# block 1

### Track usage over the die, block 1

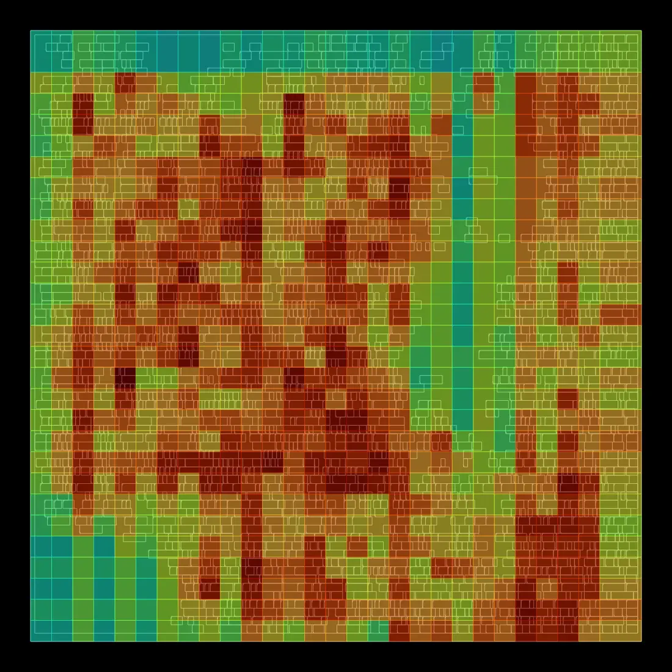

===== src/rtl/dcache_mshr_bank_if.sv =====
// dcache_mshr_bank_if
//   Groups the dcache-facing, memory-facing and completion signals of one
//   MSHR bank. The bank itself connects through the slave modport. The cache,
//   the memory side and the LSQ connect through the master modport.
//
//   Cache side : alloc, alloc_addr -> wr_idx, full
//   Memory req : mem_req_valid/mem_req_ready, mem_req_addr, mem_req_idx
//   Memory resp: mem_resp_valid, mem_resp_idx, mem_resp_data (no ready)
//   Completion : fin, fin_idx, fill_addr, fill_data, occupancy
//
// Handshake: mem_req transfers on a cycle where mem_req_valid && mem_req_ready
// at the rising edge. Once valid is raised, valid, addr and idx stay stable
// until that transfer. mem_resp has no ready and is accepted whenever it is
// valid.
interface dcache_mshr_bank_if #(
    parameter int IDX_BITS       = 3,
    parameter int LINE_ADDR_BITS = 28,
    parameter int LINE_BITS      = 128
);
    logic                      alloc;
    logic [LINE_ADDR_BITS-1:0] alloc_addr;
    logic [IDX_BITS-1:0]       wr_idx;
    logic                      full;
    logic                      mem_req_valid;
    logic                      mem_req_ready;
    logic [LINE_ADDR_BITS-1:0] mem_req_addr;
    logic [IDX_BITS-1:0]       mem_req_idx;
    logic                      mem_resp_valid;
    logic [IDX_BITS-1:0]       mem_resp_idx;
    logic [LINE_BITS-1:0]      mem_resp_data;
    logic                      fin;
    logic [IDX_BITS-1:0]       fin_idx;
    logic [LINE_ADDR_BITS-1:0] fill_addr;
    logic [LINE_BITS-1:0]      fill_data;
    logic [IDX_BITS:0]         occupancy;

    modport slave (
        input  alloc, alloc_addr, mem_req_ready, mem_resp_valid, mem_resp_idx, mem_resp_data,
        output wr_idx, full, mem_req_valid, mem_req_addr, mem_req_idx,
               fin, fin_idx, fill_addr, fill_data, occupancy
    );

    modport master (
        output alloc, alloc_addr, mem_req_ready, mem_resp_valid, mem_resp_idx, mem_resp_data,
        input  wr_idx, full, mem_req_valid, mem_req_addr, mem_req_idx,
               fin, fin_idx, fill_addr, fill_data, occupancy
    );
endinterface


===== src/rtl/dcache_mshr_bank.sv =====
// dcache_mshr_bank
//   MSHR bank for one dcache bank. It tracks outstanding line misses and
//   issues fill requests in allocation order through an index FIFO. It
//   accepts fill responses out of order and reports each completion to the
//   LSQ with a one-cycle fin pulse. The same pulse carries the line address
//   and data to the cache data array.
//
// Ports:
//   clk  - clock
//   rst  - synchronous, active-low reset
//   bus  - dcache_mshr_bank_if.slave; see the interface file for the signal
//          list and the handshake rules.
//
// Configuration:
//   MSHR_MERGE_EN - when defined, a miss to a line already held by a non-IDLE
//   entry merges into that entry. When undefined, every accepted miss takes
//   a fresh entry and issues its own request.
//
// Each entry steps through IDLE -> PEND -> ISSUED -> DONE -> IDLE. The
// per-entry state array state_q is the debug view of these FSMs.
module dcache_mshr_bank #(
    parameter int ENTRIES        = 8,
    parameter int IDX_BITS       = 3,
    parameter int LINE_ADDR_BITS = 28,
    parameter int LINE_BITS      = 128
) (
    input logic               clk,
    input logic               rst,
    dcache_mshr_bank_if.slave bus
);
    typedef enum logic [1:0] {ST_IDLE, ST_PEND, ST_ISSUED, ST_DONE} entry_state_e;

    entry_state_e              state_q [ENTRIES];
    entry_state_e              state_d [ENTRIES];
    logic [LINE_ADDR_BITS-1:0] addr_q  [ENTRIES];
    logic [LINE_ADDR_BITS-1:0] addr_d  [ENTRIES];
    logic [IDX_BITS-1:0]       fifo_q  [ENTRIES];
    logic [IDX_BITS-1:0]       fifo_d  [ENTRIES];
    logic [IDX_BITS-1:0]       head_q, head_d, tail_q, tail_d;
    logic [IDX_BITS:0]         cnt_q, cnt_d;
    logic                      fin_q, fin_d;
    logic [IDX_BITS-1:0]       fin_idx_q, fin_idx_d;
    logic [LINE_ADDR_BITS-1:0] fill_addr_q, fill_addr_d;
    logic [LINE_BITS-1:0]      fill_data_q, fill_data_d;

    logic                      match_hit, free_hit, alloc_new, req_fire, resp_ok;
    logic [IDX_BITS-1:0]       match_idx, free_idx, req_idx;
    logic [IDX_BITS:0]         occ;

    // Lookup: the scan runs from high to low index so that the lowest free
    // entry wins. A DONE entry still counts as occupied, so it cannot be
    // reallocated in its fin cycle.
    always_comb begin
        match_hit = 1'b0;
        match_idx = '0;
        free_hit  = 1'b0;
        free_idx  = '0;
        for (int i = ENTRIES - 1; i >= 0; i--) begin
            if (state_q[i] == ST_IDLE) begin
                free_hit = 1'b1;
                free_idx = IDX_BITS'(i);
            end
`ifdef MSHR_MERGE_EN
            if (state_q[i] != ST_IDLE && addr_q[i] == bus.alloc_addr) begin
                match_hit = 1'b1;
                match_idx = IDX_BITS'(i);
            end
`endif
        end
    end

    assign bus.wr_idx = match_hit ? match_idx : free_idx;
    assign bus.full   = !match_hit && !free_hit;
    assign alloc_new  = bus.alloc && !bus.full && !match_hit;

    assign req_idx    = fifo_q[head_q];
    req_fire_comb: assert property (@(posedge clk) disable iff (!rst) cnt_q <= (IDX_BITS+1)'(ENTRIES));
    assign req_fire   = bus.mem_req_valid && bus.mem_req_ready;
    assign resp_ok    = bus.mem_resp_valid && state_q[bus.mem_resp_idx] == ST_ISSUED;

    // Next-state logic. Each event touches an entry in a different state
    // (pop: PEND, response: ISSUED, alloc: IDLE, retire: DONE), so the
    // updates never collide on one entry.
    always_comb begin
        state_d     = state_q;
        addr_d      = addr_q;
        fifo_d      = fifo_q;
        head_d      = head_q;
        tail_d      = tail_q;
        fin_d       = 1'b0;
        fin_idx_d   = fin_idx_q;
        fill_addr_d = fill_addr_q;
        fill_data_d = fill_data_q;

        for (int i = 0; i < ENTRIES; i++) begin
            if (state_q[i] == ST_DONE) state_d[i] = ST_IDLE;
        end

        if (req_fire) begin
            state_d[req_idx] = ST_ISSUED;
            head_d           = head_q + 1'b1;
        end

        if (resp_ok) begin
            state_d[bus.mem_resp_idx] = ST_DONE;
            fin_d       = 1'b1;
            fin_idx_d   = bus.mem_resp_idx;
            fill_addr_d = addr_q[bus.mem_resp_idx];
            fill_data_d = bus.mem_resp_data;
        end

        if (alloc_new) begin
            state_d[bus.wr_idx] = ST_PEND;
            addr_d[bus.wr_idx]  = bus.alloc_addr;
            fifo_d[tail_q]      = bus.wr_idx;
            tail_d              = tail_q + 1'b1;
        end

        cnt_d = cnt_q + (IDX_BITS+1)'(alloc_new) - (IDX_BITS+1)'(req_fire);
    end

    always_ff @(posedge clk) begin
        if (!rst) begin
            for (int i = 0; i < ENTRIES; i++) begin
                state_q[i] <= ST_IDLE;
                addr_q[i]  <= '0;
                fifo_q[i]  <= '0;
            end
            head_q      <= '0;
            tail_q      <= '0;
            cnt_q       <= '0;
            fin_q       <= 1'b0;
            fin_idx_q   <= '0;
            fill_addr_q <= '0;
            fill_data_q <= '0;
        end else begin
            state_q     <= state_d;
            addr_q      <= addr_d;
            fifo_q      <= fifo_d;
            head_q      <= head_d;
            tail_q      <= tail_d;
            cnt_q       <= cnt_d;
            fin_q       <= fin_d;
            fin_idx_q   <= fin_idx_d;
            fill_addr_q <= fill_addr_d;
            fill_data_q <= fill_data_d;
        end
    end

    always_comb begin
        occ = '0;
        for (int i = 0; i < ENTRIES; i++) begin
            if (state_q[i] != ST_IDLE) occ = occ + (IDX_BITS+1)'(1);
        end
    end

    // The request valid comes straight from the registered FIFO count.
    assign bus.mem_req_valid = (cnt_q != '0);
    assign bus.mem_req_addr  = addr_q[req_idx];
    assign bus.mem_req_idx   = req_idx;
    assign bus.fin           = fin_q;
    assign bus.fin_idx       = fin_idx_q;
    assign bus.fill_addr     = fill_addr_q;
    assign bus.fill_data     = fill_data_q;
    assign bus.occupancy     = occ;
endmodule


===== src/flat_wrapper.sv =====
// flat-port wrapper written by rule: the top's interface ports become plain ports
module dcache_mshr_bank_flat 
#(
    parameter int ENTRIES        = 8,
    parameter int IDX_BITS       = 3,
    parameter int LINE_ADDR_BITS = 28,
    parameter int LINE_BITS      = 128
)
  (clk, rst, bus_alloc, bus_alloc_addr, bus_mem_req_ready, bus_mem_resp_valid, bus_mem_resp_idx, bus_mem_resp_data, bus_wr_idx, bus_full, bus_mem_req_valid, bus_mem_req_addr, bus_mem_req_idx, bus_fin, bus_fin_idx, bus_fill_addr, bus_fill_data, bus_occupancy);
  dcache_mshr_bank_if #(.IDX_BITS(IDX_BITS), .LINE_ADDR_BITS(LINE_ADDR_BITS), .LINE_BITS(LINE_BITS)) bus_i ();
  input logic clk;
  input logic rst;
  input wire logic [$bits(bus_i.alloc)-1:0] bus_alloc;
  input wire logic [$bits(bus_i.alloc_addr)-1:0] bus_alloc_addr;
  input wire logic [$bits(bus_i.mem_req_ready)-1:0] bus_mem_req_ready;
  input wire logic [$bits(bus_i.mem_resp_valid)-1:0] bus_mem_resp_valid;
  input wire logic [$bits(bus_i.mem_resp_idx)-1:0] bus_mem_resp_idx;
  input wire logic [$bits(bus_i.mem_resp_data)-1:0] bus_mem_resp_data;
  output wire logic [$bits(bus_i.wr_idx)-1:0] bus_wr_idx;
  output wire logic [$bits(bus_i.full)-1:0] bus_full;
  output wire logic [$bits(bus_i.mem_req_valid)-1:0] bus_mem_req_valid;
  output wire logic [$bits(bus_i.mem_req_addr)-1:0] bus_mem_req_addr;
  output wire logic [$bits(bus_i.mem_req_idx)-1:0] bus_mem_req_idx;
  output wire logic [$bits(bus_i.fin)-1:0] bus_fin;
  output wire logic [$bits(bus_i.fin_idx)-1:0] bus_fin_idx;
  output wire logic [$bits(bus_i.fill_addr)-1:0] bus_fill_addr;
  output wire logic [$bits(bus_i.fill_data)-1:0] bus_fill_data;
  output wire logic [$bits(bus_i.occupancy)-1:0] bus_occupancy;
  assign bus_i.alloc = bus_alloc;
  assign bus_i.alloc_addr = bus_alloc_addr;
  assign bus_i.mem_req_ready = bus_mem_req_ready;
  assign bus_i.mem_resp_valid = bus_mem_resp_valid;
  assign bus_i.mem_resp_idx = bus_mem_resp_idx;
  assign bus_i.mem_resp_data = bus_mem_resp_data;
  assign bus_wr_idx = bus_i.wr_idx;
  assign bus_full = bus_i.full;
  assign bus_mem_req_valid = bus_i.mem_req_valid;
  assign bus_mem_req_addr = bus_i.mem_req_addr;
  assign bus_mem_req_idx = bus_i.mem_req_idx;
  assign bus_fin = bus_i.fin;
  assign bus_fin_idx = bus_i.fin_idx;
  assign bus_fill_addr = bus_i.fill_addr;
  assign bus_fill_data = bus_i.fill_data;
  assign bus_occupancy = bus_i.occupancy;
  dcache_mshr_bank #(.ENTRIES(ENTRIES), .IDX_BITS(IDX_BITS), .LINE_ADDR_BITS(LINE_ADDR_BITS), .LINE_BITS(LINE_BITS)) u_core (.clk(clk), .rst(rst), .bus(bus_i));
endmodule

===== config.mk =====
export PLATFORM = sky130hd
export DESIGN_NAME = dcache_mshr_bank_flat
export DESIGN_NICKNAME = d
export VERILOG_FILES = /design/src/rtl/dcache_mshr_bank_if.sv /design/src/rtl/dcache_mshr_bank.sv /design/src/flat_wrapper.sv
export SDC_FILE = /design/constraint.sdc
export NUM_CORES = 1
export LEC_CHECK = 0
export ABC_AREA = 0
export CORE_UTILIZATION = 54
export DETAILED_ROUTE_END_ITERATION = 6
export PLACE_DENSITY = 0.89
export RECOVER_POWER = 50
export SYNTH_ARGS = -nofsm -noshare
export SYNTH_HDL_FRONTEND = slang
export SYNTH_SLANG_ARGS = --single-unit

===== constraint.sdc =====
create_clock -name clk -period 6.6 [get_ports clk]
set_clock_uncertainty 0.1 [all_clocks]
set_input_delay 1.32 -clock clk [delete_from_list [all_inputs] [get_ports clk]]
set_output_delay 1.32 -clock clk [all_outputs]
set_load 0.02 [all_outputs]

# block 2

## config.mk

```make
export PLATFORM = sky130hd
export DESIGN_NAME = fetch_unit
export DESIGN_NICKNAME = d
export VERILOG_FILES = /design/src/rtl/fetch_unit.sv
export SDC_FILE = /design/constraint.sdc
export NUM_CORES = 1
export LEC_CHECK = 0
export ABC_AREA = 1
export CAP_MARGIN = 20
export CORE_MARGIN = 2
export CORE_UTILIZATION = 30
export DETAILED_ROUTE_END_ITERATION = 6
export GPL_TIMING_DRIVEN = 0
export PLACE_DENSITY = 0.55
export SYNTH_ARGS = -nofsm -noshare
export SYNTH_HDL_FRONTEND = slang
export SYNTH_SLANG_ARGS = --single-unit
```

## constraint.sdc

```tcl
create_clock -name clk -period 11.2 [get_ports clk]
set_input_delay 2.8 -clock clk [delete_from_list [all_inputs] [get_ports clk]]
set_output_delay 2.8 -clock clk [all_outputs]
set_load 0.01 [all_outputs]
```

## src/rtl/fetch_unit.sv

```systemverilog
// Instruction fetch front-end: fetch PC, single-outstanding request/grant/response
// port to instruction memory, and a small {pc, instr} FIFO with valid/ready output.
module fetch_unit #(
    parameter logic [31:0] RESET_PC = 32'h0000_3000,
    parameter int unsigned DEPTH    = 2
) (
    input  logic        clk,
    input  logic        reset,
    output logic        imem_req,
    output logic [31:0] imem_addr,
    input  logic        imem_gnt,
    input  logic        imem_rvalid,
    input  logic [31:0] imem_rdata,
    input  logic        redirect,
    input  logic [31:0] redirect_pc,
    output logic        out_valid,
    input  logic        out_ready,
    output logic [31:0] out_instr,
    output logic [31:0] out_pc
);

    localparam int unsigned PW = (DEPTH > 1) ? $clog2(DEPTH) : 1;
    localparam int unsigned CW = $clog2(DEPTH + 1);
    localparam logic [CW-1:0] FULL = CW'(DEPTH);

    typedef enum logic [1:0] {S_IDLE, S_REQ, S_WAIT} state_t;

    state_t        state, state_next;
    logic [31:0]   fpc;
    logic [31:0]   req_addr;
    logic [31:0]   mem_pc    [DEPTH];
    logic [31:0]   mem_instr [DEPTH];
    logic [PW-1:0] wr_ptr, rd_ptr;
    logic [CW-1:0] count, count_after;
    logic          drop;
    logic          push, pop, load_req;

    assign imem_req  = (state == S_REQ);
    assign imem_addr = req_addr;
    assign out_valid = (count != '0);
    assign out_instr = out_valid ? mem_instr[rd_ptr] : '0;
    assign out_pc    = out_valid ? mem_pc[rd_ptr]    : '0;

    always_comb begin
        pop         = out_valid && out_ready;
        push        = (state == S_WAIT) && imem_rvalid && !drop && !redirect;
        count_after = count + CW'(push) - CW'(pop);
        load_req    = 1'b0;
        state_next  = state;
        case (state)
            S_IDLE: begin
                if (!redirect && (count < FULL)) begin
                    load_req   = 1'b1;
                    state_next = S_REQ;
                end
            end
            // Address is committed once presented; a redirect cannot retract it.
            S_REQ: begin
                if (imem_gnt) state_next = S_WAIT;
            end
            S_WAIT: begin
                if (imem_rvalid) begin
                    if (!redirect && (count_after < FULL)) begin
                        load_req   = 1'b1;
                        state_next = S_REQ;
                    end else begin
                        state_next = S_IDLE;
                    end
                end
            end
            default: state_next = S_IDLE;
        endcase
    end

    always_ff @(posedge clk or negedge reset) begin
        if (!reset) state <= S_IDLE;
        else        state <= state_next;
    end

    always_ff @(posedge clk or negedge reset) begin
        if (!reset) begin
            fpc      <= RESET_PC;
            req_addr <= RESET_PC;
            wr_ptr   <= '0;
            rd_ptr   <= '0;
            count    <= '0;
            drop     <= 1'b0;
        end else if (redirect) begin
            fpc    <= redirect_pc & ~32'h3;
            wr_ptr <= '0;
            rd_ptr <= '0;
            count  <= '0;
            // A response arriving this same cycle is simply not pushed, so no drop needed.
            if (state == S_REQ || (state == S_WAIT && !imem_rvalid))
                drop <= 1'b1;
            else if (state == S_WAIT)
                drop <= 1'b0;
        end else begin
            if (load_req) begin
                req_addr <= fpc;
                fpc      <= fpc + 32'd4;
            end
            if (push) wr_ptr <= wr_ptr + PW'(1);
            if (pop)  rd_ptr <= rd_ptr + PW'(1);
            count <= count_after;
            if (state == S_WAIT && imem_rvalid) drop <= 1'b0;
        end
    end

    always_ff @(posedge clk) begin
        if (push) begin
            mem_pc[wr_ptr]    <= req_addr;
            mem_instr[wr_ptr] <= imem_rdata;
        end
    end

endmodule

```

# block 3

--- config.mk ---
export PLATFORM = sky130hd
export DESIGN_NAME = led_pattern_driver
export DESIGN_NICKNAME = d
export VERILOG_FILES = /design/src/rtl/led_pkg.sv /design/src/rtl/led_envelope.sv /design/src/rtl/led_pattern_driver.sv
export SDC_FILE = /design/constraint.sdc
export NUM_CORES = 1
export LEC_CHECK = 0
export CAP_MARGIN = 15
export CORE_MARGIN = 2
export CORE_UTILIZATION = 40
export DETAILED_ROUTE_END_ITERATION = 16
export PLACE_DENSITY = 0.65
export SLEW_MARGIN = 30
export SYNTH_ARGS = -nofsm -noshare
export SYNTH_HDL_FRONTEND = slang
export SYNTH_SLANG_ARGS = --single-unit
export TNS_END_PERCENT = 30
--- constraint.sdc ---
create_clock -name clk -period 3.1 [get_ports clk]
set_input_delay 0.62 -clock clk [delete_from_list [all_inputs] [get_ports clk]]
set_output_delay 0.62 -clock clk [all_outputs]
set_load 0.01 [all_outputs]
--- src/rtl/led_pkg.sv ---
// Shared mode encodings and command record for the RGB LED pattern driver.
package led_pkg;

    localparam int unsigned PWM_W = 8;

    localparam logic [1:0] MODE_OFF     = 2'd0;
    localparam logic [1:0] MODE_SOLID   = 2'd1;
    localparam logic [1:0] MODE_BLINK   = 2'd2;
    localparam logic [1:0] MODE_BREATHE = 2'd3;

    typedef struct packed {
        logic [1:0]       mode;
        logic [2:0]       rgb;
        logic [PWM_W-1:0] level;
    } led_cmd_t;

endpackage

--- src/rtl/led_envelope.sv ---
// Blink phase and breathe envelope generator; produces the effective PWM level
// for the currently applied mode. Restart re-arms phase and envelope.
module led_envelope
    import led_pkg::*;
#(
    parameter int unsigned BLINK_TICKS = 20000000,
    parameter int unsigned STEP_TICKS  = 39062
) (
    input  logic             i_clk,
    input  logic             i_rst,
    input  logic             i_restart,
    input  logic [1:0]       i_mode,
    input  logic [PWM_W-1:0] i_level,
    output logic [PWM_W-1:0] o_eff
);

    localparam int unsigned BLINK_W = (BLINK_TICKS > 1) ? $clog2(BLINK_TICKS) : 1;
    localparam int unsigned STEP_W  = (STEP_TICKS > 1) ? $clog2(STEP_TICKS) : 1;

    logic [BLINK_W-1:0] r_blink_cnt;
    logic               r_phase_on;
    logic [STEP_W-1:0]  r_step_cnt;
    logic [PWM_W-1:0]   r_breathe;
    logic               r_falling;

    logic w_blink_tc;
    logic w_step_tc;

    assign w_blink_tc = (r_blink_cnt == BLINK_W'(BLINK_TICKS - 1));
    assign w_step_tc  = (r_step_cnt == STEP_W'(STEP_TICKS - 1));

    always_ff @(posedge i_clk) begin
        if (i_rst || i_restart) begin
            r_blink_cnt <= '0;
            r_phase_on  <= 1'b1;
            r_step_cnt  <= '0;
            r_breathe   <= '0;
            r_falling   <= 1'b0;
        end else begin
            if (i_mode == MODE_BLINK) begin
                if (w_blink_tc) begin
                    r_blink_cnt <= '0;
                    r_phase_on  <= ~r_phase_on;
                end else begin
                    r_blink_cnt <= r_blink_cnt + BLINK_W'(1);
                end
            end
            if (i_mode == MODE_BREATHE) begin
                if (w_step_tc) begin
                    r_step_cnt <= '0;
                    // Envelope is clamped to [0, level]; a zero peak holds it at 0.
                    if (!r_falling) begin
                        if (r_breathe < i_level) begin
                            r_breathe <= r_breathe + 8'd1;
                            if ((r_breathe + 8'd1) == i_level) begin
                                r_falling <= 1'b1;
                            end
                        end
                    end else begin
                        if (r_breathe != '0) begin
                            r_breathe <= r_breathe - 8'd1;
                        end
                        if (r_breathe <= 8'd1) begin
                            r_falling <= 1'b0;
                        end
                    end
                end else begin
                    r_step_cnt <= r_step_cnt + STEP_W'(1);
                end
            end
        end
    end

    always_comb begin
        o_eff = '0;
        unique case (i_mode)
            MODE_OFF:     o_eff = '0;
            MODE_SOLID:   o_eff = i_level;
            MODE_BLINK:   o_eff = r_phase_on ? i_level : '0;
            MODE_BREATHE: o_eff = r_breathe;
            default:      o_eff = '0;
        endcase
    end

endmodule

--- src/rtl/led_pattern_driver.sv ---
// RGB LED output stage: command handshake, period-aligned command apply,
// 8-bit PWM comparators and registered LED pins.
module led_pattern_driver
    import led_pkg::*;
#(
    parameter int unsigned BLINK_TICKS    = 20000000,
    parameter int unsigned STEP_TICKS     = 39062,
    parameter bit          LED_ACTIVE_LOW = 1'b1
) (
    input  logic             clk,
    input  logic             rst,
    input  logic             cmd_valid,
    output logic             cmd_ready,
    input  logic [1:0]       cmd_mode,
    input  logic [2:0]       cmd_rgb,
    input  logic [PWM_W-1:0] cmd_level,
    output logic             redled,
    output logic             greenled,
    output logic             blueled,
    output logic [1:0]       mode_o
);

    led_cmd_t         r_shadow;
    led_cmd_t         r_active;
    logic             r_pending;
    logic [PWM_W-1:0] r_pwm_cnt;
    logic [2:0]       r_pins;

    logic             w_accept;
    logic             w_apply;
    logic             w_on;
    logic [PWM_W-1:0] w_eff;

    assign cmd_ready = ~r_pending;
    assign w_accept  = cmd_valid & ~r_pending;
    // Only swap settings on the 255->0 edge so a PWM period is never cut short.
    assign w_apply   = r_pending & (r_pwm_cnt == '1);

    always_ff @(posedge clk) begin
        if (rst) begin
            r_shadow  <= '0;
            r_active  <= '0;
            r_pending <= 1'b0;
            r_pwm_cnt <= '0;
        end else begin
            r_pwm_cnt <= r_pwm_cnt + 8'd1;
            if (w_accept) begin
                r_shadow.mode  <= cmd_mode;
                r_shadow.rgb   <= cmd_rgb;
                r_shadow.level <= cmd_level;
                r_pending      <= 1'b1;
            end else if (w_apply) begin
                r_active  <= r_shadow;
                r_pending <= 1'b0;
            end
        end
    end

    led_envelope #(
        .BLINK_TICKS (BLINK_TICKS),
        .STEP_TICKS  (STEP_TICKS)
    ) u_envelope (
        .i_clk     (clk),
        .i_rst     (rst),
        .i_restart (w_apply),
        .i_mode    (r_active.mode),
        .i_level   (r_active.level),
        .o_eff     (w_eff)
    );

    assign w_on = (w_eff == '1) || (r_pwm_cnt < w_eff);

    always_ff @(posedge clk) begin
        if (rst) begin
            r_pins <= {3{LED_ACTIVE_LOW}};
        end else begin
            r_pins <= (r_active.rgb & {3{w_on}}) ^ {3{LED_ACTIVE_LOW}};
        end
    end

    assign redled   = r_pins[2];
    assign greenled = r_pins[1];
    assign blueled  = r_pins[0];
    assign mode_o   = r_active.mode;

endmodule

### Wiring by layer, block 2

(3 px per um) Only two layers are drawn.
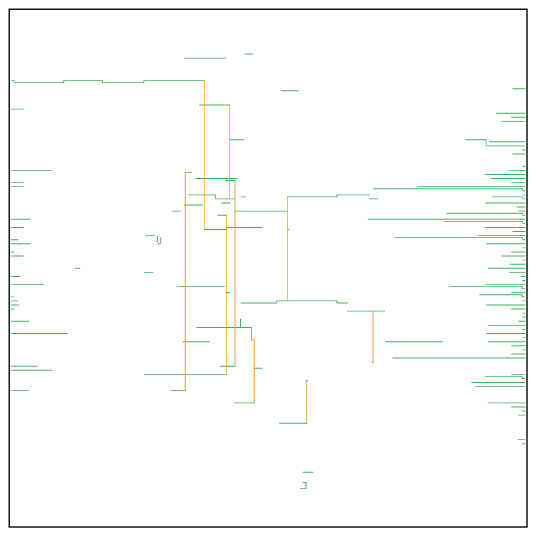
layer	colour	wire length
metal 4	orange	361 um
metal 3	green	1230 um

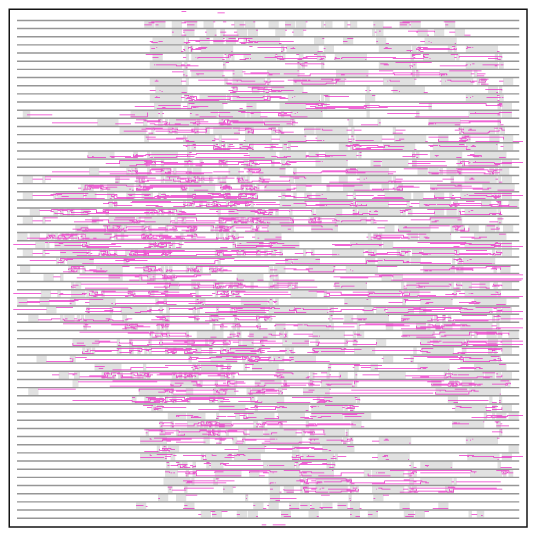
*Signal wires on met1, block 2*
(3 px per um) Supply wires on this layer in grey.
share of all routed wire	46%
longest straight run	58.0 um
nets with wire on the layer	1051
Vias: 6672
final WL: 23950 um

==> Changelog: implementation, block 2 <==
### Changed

* Synth top cell by count: nand2_1
* Synth Instances at a little under 900
* Register name with the most flops: mem_instr
* TritonCTS clock tree: yes
* Cts repair resizes at 0
* CTS max path bufs at 2
* Critical path peak fanout at 10
* Overflow after GRT at 0
* DP HPWL at about 18000 um
* Hold Path End: mem_pc[1][10]
* Area of placed instances at 10700 um^2
* Crit-path leading delay family: buffers and inverters
* Largest net degree at the start of global routing at about 40
* Post-synth regs at ~190
* Vias in the first global route at approximately 6400
* Largest regs: mem_instr x64, mem_pc x60
* Yosys aoi share at 7.290%
* Number of antenna diodes at 0
* Cell Chain, Critical Path: clkbuf_1 > clkbuf_1 > nand2_1 > a21oi_1 > clkdlybuf4s50_1
* Synthesis area per yosys at about 8500 um^2
* Xor+xnor area frac at less than 1%
* Worst EP required at between 8000 and 9000 ps
* Status: finished, final reports clean
* EDFF count, synth at 124
* Initial antenna violation count at 0
* H-tree level count at 4
* Hold Fails Final Rpt at 0
* Number of port buffers at around 160
## block 2: cells by family (layout without fill, tap and decap cells)
logic type	after synthesis	count (layout)
compound gates	121	121
fa+ha+maj	3	3
xor+xnor	4	4
buf+inv	92	296
simple gates	476	476
flops	191	191
other cells	1	4
## block 2: per-layer routing
metal  track usage [%]  routed length [um]  vias up
met5                 0                   0        -
met3             3.731                1227       22
met1             21.20               10940     3178
met2             26.86               11420      154
li1                  -                   -     3318
met4             4.567                 360        0
## block 2: area by class of cell
type | instances | area (um^2) | area share [%]
multi-input cells | 608 | 2674 | 23.67
flip-flops and latches | 191 | 5405 | 47.86
clock buffers | 17 | 425.4 | 3.766
repair buffers | 173 | 1740 | 15.41
inverters | 51 | 193.9 | 1.717
well taps | 378 | 473.0 | 4.187
clock inverters | 14 | 152.6 | 1.351
plain buffers | 41 | 230.2 | 2.038
## block 2: layout by cell type (no fill, tap or decap), drive strengths merged, types with 3 or more instances in the layout
cell type	count
or2	7
nand3	43
edfxtp	124
nor2	62
buf	33
ha	3
clkbuf	39
conb	4
inv	56
clkinv	6
a31oi	3
a21oi	65
o21ai	49
dfstp	4
clkdlybuf4s50	159
nand4	10
nor3	3
dfrtp	63
nand2	350
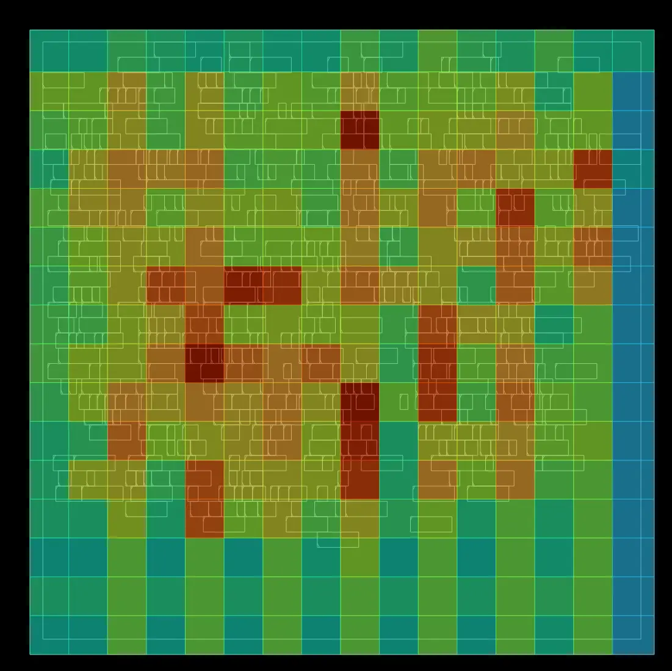
*Track usage over the die, block 3*
met2 usage: 27.20%
Util after Layout: 45.58%
drt wl/cell: 13.72 um
gr busiest metal: met2
met3 Usage GRT: 3.773%

==> Changelog: implementation, block 3 <==
### Changed

* Status: finished, final reports clean
* Clk latency late pin at ~330 ps
* Largest net degree at the start of global routing at 38
* Worst EP required at between 3000 and 4000 ps
* Final hold slack at ~430 ps
* F_max at between 0.4 and 0.5 GHz
* Share of flip-flops with an asynchronous set or reset at 0%
* Taps Inserted at around 140
* CTS Sinks at about 89
* Commonest Layout Cell: dfxtp_1
* EDFF count, synth at 0
* Syn_area_per_cell at ~8.5 um^2
* Maximum VDD drop at 337.5 uV
* Primary FF master, synth: dfxtp_1
* Met1 WL at approximately 4500 um
* FF+latch area at 1782 um^2
* Crit start category: register
* Buf+Inv Stages, Crit Path at 0
* Final ANT Viol Nets at 0
* Non-clk invs at 15
* Max incr delay on CP at slightly above 500 ps
* Vias in the first global route at around 3600
* Yosys Instances at 541
* Xor+xnor area frac at between 10% and 20%
* Cts repair resizes at 0
* Clk root buf: clkbuf_16
* Core Box Area at 11270 um^2
* Initial antenna violation count at 0
* Synth Instances at between 500 and 600
* Final critical-path required period at between 2000 and 2500 ps
* Drt first pass iters at 5
## block 3: registers in the layout, summed over array words and instances (netlist names)
name                    cells
mode_o                      2
r_active                   11
r_pending                   1
r_pins                      3
r_pwm_cnt                   8
r_shadow                   13
u_envelope.r_blink_cnt     25
u_envelope.r_breathe        8
u_envelope.r_falling        1
u_envelope.r_phase_on       1
u_envelope.r_step_cnt      16
## block 3: power breakdown
| part | switching, W | leakage, nW | total [W] | internal, W |
|---|---|---|---|---|
| Clock | 0.000438 | 0.143 | 0.00103 | 0.000587 |
| Combinational | 0.0000455 | 0.941 | 0.0000830 | 0.0000375 |
| Sequential | 0.0000107 | 0.720 | 0.00117 | 0.00116 |
| Total | 0.000494 | 1.80 | 0.00228 | 0.00178 |
## block 3: synth_stat cells (all sizes together), types with 5 or more instances
master  instances
nand4          15
nand3          24
nand2          62
a21oi          27
dfxtp          89
nor2           83
nor4b           5
a22oi           6
xor2           27
or3             8
o21ai          17
nor2b           5
mux2i          15
nor4            6
ha             23
xnor2          27
inv            15
nor3            8
buf            15
and3            8
clkbuf         11
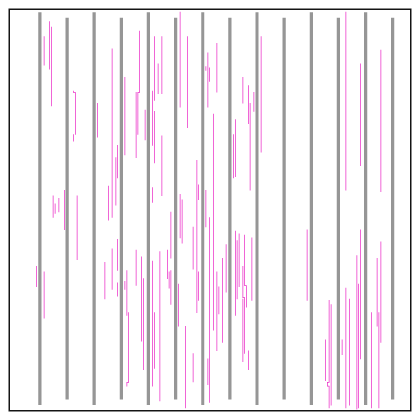
*M4 wires, block 1*
(2 px per um) Supply wires on this layer in grey.
share of all routed wire	4.7%
main direction	vertical
wire length on this layer	3200 um
nets with wire on the layer	68
longest straight run	108 um

## Picture notes: 'Track usage over the die' of block 1
drt wl/cell: 20.26 um
met1 usage: 37.23%

==> Changelog: implementation, block 1 <==
### Changed

* Seq area share at roughly 33%
* H-tree level count at 2
* Final WL at a little under 70000 um
* Mapped Area at ~21000 um^2
* Taps Inserted at 518
* Max Slew Vio Count at between 200 and 250
* Dominant cell area share at 41.06%
* Max Cap Violations at 7
* Data buffer area share at 14.72%
* Clk root buf: clkbuf_16
* Clk latency late pin at 590 ps
* Clkbuf count at roughly 65
* Repair and plain buffers at ~400
* Status: finished, violations left
* Synth top cell by count: nand2_1
* Row count at between 70 and 80
* Switching Fraction at between 20% and 30%
* Comb pwr at between 0.001 and 0.0015 W
* Max incr delay on CP at approximately 440 ps
* Global placement routability congestion at a little over 0.9
* Initial antenna violation count at 23
* Period utilization at 95.28%
* Share of flip-flops with an asynchronous set or reset at 0%
* Failing checks: capacitance limit, slew limit
* DP HPWL at 42350 um
-- block 1: what timing repair did --
action | in CTS | in global routing
hold buffers | 0 | 0
pin swaps | 0 | 3
gates resized | 2 | 6
endpoints found under the setup margin | 1 | 3
-- block 1: through the flow --
stage / setup slack (ps) / hold slack, ps / total power, W / utilization (%) / cells
after floorplan: 1102 / 340.2 / 0.003590 / - / 2571
after global placement: 524.8 / 351.1 / 0.004046 / 64.51 / 3250
after detailed placement: 427.3 / 358.8 / 0.004086 / 64.51 / 3250
after CTS: 47.16 / 367.3 / 0.006746 / 68.51 / 3330
after global routing: 39.78 / 381.6 / 0.006964 / 68.59 / 3351
final: 311.8 / 360.5 / 0.006729 / 68.61 / 3354
-- block 1: metal layers --
layer,share of wire [%],global-route usage [%],up-vias
li1,-,-,9055
met1,36,37.23,9243
met2,50,57.14,1070
met3,9.6,8.031,221
met4,4.7,21.40,2
met5,0.018,0,-
-- block 1: registers in the layout (all words and copies together), names as in the netlist --
name	cells
u_core.addr_q	224
u_core.bus.fill_addr	28
u_core.bus.fill_data	128
u_core.bus.fin	1
u_core.bus.fin_idx	3
u_core.cnt_q	4
u_core.fifo_q	24
u_core.head_q	3
u_core.state_q	16
u_core.tail_q	3

==> layout pictures side by side <==
Where the registers sit.
Plate I
(3 px per um)
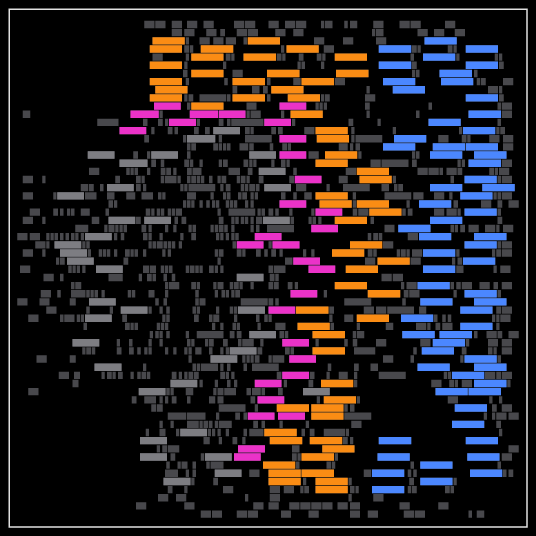
Plate II
(4 px per um)
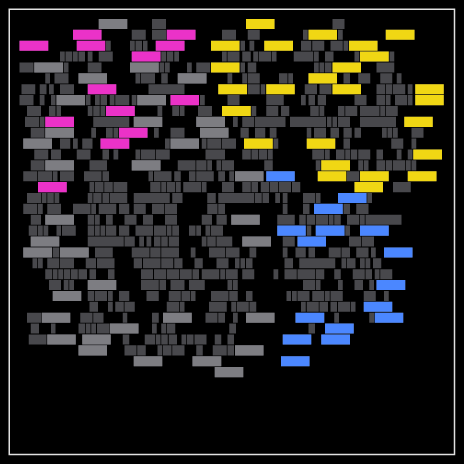
Plate III
(2 px per um)
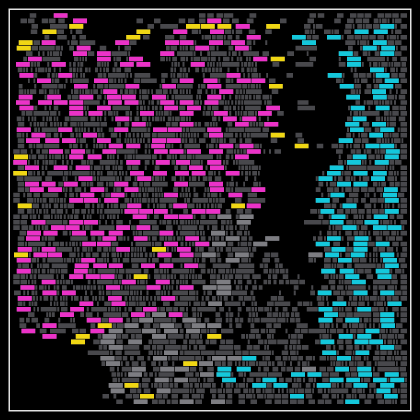
The one with the most sequential cells is Plate III.
The one with the largest die is Plate III.
block 1 -> Plate III
block 3 -> Plate II
block 2 -> Plate I

Key to Plate II:
name in the netlist	colour	sequential cells
`u_envelope.r_blink_cnt`	yellow	25
`r_shadow`	magenta	13
`u_envelope.r_step_cnt`	blue	16
not coloured	35


# block 4

[src/rtl/ps2_host_tx.sv]
// PS/2 host-to-device transmitter: frames a command byte using request-to-send and reports ack/nack/timeout.
// Optional single retry on failure is built when PS2_HOST_TX_RETRY_EN is defined.
module ps2_host_tx #(
  parameter int INHIBIT_CYCLES = 5760,
  parameter int TIMEOUT_CYCLES = 720000,
  parameter int SYNC_STAGES    = 2
) (
  input  logic       clk,
  input  logic       rst,
  input  logic [7:0] tx_data,
  input  logic       tx_valid,
  output logic       tx_ready,
  output logic       tx_done,
  output logic       tx_err,
  output logic       rx_inhibit,
  input  logic       ps2_clk_in,
  input  logic       ps2_dat_in,
  output logic       ps2_clk_oe,
  output logic       ps2_dat_oe
);

  // state     | meaning
  // IDLE      | lines released, waiting for a byte
  // INHIBIT   | host holds clock low; start bit asserted in last cycle
  // RTS       | clock released, shifting d0..d7, parity, stop on falling edges
  // ACK       | waiting for the 11th falling edge to sample device ack
  // WAIT_IDLE | waiting for clock and data both high before reporting
  typedef enum logic [2:0] {
    S_IDLE, S_INHIBIT, S_RTS, S_ACK, S_WAIT_IDLE
  } state_t;

  localparam int          INH_W     = $clog2(INHIBIT_CYCLES + 1);
  localparam logic [19:0] TMO_LIMIT = 20'(TIMEOUT_CYCLES);

  logic [SYNC_STAGES-1:0] clk_sync_q, clk_sync_d;
  logic [SYNC_STAGES-1:0] dat_sync_q, dat_sync_d;
  logic                   clk_prev_q, clk_prev_d;
  state_t                 state_q, state_d;
  logic [INH_W-1:0]       inh_cnt_q, inh_cnt_d;
  logic [19:0]            tmo_cnt_q, tmo_cnt_d;
  logic [9:0]             frame_q, frame_d;
  logic [3:0]             bit_idx_q, bit_idx_d;
  logic                   dat_drv_q, dat_drv_d;
  logic                   ack_ok_q, ack_ok_d;
  logic                   done_q, done_d;
  logic                   err_q, err_d;
`ifdef PS2_HOST_TX_RETRY_EN
  logic                   retry_q, retry_d;
`endif

  logic        sclk, sdat, clk_fall, tmo_expired, fail;
  logic [19:0] tmo_inc;

  assign sclk        = clk_sync_q[SYNC_STAGES-1];
  assign sdat        = dat_sync_q[SYNC_STAGES-1];
  assign clk_fall    = clk_prev_q & ~sclk;
  assign tmo_inc     = (tmo_cnt_q == 20'hFFFFF) ? tmo_cnt_q : tmo_cnt_q + 20'd1;
  assign tmo_expired = (tmo_inc >= TMO_LIMIT);

  always_comb begin
    clk_sync_d = {clk_sync_q[SYNC_STAGES-2:0], ps2_clk_in};
    dat_sync_d = {dat_sync_q[SYNC_STAGES-2:0], ps2_dat_in};
    clk_prev_d = sclk;
    state_d    = state_q;
    inh_cnt_d  = inh_cnt_q;
    tmo_cnt_d  = tmo_cnt_q;
    frame_d    = frame_q;
    bit_idx_d  = bit_idx_q;
    dat_drv_d  = dat_drv_q;
    ack_ok_d   = ack_ok_q;
    done_d     = 1'b0;
    err_d      = 1'b0;
    fail       = 1'b0;
`ifdef PS2_HOST_TX_RETRY_EN
    retry_d    = retry_q;
`endif

    case (state_q)
      S_IDLE: begin
        if (tx_valid) begin
          frame_d   = {1'b1, ~^tx_data, tx_data};
          inh_cnt_d = INH_W'(INHIBIT_CYCLES - 1);
          state_d   = S_INHIBIT;
`ifdef PS2_HOST_TX_RETRY_EN
          retry_d   = 1'b0;
`endif
        end
      end
      S_INHIBIT: begin
        if (inh_cnt_q == '0) begin
          state_d   = S_RTS;
          tmo_cnt_d = '0;
          bit_idx_d = '0;
          dat_drv_d = 1'b1;
        end else begin
          inh_cnt_d = inh_cnt_q - 1'b1;
        end
      end
      S_RTS: begin
        tmo_cnt_d = tmo_inc;
        // A falling edge coinciding with expiry is dropped: timeout wins.
        if (tmo_expired) begin
          fail = 1'b1;
        end else if (clk_fall) begin
          dat_drv_d = ~frame_q[bit_idx_q];
          if (bit_idx_q == 4'd9) state_d = S_ACK;
          else bit_idx_d = bit_idx_q + 4'd1;
        end
      end
      S_ACK: begin
        tmo_cnt_d = tmo_inc;
        if (tmo_expired) begin
          fail = 1'b1;
        end else if (clk_fall) begin
          ack_ok_d = ~sdat;
          state_d  = S_WAIT_IDLE;
        end
      end
      S_WAIT_IDLE: begin
        tmo_cnt_d = tmo_inc;
        if (tmo_expired) begin
          fail = 1'b1;
        end else if (sclk && sdat) begin
          if (ack_ok_q) begin
            state_d = S_IDLE;
            done_d  = 1'b1;
          end else begin
            fail = 1'b1;
          end
        end
      end
      default: state_d = S_IDLE;
    endcase

    if (fail) begin
      dat_drv_d = 1'b0;
`ifdef PS2_HOST_TX_RETRY_EN
      if (!retry_q) begin
        retry_d   = 1'b1;
        state_d   = S_INHIBIT;
        inh_cnt_d = INH_W'(INHIBIT_CYCLES - 1);
      end else begin
        state_d = S_IDLE;
        err_d   = 1'b1;
      end
`else
      state_d = S_IDLE;
      err_d   = 1'b1;
`endif
    end
  end

  always_ff @(posedge clk) begin
    if (rst) begin
      clk_sync_q <= '1;
      dat_sync_q <= '1;
      clk_prev_q <= 1'b1;
      state_q    <= S_IDLE;
      inh_cnt_q  <= '0;
      tmo_cnt_q  <= '0;
      frame_q    <= '0;
      bit_idx_q  <= '0;
      dat_drv_q  <= 1'b0;
      ack_ok_q   <= 1'b0;
      done_q     <= 1'b0;
      err_q      <= 1'b0;
`ifdef PS2_HOST_TX_RETRY_EN
      retry_q    <= 1'b0;
`endif
    end else begin
      clk_sync_q <= clk_sync_d;
      dat_sync_q <= dat_sync_d;
      clk_prev_q <= clk_prev_d;
      state_q    <= state_d;
      inh_cnt_q  <= inh_cnt_d;
      tmo_cnt_q  <= tmo_cnt_d;
      frame_q    <= frame_d;
      bit_idx_q  <= bit_idx_d;
      dat_drv_q  <= dat_drv_d;
      ack_ok_q   <= ack_ok_d;
      done_q     <= done_d;
      err_q      <= err_d;
`ifdef PS2_HOST_TX_RETRY_EN
      retry_q    <= retry_d;
`endif
    end
  end

  assign tx_ready   = (state_q == S_IDLE);
  assign tx_done    = done_q;
  assign tx_err     = err_q;
  // Pulse cycle is already IDLE, so the registered pulse keeps the inhibit up.
  assign rx_inhibit = (state_q != S_IDLE) | done_q | err_q;
  assign ps2_clk_oe = (state_q == S_INHIBIT);
  assign ps2_dat_oe = ((state_q == S_INHIBIT) && (inh_cnt_q == '0)) ||
                      ((state_q == S_RTS) && dat_drv_q);

endmodule
[config.mk]
export PLATFORM = sky130hd
export DESIGN_NAME = ps2_host_tx
export DESIGN_NICKNAME = d
export VERILOG_FILES = /design/src/rtl/ps2_host_tx.sv
export SDC_FILE = /design/constraint.sdc
export NUM_CORES = 1
export LEC_CHECK = 0
export ABC_CLOCK_PERIOD_IN_PS = 8100
export CAP_MARGIN = 20
export CORE_MARGIN = 3
export CORE_UTILIZATION = 44
export DETAILED_ROUTE_END_ITERATION = 16
export SLEW_MARGIN = 20
export SYNTH_ARGS = -nofsm -noshare
export SYNTH_HDL_FRONTEND = slang
export SYNTH_SLANG_ARGS = --single-unit
[constraint.sdc]
create_clock -name clk -period 8.1 [get_ports clk]
set_clock_uncertainty 0.2 [all_clocks]
set_input_delay 1.215 -clock clk [delete_from_list [all_inputs] [get_ports clk]]
set_output_delay 1.215 -clock clk [all_outputs]
set_load 0.005 [all_outputs]
# block 5

**src/rtl/load_store_unit.sv**
```systemverilog
// Load/store request controller for a 64-bit-wide doubleword memory.
// Checks alignment/range, sequences read, read-modify-write and write, returns extended loads.
//   state   | meaning
//   S_IDLE  | ready for a request
//   S_RD    | memory read strobe, doubleword index on the address bus
//   S_RDATA | memory data valid: extract the load field or merge the store bytes
//   S_WR    | memory write strobe, merged doubleword on the data bus
//   S_RESP  | response held until the consumer takes it
module load_store_unit #(
  parameter int MEM_DEPTH = 64
) (
  input  logic        i_clk,
  input  logic        i_rst,
  input  logic        i_req_valid,
  output logic        o_req_ready,
  input  logic        i_req_write,
  input  logic [1:0]  i_req_size,
  input  logic        i_req_signed,
  input  logic [63:0] i_req_address,
  input  logic [63:0] i_req_write_data,
  output logic        o_resp_valid,
  input  logic        i_resp_ready,
  output logic [63:0] o_resp_read_data,
  output logic        o_resp_error,
  output logic [63:0] o_mem_address,
  output logic [63:0] o_mem_write_data,
  output logic        o_memory_read,
  output logic        o_memory_write,
  input  logic [63:0] i_mem_read_data
);

  typedef enum logic [2:0] {
    S_IDLE,
    S_RD,
    S_RDATA,
    S_WR,
    S_RESP
  } state_t;

  state_t      r_state;
  state_t      w_next;

  logic        r_write;
  logic [1:0]  r_size;
  logic        r_signed;
  logic [63:0] r_addr;
  logic [63:0] r_wdata;
  logic [63:0] r_resp_data;
  logic        r_resp_error;

  logic        w_misaligned;
  logic        w_range_err;
  logic        w_err;
  logic [5:0]  w_shift;
  logic [63:0] w_lane_mask;
  logic [63:0] w_pos_mask;
  logic [63:0] w_field;
  logic [63:0] w_load_ext;
  logic [63:0] w_merged;

  always_comb begin
    w_misaligned = 1'b0;
    case (i_req_size)
      2'd0: w_misaligned = 1'b0;
      2'd1: w_misaligned = i_req_address[0];
      2'd2: w_misaligned = (i_req_address[1:0] != 2'b00);
      2'd3: w_misaligned = (i_req_address[2:0] != 3'b000);
      default: w_misaligned = 1'b0;
    endcase
  end

  assign w_range_err = ({3'b000, i_req_address[63:3]} >= 64'(MEM_DEPTH));
  assign w_err       = w_misaligned | w_range_err;

  // Lane datapath works on the captured request and the live memory read data.
  assign w_shift = {r_addr[2:0], 3'b000};

  always_comb begin
    w_lane_mask = '1;
    case (r_size)
      2'd0: w_lane_mask = 64'h0000_0000_0000_00FF;
      2'd1: w_lane_mask = 64'h0000_0000_0000_FFFF;
      2'd2: w_lane_mask = 64'h0000_0000_FFFF_FFFF;
      2'd3: w_lane_mask = 64'hFFFF_FFFF_FFFF_FFFF;
      default: w_lane_mask = '1;
    endcase
  end

  assign w_pos_mask = w_lane_mask << w_shift;
  assign w_field    = (i_mem_read_data >> w_shift) & w_lane_mask;
  assign w_merged   = (i_mem_read_data & ~w_pos_mask) | ((r_wdata << w_shift) & w_pos_mask);

  always_comb begin
    w_load_ext = w_field;
    case (r_size)
      2'd0: w_load_ext = r_signed ? {{56{w_field[7]}}, w_field[7:0]} : w_field;
      2'd1: w_load_ext = r_signed ? {{48{w_field[15]}}, w_field[15:0]} : w_field;
      2'd2: w_load_ext = r_signed ? {{32{w_field[31]}}, w_field[31:0]} : w_field;
      2'd3: w_load_ext = w_field;
      default: w_load_ext = w_field;
    endcase
  end

  always_comb begin
    w_next = r_state;
    case (r_state)
      S_IDLE: begin
        if (i_req_valid) begin
          if (w_err) begin
            w_next = S_RESP;
          end else if (i_req_write && (i_req_size == 2'd3)) begin
            w_next = S_WR;
          end else begin
            w_next = S_RD;
          end
        end
      end
      S_RD:    w_next = S_RDATA;
      S_RDATA: w_next = r_write ? S_WR : S_RESP;
      S_WR:    w_next = S_RESP;
      S_RESP:  w_next = i_resp_ready ? S_IDLE : S_RESP;
      default: w_next = S_IDLE;
    endcase
  end

  always_ff @(posedge i_clk or posedge i_rst) begin
    if (i_rst) begin
      r_state      <= S_IDLE;
      r_write      <= 1'b0;
      r_size       <= 2'd0;
      r_signed     <= 1'b0;
      r_addr       <= '0;
      r_wdata      <= '0;
      r_resp_data  <= '0;
      r_resp_error <= 1'b0;
    end else begin
      r_state <= w_next;
      case (r_state)
        S_IDLE: begin
          if (i_req_valid) begin
            r_write      <= i_req_write;
            r_size       <= i_req_size;
            r_signed     <= i_req_signed;
            r_addr       <= i_req_address;
            r_wdata      <= i_req_write_data;
            r_resp_data  <= '0;
            r_resp_error <= w_err;
          end
        end
        S_RDATA: begin
          // Store data register is reused to hold the merged doubleword for S_WR.
          if (r_write) begin
            r_wdata <= w_merged;
          end else begin
            r_resp_data <= w_load_ext;
          end
        end
        default: begin
        end
      endcase
    end
  end

  assign o_req_ready      = (r_state == S_IDLE);
  assign o_resp_valid     = (r_state == S_RESP);
  assign o_resp_read_data = r_resp_data;
  assign o_resp_error     = r_resp_error;
  assign o_memory_read    = (r_state == S_RD);
  assign o_memory_write   = (r_state == S_WR);
  assign o_mem_address    = ((r_state == S_RD) || (r_state == S_RDATA) || (r_state == S_WR))
                            ? {3'b000, r_addr[63:3]} : 64'd0;
  assign o_mem_write_data = (r_state == S_WR) ? r_wdata : 64'd0;

endmodule

```
**config.mk**
```make
export PLATFORM = sky130hd
export DESIGN_NAME = load_store_unit
export DESIGN_NICKNAME = d
export VERILOG_FILES = /design/src/rtl/load_store_unit.sv
export SDC_FILE = /design/constraint.sdc
export NUM_CORES = 1
export LEC_CHECK = 0
export CAP_MARGIN = 20
export CORE_MARGIN = 5
export CORE_UTILIZATION = 40
export CTS_CLUSTER_SIZE = 8
export DETAILED_ROUTE_END_ITERATION = 10
export MAX_ROUTING_LAYER = met4
export PLACE_DENSITY = 0.73
export SYNTH_ARGS = -nofsm -noshare
export SYNTH_HDL_FRONTEND = slang
export SYNTH_SLANG_ARGS = --single-unit
```
**constraint.sdc**
```tcl
create_clock -name i_clk -period 16.5 [get_ports i_clk]
set_input_delay 2.475 -clock i_clk [delete_from_list [all_inputs] [get_ports i_clk]]
set_output_delay 2.475 -clock i_clk [all_outputs]
set_load 0.05 [all_outputs]
```
# block 6

[src/rtl/fnd_pkg.sv]
// Shared constants, font table and FSM state type for the FND display blocks.
package fnd_pkg;

  localparam int FND_DIGITS = 4;
  localparam int BCD_W      = 16;
  localparam int BIN_W      = 14;
  localparam int DD_STEPS   = 14;
  localparam logic [BIN_W-1:0] MAX_DISPLAY = 14'd9999;

  localparam logic [7:0] FONT_0     = 8'hC0;
  localparam logic [7:0] FONT_1     = 8'hF9;
  localparam logic [7:0] FONT_2     = 8'hA4;
  localparam logic [7:0] FONT_3     = 8'hB0;
  localparam logic [7:0] FONT_4     = 8'h99;
  localparam logic [7:0] FONT_5     = 8'h92;
  localparam logic [7:0] FONT_6     = 8'h82;
  localparam logic [7:0] FONT_7     = 8'hF8;
  localparam logic [7:0] FONT_8     = 8'h80;
  localparam logic [7:0] FONT_9     = 8'h90;
  localparam logic [7:0] FONT_BLANK = 8'hFF;
  localparam logic [7:0] FONT_DASH  = 8'hBF;

  typedef enum logic {ST_IDLE, ST_CONV} fnd_state_e;

  // Double-dabble pre-shift correction: any nibble >= 5 gets +3.
  function automatic logic [BCD_W-1:0] dd_adjust(input logic [BCD_W-1:0] i_bcd);
    logic [BCD_W-1:0] v;
    v = i_bcd;
    for (int n = 0; n < BCD_W / 4; n++) begin
      if (v[n*4 +: 4] >= 4'd5) v[n*4 +: 4] = v[n*4 +: 4] + 4'd3;
    end
    return v;
  endfunction

endpackage

[src/rtl/fnd_font_decode.sv]
// BCD nibble to common-anode 7-segment font (active-low, dp off).
// Dash takes priority over blank so overflow indication is never hidden.
module fnd_font_decode
  import fnd_pkg::*;
(
  input  logic [3:0] i_nibble,
  input  logic       i_blank,
  input  logic       i_dash,
  output logic [7:0] o_font
);

  always_comb begin
    o_font = FONT_BLANK;
    if (i_dash) begin
      o_font = FONT_DASH;
    end else if (!i_blank) begin
      case (i_nibble)
        4'd0:    o_font = FONT_0;
        4'd1:    o_font = FONT_1;
        4'd2:    o_font = FONT_2;
        4'd3:    o_font = FONT_3;
        4'd4:    o_font = FONT_4;
        4'd5:    o_font = FONT_5;
        4'd6:    o_font = FONT_6;
        4'd7:    o_font = FONT_7;
        4'd8:    o_font = FONT_8;
        4'd9:    o_font = FONT_9;
        default: o_font = FONT_BLANK;
      endcase
    end
  end

endmodule

[src/rtl/fnd_scan_controller.sv]
// 4-digit FND scan driver with sequential binary-to-BCD conversion.
// Define FND_LZB_EN to blank leading zeros (digit 0 and dashes never blanked).
//
// state   | meaning
// ST_IDLE | waiting for i_Load; display register holds last commit
// ST_CONV | 14 double-dabble shifts in flight, o_Busy high
module fnd_scan_controller
  import fnd_pkg::*;
#(
  parameter int CLK_HZ  = 100_000_000,
  parameter int SCAN_HZ = 1000
) (
  input  logic             i_clk,
  input  logic             i_reset_n,
  input  logic [BIN_W-1:0] i_Value,
  input  logic             i_Load,
  input  logic             i_EN,
  output logic             o_Busy,
  output logic [3:0]       o_FND_Digit,
  output logic [7:0]       o_FND_Font
);

  localparam int DIV = CLK_HZ / SCAN_HZ;
  localparam int PW  = $clog2(DIV);
  localparam logic [PW-1:0] PRESC_MAX = PW'(DIV - 1);

  fnd_state_e       r_state, w_state_nxt;
  logic [BIN_W-1:0] r_bin;
  logic [BCD_W-1:0] r_scratch, r_disp;
  logic [3:0]       r_step;
  logic             r_ovf_pend, r_ovf, r_busy;
  logic [PW-1:0]    r_presc;
  logic [1:0]       r_idx;
  logic [3:0]       r_digit;
  logic [7:0]       r_font;

  logic [BCD_W-1:0] w_adj, w_shifted, w_upper;
  logic             w_last, w_blank;
  logic [7:0]       w_font;

  assign w_adj     = dd_adjust(r_scratch);
  assign w_shifted = (w_adj << 1) | BCD_W'(r_bin[BIN_W-1]);
  assign w_last    = (r_step == 4'(DD_STEPS - 1));

  always_ff @(posedge i_clk) begin
    if (!i_reset_n) r_state <= ST_IDLE;
    else            r_state <= w_state_nxt;
  end

  always_comb begin
    w_state_nxt = r_state;
    case (r_state)
      ST_IDLE: if (i_Load) w_state_nxt = ST_CONV;
      ST_CONV: if (w_last) w_state_nxt = ST_IDLE;
      default: w_state_nxt = ST_IDLE;
    endcase
  end

  always_ff @(posedge i_clk) begin
    if (!i_reset_n) begin
      r_bin      <= '0;
      r_scratch  <= '0;
      r_step     <= '0;
      r_ovf_pend <= 1'b0;
      r_disp     <= '0;
      r_ovf      <= 1'b0;
      r_busy     <= 1'b0;
    end else begin
      case (r_state)
        ST_IDLE: begin
          if (i_Load) begin
            r_bin      <= i_Value;
            r_scratch  <= '0;
            r_step     <= '0;
            r_ovf_pend <= (i_Value > MAX_DISPLAY);
            r_busy     <= 1'b1;
          end
        end
        ST_CONV: begin
          r_bin     <= r_bin << 1;
          r_scratch <= w_shifted;
          r_step    <= r_step + 4'd1;
          if (w_last) begin
            r_busy <= 1'b0;
            // Out-of-range values keep the old digits; only the flag changes.
            if (r_ovf_pend) begin
              r_ovf <= 1'b1;
            end else begin
              r_ovf  <= 1'b0;
              r_disp <= w_shifted;
            end
          end
        end
        default: r_busy <= 1'b0;
      endcase
    end
  end

  always_ff @(posedge i_clk) begin
    if (!i_reset_n) begin
      r_presc <= '0;
      r_idx   <= '0;
    end else if (r_presc == PRESC_MAX) begin
      r_presc <= '0;
      r_idx   <= r_idx + 2'd1;
    end else begin
      r_presc <= r_presc + 1'b1;
    end
  end

  assign w_upper = r_disp >> {r_idx, 2'b00};
`ifdef FND_LZB_EN
  assign w_blank = (r_idx != 2'd0) && (w_upper == '0);
`else
  assign w_blank = 1'b0;
`endif

  fnd_font_decode u_font (
    .i_nibble (w_upper[3:0]),
    .i_blank  (w_blank),
    .i_dash   (r_ovf),
    .o_font   (w_font)
  );

  always_ff @(posedge i_clk) begin
    if (!i_reset_n || !i_EN) begin
      r_digit <= 4'hF;
      r_font  <= FONT_BLANK;
    end else begin
      r_digit <= ~(4'b0001 << r_idx);
      r_font  <= w_font;
    end
  end

  assign o_Busy      = r_busy;
  assign o_FND_Digit = r_digit;
  assign o_FND_Font  = r_font;

endmodule
[config.mk]
export PLATFORM = sky130hd
export DESIGN_NAME = fnd_scan_controller
export DESIGN_NICKNAME = d
export VERILOG_FILES = /design/src/rtl/fnd_pkg.sv /design/src/rtl/fnd_font_decode.sv /design/src/rtl/fnd_scan_controller.sv
export SDC_FILE = /design/constraint.sdc
export NUM_CORES = 1
export LEC_CHECK = 0
export ABC_AREA = 0
export CAP_MARGIN = 20
export CORE_MARGIN = 2
export CORE_UTILIZATION = 60
export DETAILED_ROUTE_END_ITERATION = 12
export PLACE_DENSITY = 0.82
export SLEW_MARGIN = 20
export SYNTH_ARGS = -nofsm -noshare
export SYNTH_HDL_FRONTEND = slang
export SYNTH_SLANG_ARGS = --single-unit
[constraint.sdc]
create_clock -name i_clk -period 3.6 [get_ports i_clk]
set_input_delay 0.72 -clock i_clk [delete_from_list [all_inputs] [get_ports i_clk]]
set_output_delay 0.72 -clock i_clk [all_outputs]
set_load 0.01 [all_outputs]
# block 7

`config.mk`:
```
export PLATFORM = sky130hd
export DESIGN_NAME = seed_hit_detector
export DESIGN_NICKNAME = d
export VERILOG_FILES = /design/src/rtl/seed_hit_detector.sv
export SDC_FILE = /design/constraint.sdc
export NUM_CORES = 1
export LEC_CHECK = 0
export CORE_MARGIN = 4
export CORE_UTILIZATION = 30
export DETAILED_ROUTE_END_ITERATION = 10
export SLEW_MARGIN = 20
export SYNTH_ARGS = -nofsm -noshare
export SYNTH_HDL_FRONTEND = slang
export SYNTH_SLANG_ARGS = --single-unit
```
`constraint.sdc`:
```
create_clock -name com_clk -period 4.9 [get_ports com_clk]
set_clock_uncertainty 0.15 [all_clocks]
set_input_delay 0.98 -clock com_clk [delete_from_list [all_inputs] [get_ports com_clk]]
set_output_delay 0.98 -clock com_clk [all_outputs]
set_load 0.02 [all_outputs]
```
`src/rtl/seed_hit_detector.sv`:
```
`default_nettype none
// ============================================================================
//  Module      : seed_hit_detector
//  Description : Tracks runs of consecutive diagonal matches coming out of a
//                comparator array. A run of WORD_LEN contiguous matches makes
//                one seed hit, which is queued in a small FIFO with a
//                valid/ready read port. Counts all hits and flags drops.
//  Revision    : 1.0 - initial release
// ============================================================================
module seed_hit_detector #(
    parameter int LENGTH_COUNTER = 8,
    parameter int WORD_LEN       = 4,
    parameter int FIFO_DEPTH     = 4
) (
    input  logic                      com_clk,
    input  logic                      reset_n,
    input  logic                      in_valid,
    input  logic                      match,
    input  logic [LENGTH_COUNTER-1:0] query_id,
    input  logic [LENGTH_COUNTER-1:0] sub_id,
    output logic                      hit_valid,
    input  logic                      hit_ready,
    output logic [LENGTH_COUNTER-1:0] hit_query_id,
    output logic [LENGTH_COUNTER-1:0] hit_sub_id,
    output logic [7:0]                hit_count,
    output logic                      overflow
);

    localparam int                  c_ADDR_W   = $clog2(FIFO_DEPTH);
    localparam logic [3:0]          c_WORD_LEN = 4'(WORD_LEN);
    localparam logic [c_ADDR_W:0]   c_DEPTH    = (c_ADDR_W + 1)'(FIFO_DEPTH);

    // Run tracking state
    logic [3:0]                r_run;
    logic [LENGTH_COUNTER-1:0] r_start_q;
    logic [LENGTH_COUNTER-1:0] r_start_s;
    logic [LENGTH_COUNTER-1:0] r_last_q;
    logic [LENGTH_COUNTER-1:0] r_last_s;

    // Hit FIFO state
    logic [2*LENGTH_COUNTER-1:0] r_fifo_mem [FIFO_DEPTH];
    logic [c_ADDR_W-1:0]         r_wr_ptr;
    logic [c_ADDR_W-1:0]         r_rd_ptr;
    logic [c_ADDR_W:0]           r_occ;
    logic [7:0]                  r_hit_count;
    logic                        r_overflow;

    logic [LENGTH_COUNTER-1:0]   w_next_q;
    logic [LENGTH_COUNTER-1:0]   w_next_s;
    logic                        w_contig;
    logic [3:0]                  w_run_next;
    logic                        w_hit;
    logic [LENGTH_COUNTER-1:0]   w_hit_q;
    logic [LENGTH_COUNTER-1:0]   w_hit_s;
    logic                        w_pop;
    logic                        w_full;
    logic                        w_push;
    logic                        w_drop;
    logic [2*LENGTH_COUNTER-1:0] w_head;

    // Diagonal continuation test, hit generation and FIFO handshake decode.
    // Id increments wrap naturally at the id width, so wrap is contiguous.
    always_comb begin
        w_next_q   = r_last_q + LENGTH_COUNTER'(1);
        w_next_s   = r_last_s + LENGTH_COUNTER'(1);
        w_contig   = (r_run != 4'd0) && (query_id == w_next_q) && (sub_id == w_next_s);
        w_run_next = w_contig ? (r_run + 4'd1) : 4'd1;
        w_hit      = in_valid && match && (w_run_next == c_WORD_LEN);
        // A restarting run (WORD_LEN=1) reports the current ids as its start.
        w_hit_q    = w_contig ? r_start_q : query_id;
        w_hit_s    = w_contig ? r_start_s : sub_id;
        w_pop      = hit_valid && hit_ready;
        w_full     = (r_occ == c_DEPTH);
        // A full FIFO still accepts a hit when the head leaves on the same edge.
        w_push     = w_hit && (!w_full || w_pop);
        w_drop     = w_hit && w_full && !w_pop;
    end

    // Run length, run start and last-match registers.
    always_ff @(posedge com_clk) begin
        if (!reset_n) begin
            r_run     <= 4'd0;
            r_start_q <= '0;
            r_start_s <= '0;
            r_last_q  <= '0;
            r_last_s  <= '0;
        end else if (in_valid) begin
            if (!match) begin
                r_run <= 4'd0;
            end else begin
                // A completed run clears so consecutive hits never overlap.
                r_run    <= w_hit ? 4'd0 : w_run_next;
                r_last_q <= query_id;
                r_last_s <= sub_id;
                if (!w_contig) begin
                    r_start_q <= query_id;
                    r_start_s <= sub_id;
                end
            end
        end
    end

    // FIFO storage; contents are only meaningful below the occupancy count.
    always_ff @(posedge com_clk) begin
        if (w_push) begin
            r_fifo_mem[r_wr_ptr] <= {w_hit_q, w_hit_s};
        end
    end

    // FIFO pointers and occupancy.
    always_ff @(posedge com_clk) begin
        if (!reset_n) begin
            r_wr_ptr <= '0;
            r_rd_ptr <= '0;
            r_occ    <= '0;
        end else begin
            if (w_push) begin
                r_wr_ptr <= r_wr_ptr + c_ADDR_W'(1);
            end
            if (w_pop) begin
                r_rd_ptr <= r_rd_ptr + c_ADDR_W'(1);
            end
            if (w_push && !w_pop) begin
                r_occ <= r_occ + (c_ADDR_W + 1)'(1);
            end else if (!w_push && w_pop) begin
                r_occ <= r_occ - (c_ADDR_W + 1)'(1);
            end
        end
    end

    // Saturating hit counter and sticky drop flag.
    always_ff @(posedge com_clk) begin
        if (!reset_n) begin
            r_hit_count <= 8'd0;
            r_overflow  <= 1'b0;
        end else begin
            if (w_hit && (r_hit_count != 8'hFF)) begin
                r_hit_count <= r_hit_count + 8'd1;
            end
            if (w_drop) begin
                r_overflow <= 1'b1;
            end
        end
    end

    assign w_head       = r_fifo_mem[r_rd_ptr];
    assign hit_valid    = (r_occ != '0);
    assign hit_query_id = hit_valid ? w_head[2*LENGTH_COUNTER-1:LENGTH_COUNTER] : '0;
    assign hit_sub_id   = hit_valid ? w_head[LENGTH_COUNTER-1:0] : '0;
    assign hit_count    = r_hit_count;
    assign overflow     = r_overflow;

endmodule
`default_nettype wire

```
### The metal 3 layer, block 6

(4 px per um)
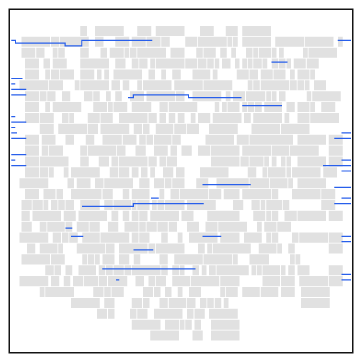
longest straight run	23.0 um
main direction	horizontal
share of all routed wire	3.2%
nets with wire on the layer	33

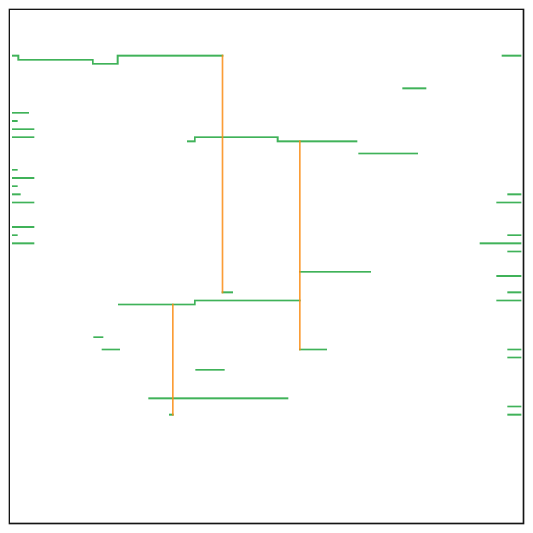
*Wiring by layer, block 6*
(6 px per um) Only two layers are drawn.
layer	colour	wire length
metal 4	orange	92.5 um
metal 3	green	226 um
final WL: 7110 um
Vias: 3012
drt wl/cell: 13.12 um
global-route usage over all layers: 20.48%

==> Changelog: implementation, block 6 <==
### Changed

* Clkbuf count at 9
* Synth Instances at 438
* Clock-pin transition on the worst setup and hold timing paths at 90 ps
* Area Growth Syn to Fin at 13.04%
* Cell area leaders: dfxtp_1 42%, ha_1 6.6%, mux2i_1 5.8%, o21ai_0 3.9%, nand2_1 3.5%
* Max incr delay on CP at 770 ps
* Most frequent cells in the layout: 83 x dfxtp_1, 37 x nand2_1, 31 x o21ai_0
* Met3 Usage GRT at 3.794%
* Vias in the first global route at roughly 2700
* Number of port buffers at 29
* CTS max path bufs at 2
* Power, Total at ~0.0018 W
* Met1 usage at a little over a quarter
* Core Box Area at around 6400 um^2
* Initial DRC count at 123
* Post-CTS Setup Inserts at 0
* Vias per cell at roughly 5.6
* Hold Fails Final Rpt at 0
* Non-clk invs at 17
* Status: finished, final reports clean
* Slowest-stage cell, CP: clkdlybuf4s50_1
* Cts repair resizes at 0
* Yosys aoi share at around 12%
* Repair and plain buffers at 34
* Maximum VDD drop at roughly 280 uV
* Nets at approximately 500
* DR WL met3 at about 230 um
* Seq area share at ~37%
* I/O pin cnt at 31
* Global placement routability congestion at 0.8276
* Flop Count at around 84
* Row count at 29
* Layout clock area frac at under 10%
* EDFF count, synth at 0
* Number of antenna diodes at 0
-- block 6: registers in the layout (all words and copies together) (netlist names) --
signal / count
r_scratch: 16
o_FND_Font: 7
r_disp: 16
r_ovf: 1
o_FND_Digit: 4
r_presc: 17
r_idx: 2
o_Busy: 1
r_bin: 14
r_step: 4
r_ovf_pend: 1
r_state: 1
-- block 6: worst paths after layout --
check / from / to / depth (start not counted)
worst max-delay path: i_Load / r_ovf_pend / 5
worst min-delay path: r_ovf / o_FND_Font[6] / 1
worst max register to register: r_idx[0] / o_FND_Font[4] / 6
worst min register to register: r_ovf / o_FND_Font[6] / 1
-- block 6: stage by stage --
step	setup WS (ps)	instance area (um^2)
6_report	1522	4502
5_1_grt	1356	4502
4_1_cts	1514	4502
3_5_place_dp	1175	4297
3_3_place_gp	1196	4297
2_1_floorplan	1803	3983
-- block 6: power breakdown --
part | internal [W] | switching, W | total (W)
clock network | 0.000333 | 0.000362 | 0.000695
logic | 0.0000595 | 0.0000596 | 0.000119
registers | 0.000949 | 0.0000126 | 0.000962
total | 0.00134 | 0.000435 | 0.00178
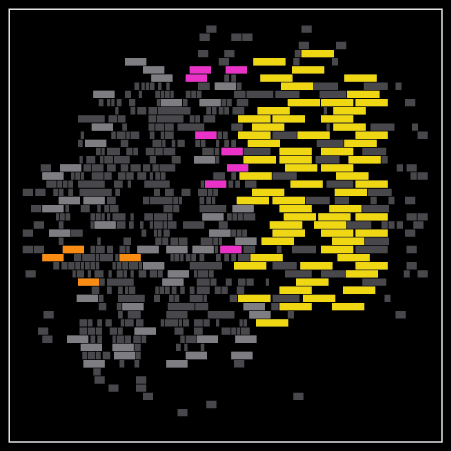
*Where the registers sit, block 7*
(3 px per um)
name in the netlist	colour	sequential cells
`r_start_q`	magenta	8
`r_run`	orange	4
`r_fifo_mem`	yellow	64
sequential power: 0.00108 W
Util after Layout: 38.03%

==> Changelog: implementation, block 7 <==
### Changed

* Period utilization at a little over four fifths
* P_leak at between 2 and 2.5 nW
* Die H at 143.7 um
* Clkbuf count at 21
* Max Slew Vio Count at 0
* Primary FF master, synth: edfxtp_1
* Vias per cell at 5.133
* Max Cap Violations at 0
* Synth top cell by count: edfxtp_1
* Yosys warns at 0
* Overflow after GRT at 0
* Final critical-path required period at a little over 4000 ps
* Seq area share at between 40% and 50%
* Worst EP required at just over 5000 ps
* Combinational gate area at 2354 um^2
* Hold Fails Final Rpt at 0
* Share of layout cells above drive strength 1 at ~15%
* Power, Total at 0.002669 W
* Clock-pin transition on the worst setup and hold timing paths at ~50 ps
* Hold Buf Count CTS at 0
* Status: finished, final reports clean
* Kind of end point of the critical path: register
* Global-route usage over all layers at about an eighth
* Comb pwr at approximately 0.00032 W
* Flop Count at roughly 120
* Post-synth mux share at between 10% and 20%
* Share of flip-flops with an asynchronous set or reset at 0%
* Clock Power Share at a little under half
* Initial core utilization at a little under a third
* Largest net degree at the start of global routing at 39
* Taps Inserted at 229
* H-tree level count at 4
* Final WL at about 12000 um
* Critical path peak fanout at 18
* Floorplan net count at a little over 500
* Post-CTS Setup Inserts at 0
* Die Size at roughly 21000 um^2
* Top pwr grp: clock
* Log Warnings at 30
## block 7: path summary, 6_finish.rpt
kind,end,cells after the start,slack [ps],start
max,r_occ[2],13,780,sub_id[7]
min,r_last_q[7],2,320,r_last_q[7]
max reg2reg,r_occ[2],13,1240,r_last_s[0]
min reg2reg,r_last_q[7],2,320,r_last_q[7]
## block 7: critical path, cell delays in order
cell             delay [ps]
clkdlybuf4s50_1         480
xnor2_1                 380
xnor2_1                 190
a31oi_1                 120
o31ai_2                 430
nand4_4                 310
nor2_1                  190
ha_1                    190
inv_1                    50
fa_1                    370
xor2_1                  150
or3_1                   310
a21oi_1                 140
## block 7: state kept, by name (all words and copies together), names as in the netlist, named ones only
name        count
r_fifo_mem     64
hit_count       8
r_last_q        8
r_last_s        8
r_start_q       8
r_start_s       8
r_run           4
r_occ           3
r_rd_ptr        2
r_wr_ptr        2
overflow        1
## block 7: layer usage
layer  share of wire, %  vias up  global-route usage [%]
met5                  0        -                       0
met4                1.3        0                   3.816
met3                5.7       14                   3.860
met2                 48      109                   20.65
met1                 45     1947                   16.51
li1                   -     1893                       -
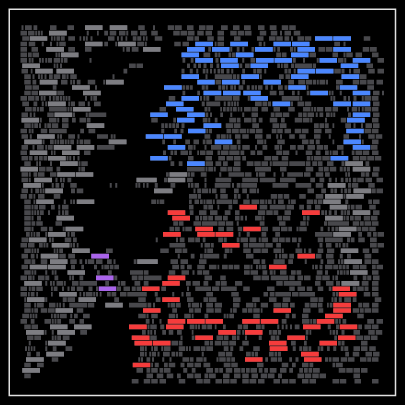
*Where the registers sit, block 5*
(2 px per um)
name in the netlist	colour	sequential cells
`o_resp_read_data`	blue	64
`r_wdata`	red	48
`r_state`	purple	3
FF+latch area: 5014 um^2
Seq area share: 27.93%

==> Changelog: implementation, block 5 <==
### Changed

* Vias per cell at ~6
* Die H at just under 200 um
* Synthesis area per yosys at between 10000 and 15000 um^2
* Number of port buffers at around 390
* Reg-to-reg endpoint: r_wdata[35]
* DRC Markers at 0
* First-pass GRT wire length at 84240 um
* Global-route usage over all layers at between 30% and 40%
* Cell Chain, Critical Path: nor2_1 > nor2_2 > buf_4 > and2_1 > clkdlybuf4s50_1
* Period utilization at between 30% and 40%
* Worst Setup SP: r_state[0]
* Initial core utilization at about two fifths
* Yosys warns at 0
* TritonCTS clock tree: yes
* Adder Area Share at 0%
* Util after Layout at between 50% and 60%
* Die X at ~190 um
* Worst-Margin Slew at ~1100 ps
* DR WL met3 at 6718 um
* Hold Buf Count CTS at 0
* Cts bufs inserted at 17
* Max Cap Violations at 0
* Setup tns final at 0 ps
* WP data arrival at around 2800 ps
* Global placement routability congestion at 1.023
* Yosys aoi share at a little under a fifth
* Hold Fails Final Rpt at 0
* Xor+xnor area frac at 0%
* Row count at between 60 and 70
* Critical path class: register to output port
* Vias in the first global route at between 10000 and 15000
* CTS Sinks at approximately 200
* Post-CTS Setup Inserts at 0
* Overflow after GRT at 0
* Final WL at between 50000 and 60000 um
* PnR worst setup slack at 11240 ps
* Kind of end point of the critical path: output port
* Largest area contributor in the netlist: dfrtp_1
* Worst EP required at between 10000 and 15000 ps
* Status: finished, final reports clean
* Syn_area_per_cell at ~8.6 um^2
## block 5: state kept, by name, summed over array words and instances, names as in the netlist, named ones only
register / cells
r_size: 2
r_signed: 1
r_write: 1
r_wdata: 48
o_resp_error: 1
r_state: 3
o_resp_read_data: 64
r_addr: 64
## block 5: metrics by stage
step | cell area [um^2] | hold slack, ps | power, W | cells
2_1_floorplan | 13320 | 437.4 | 0.001060 | 1544
3_3_place_gp | 17290 | 449.0 | 0.001263 | 2255
3_5_place_dp | 17310 | 454.2 | 0.001273 | 2256
4_1_cts | 17910 | 472.5 | 0.001714 | 2288
5_1_grt | 17950 | 489.4 | 0.001802 | 2292
6_report | 17950 | 468.3 | 0.001730 | 2293
## block 5: where the power goes
part | internal, W | leakage, nW | switching, W
logic | 0.000268 | 4.60 | 0.000365
clock network | 0.000218 | 0.294 | 0.000222
registers | 0.000559 | 2.53 | 0.0000990
total | 0.00104 | 7.43 | 0.000686
## block 5: layout make-up
type                       count  area [um^2]
timing repair buffer         415         4119
clock buffer                  17        425.4
inverter                      15        63.81
multi-input combinational   1187         7594
clock inverter                15        175.2
fill                        2940        14750
sequential                   200         5014
tap                          442        553.0
antenna                        2        5.005
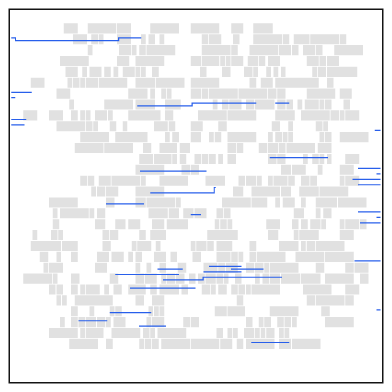
*The metal 3 layer, block 4*
(4 px per um)
main direction	horizontal
share of all routed wire	4.0%
wire length on this layer	301 um
nets with wire on the layer	30
longest straight run	25.8 um

==> Changelog: implementation, block 4 <==
### Changed

* Gr busiest metal: met2
* Global-route usage over all layers at 18.61%
* Met2 usage at between 20% and 30%
* Power, Total at between 0.001 and 0.0015 W
* Number of antenna diodes at 0
* Maximum VDD drop at between 100 and 150 uV
* I/O pin cnt at 19
* Die H at around 93 um
* Dominant cell area share at about 35%
* Final ANT Viol Nets at 0
* Row count at 31
* Hold Path Class: register to register
* Largest net degree at the start of global routing at about 56
* Nets at 438
* Syn_area_per_cell at roughly 8.1 um^2
* DP HPWL at around 5200 um
* Yosys Instances at slightly above 400
* Crit start category: register
* Period utilization at 47.64%
* Share of layout cells above drive strength 1 at between 10% and 20%
* Vias in the first global route at between 2000 and 3000
* Core Box Area at 7292 um^2
* Slowest-stage cell, CP: clkdlybuf4s50_1
* Clock-pin transition on the worst setup and hold timing paths at approximately 70 ps
* Hold Buf Count CTS at 0
* Share of flip-flops with an asynchronous set or reset at 0%
* Worst EP required at 6680 ps
* Primary FF master, synth: dfxtp_1
* EDFF count, synth at 0
* Top pwr grp: sequential cells
* Vias per cell at ~5.6
* Status: finished, final reports clean
* Seq share, synth at 35.48%
* Metal2 WL at around 3300 um
* Setup tns final at 0 ps
* Cts repair resizes at 0
==> block 4: cell type report <==
type | count | area (um^2) | area share [%]
Clock buffer | 13 | 178.9 | 4.749
Sequential cell | 59 | 1181 | 31.35
Tap cell | 99 | 123.9 | 3.288
Timing Repair Buffer | 20 | 190.2 | 5.048
Inverter | 13 | 48.80 | 1.295
Multi-Input combinational cell | 318 | 2001 | 53.11
Clock inverter | 3 | 43.79 | 1.162
==> block 4: cells by family (layout without fill, tap and decap cells) <==
| family | Yosys count | after routing | synth area share, % |
|---|---|---|---|
| AND/OR/NAND/NOR | 181 | 181 | 28.15 |
| AND-OR/OR-AND | 102 | 102 | 20.82 |
| flip-flops | 59 | 59 | 35.48 |
| buffers and inverters | 35 | 49 | 4.434 |
| XOR/XNOR | 18 | 18 | 4.735 |
| multiplexers | 13 | 13 | 4.885 |
| adder cells (fa/ha/maj) | 4 | 4 | 1.503 |
==> block 4: stage by stage <==
stage	cell area [um^2]	hold WS [ps]	utilization, %	worst slack (ps)
floorplan	3329	189.5	-	5169
global placement	3545	203.7	48.61	4447
detailed placement	3545	199.8	48.61	4395
finish	3767	215.7	51.66	4241
global route	3767	230.6	51.66	4038
CTS	3767	222.4	51.66	4206


==> screenshots <==
Track usage over the die.
image #1
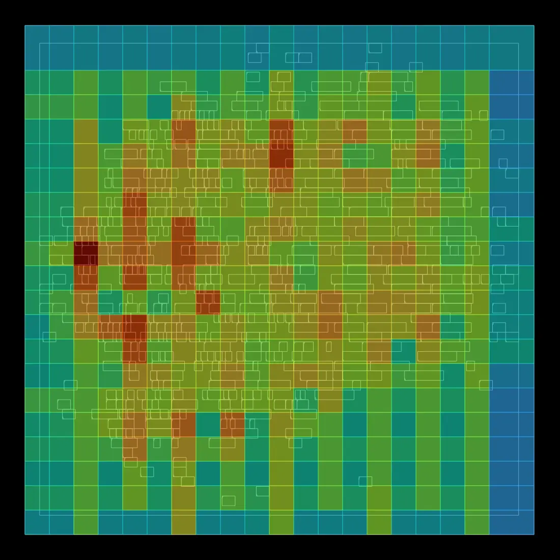
image #2
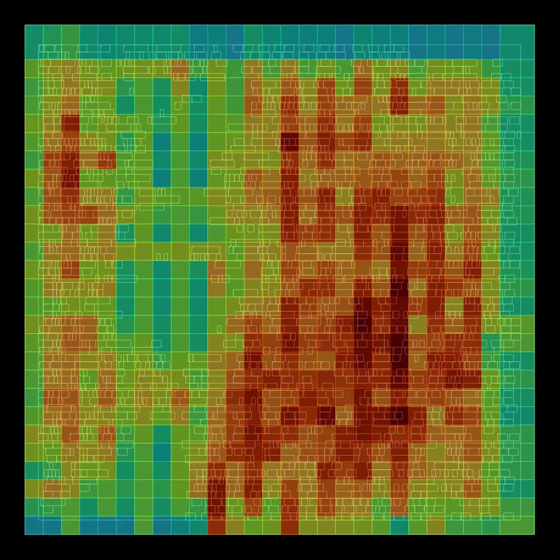
image #3
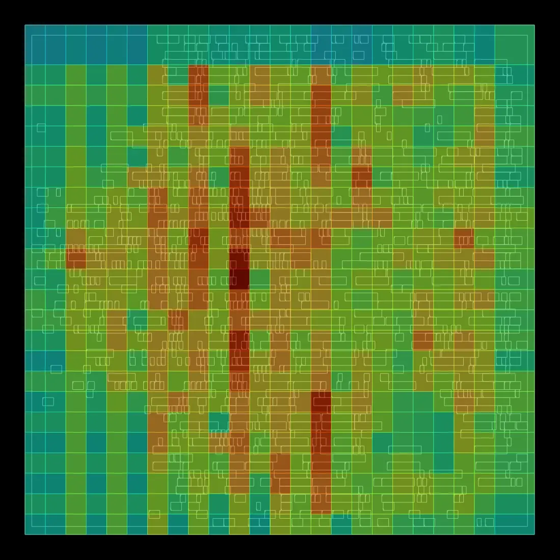
image #4
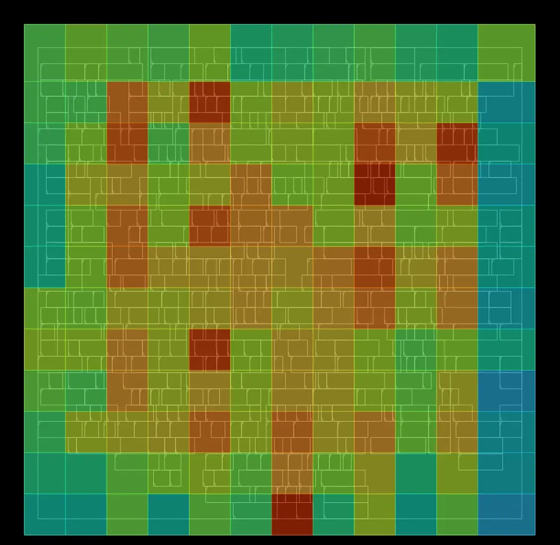
For block 5, see image #2.
For block 2, see image #3.
For block 6, see image #4.
For block 7, see image #1.


==> notes/layouts.md <==
Pictures saved along the way, in no particular order.

Signal wires on met1.
picture 1
(3 px per um) Supply wires on this layer in grey.
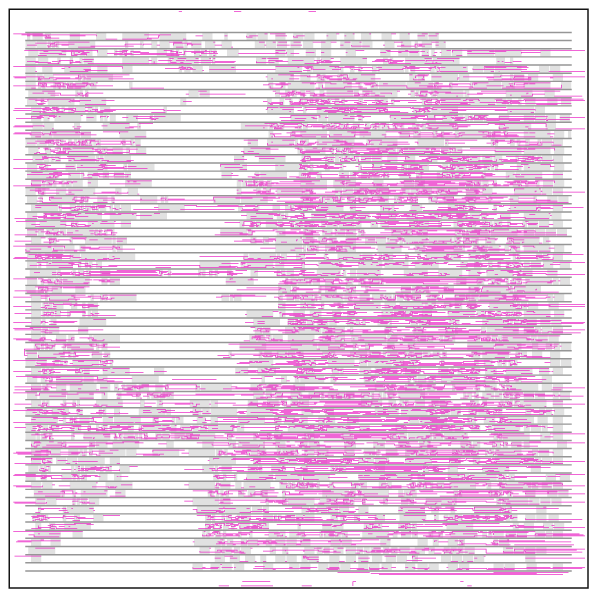
picture 2
(6 px per um) Supply wires on this layer in grey.
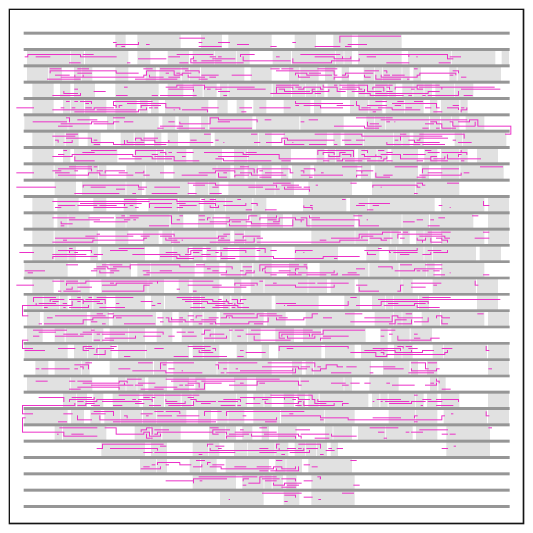
picture 3
(6 px per um) Supply wires on this layer in grey.
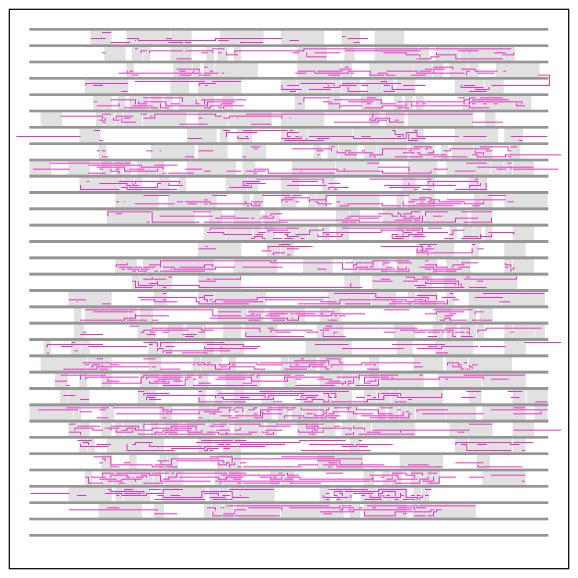
picture 4
(3 px per um) Supply wires on this layer in grey.
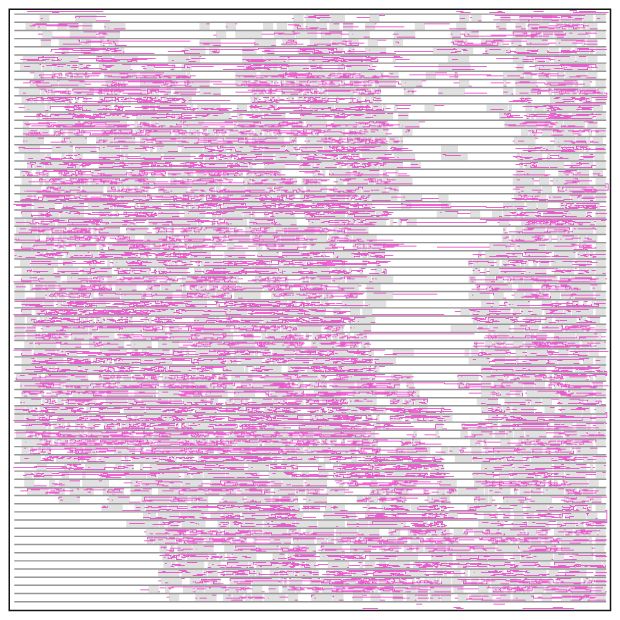
picture 5
(4 px per um) Supply wires on this layer in grey.
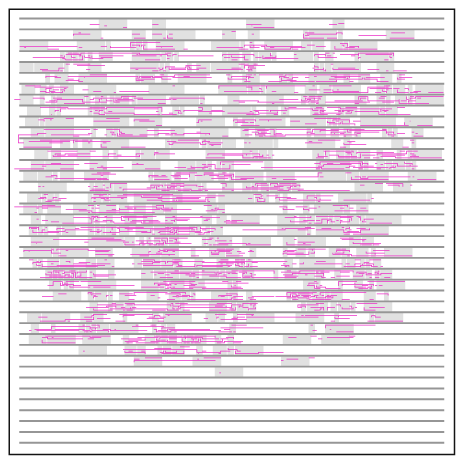
picture 6
(4 px per um) Supply wires on this layer in grey.
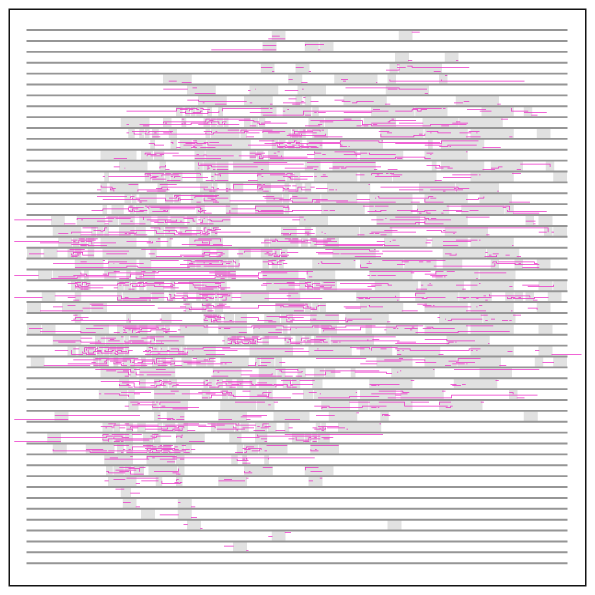
| from | picture |
|---|---|
| block 1 | picture 4 |
| block 6 | picture 2 |
| block 5 | picture 1 |
| block 3 | picture 5 |
| block 4 | picture 3 |
| block 7 | picture 6 |
Of these, smallest die: picture 2

No activity file was given, so power comes from the tool's default toggle rates.
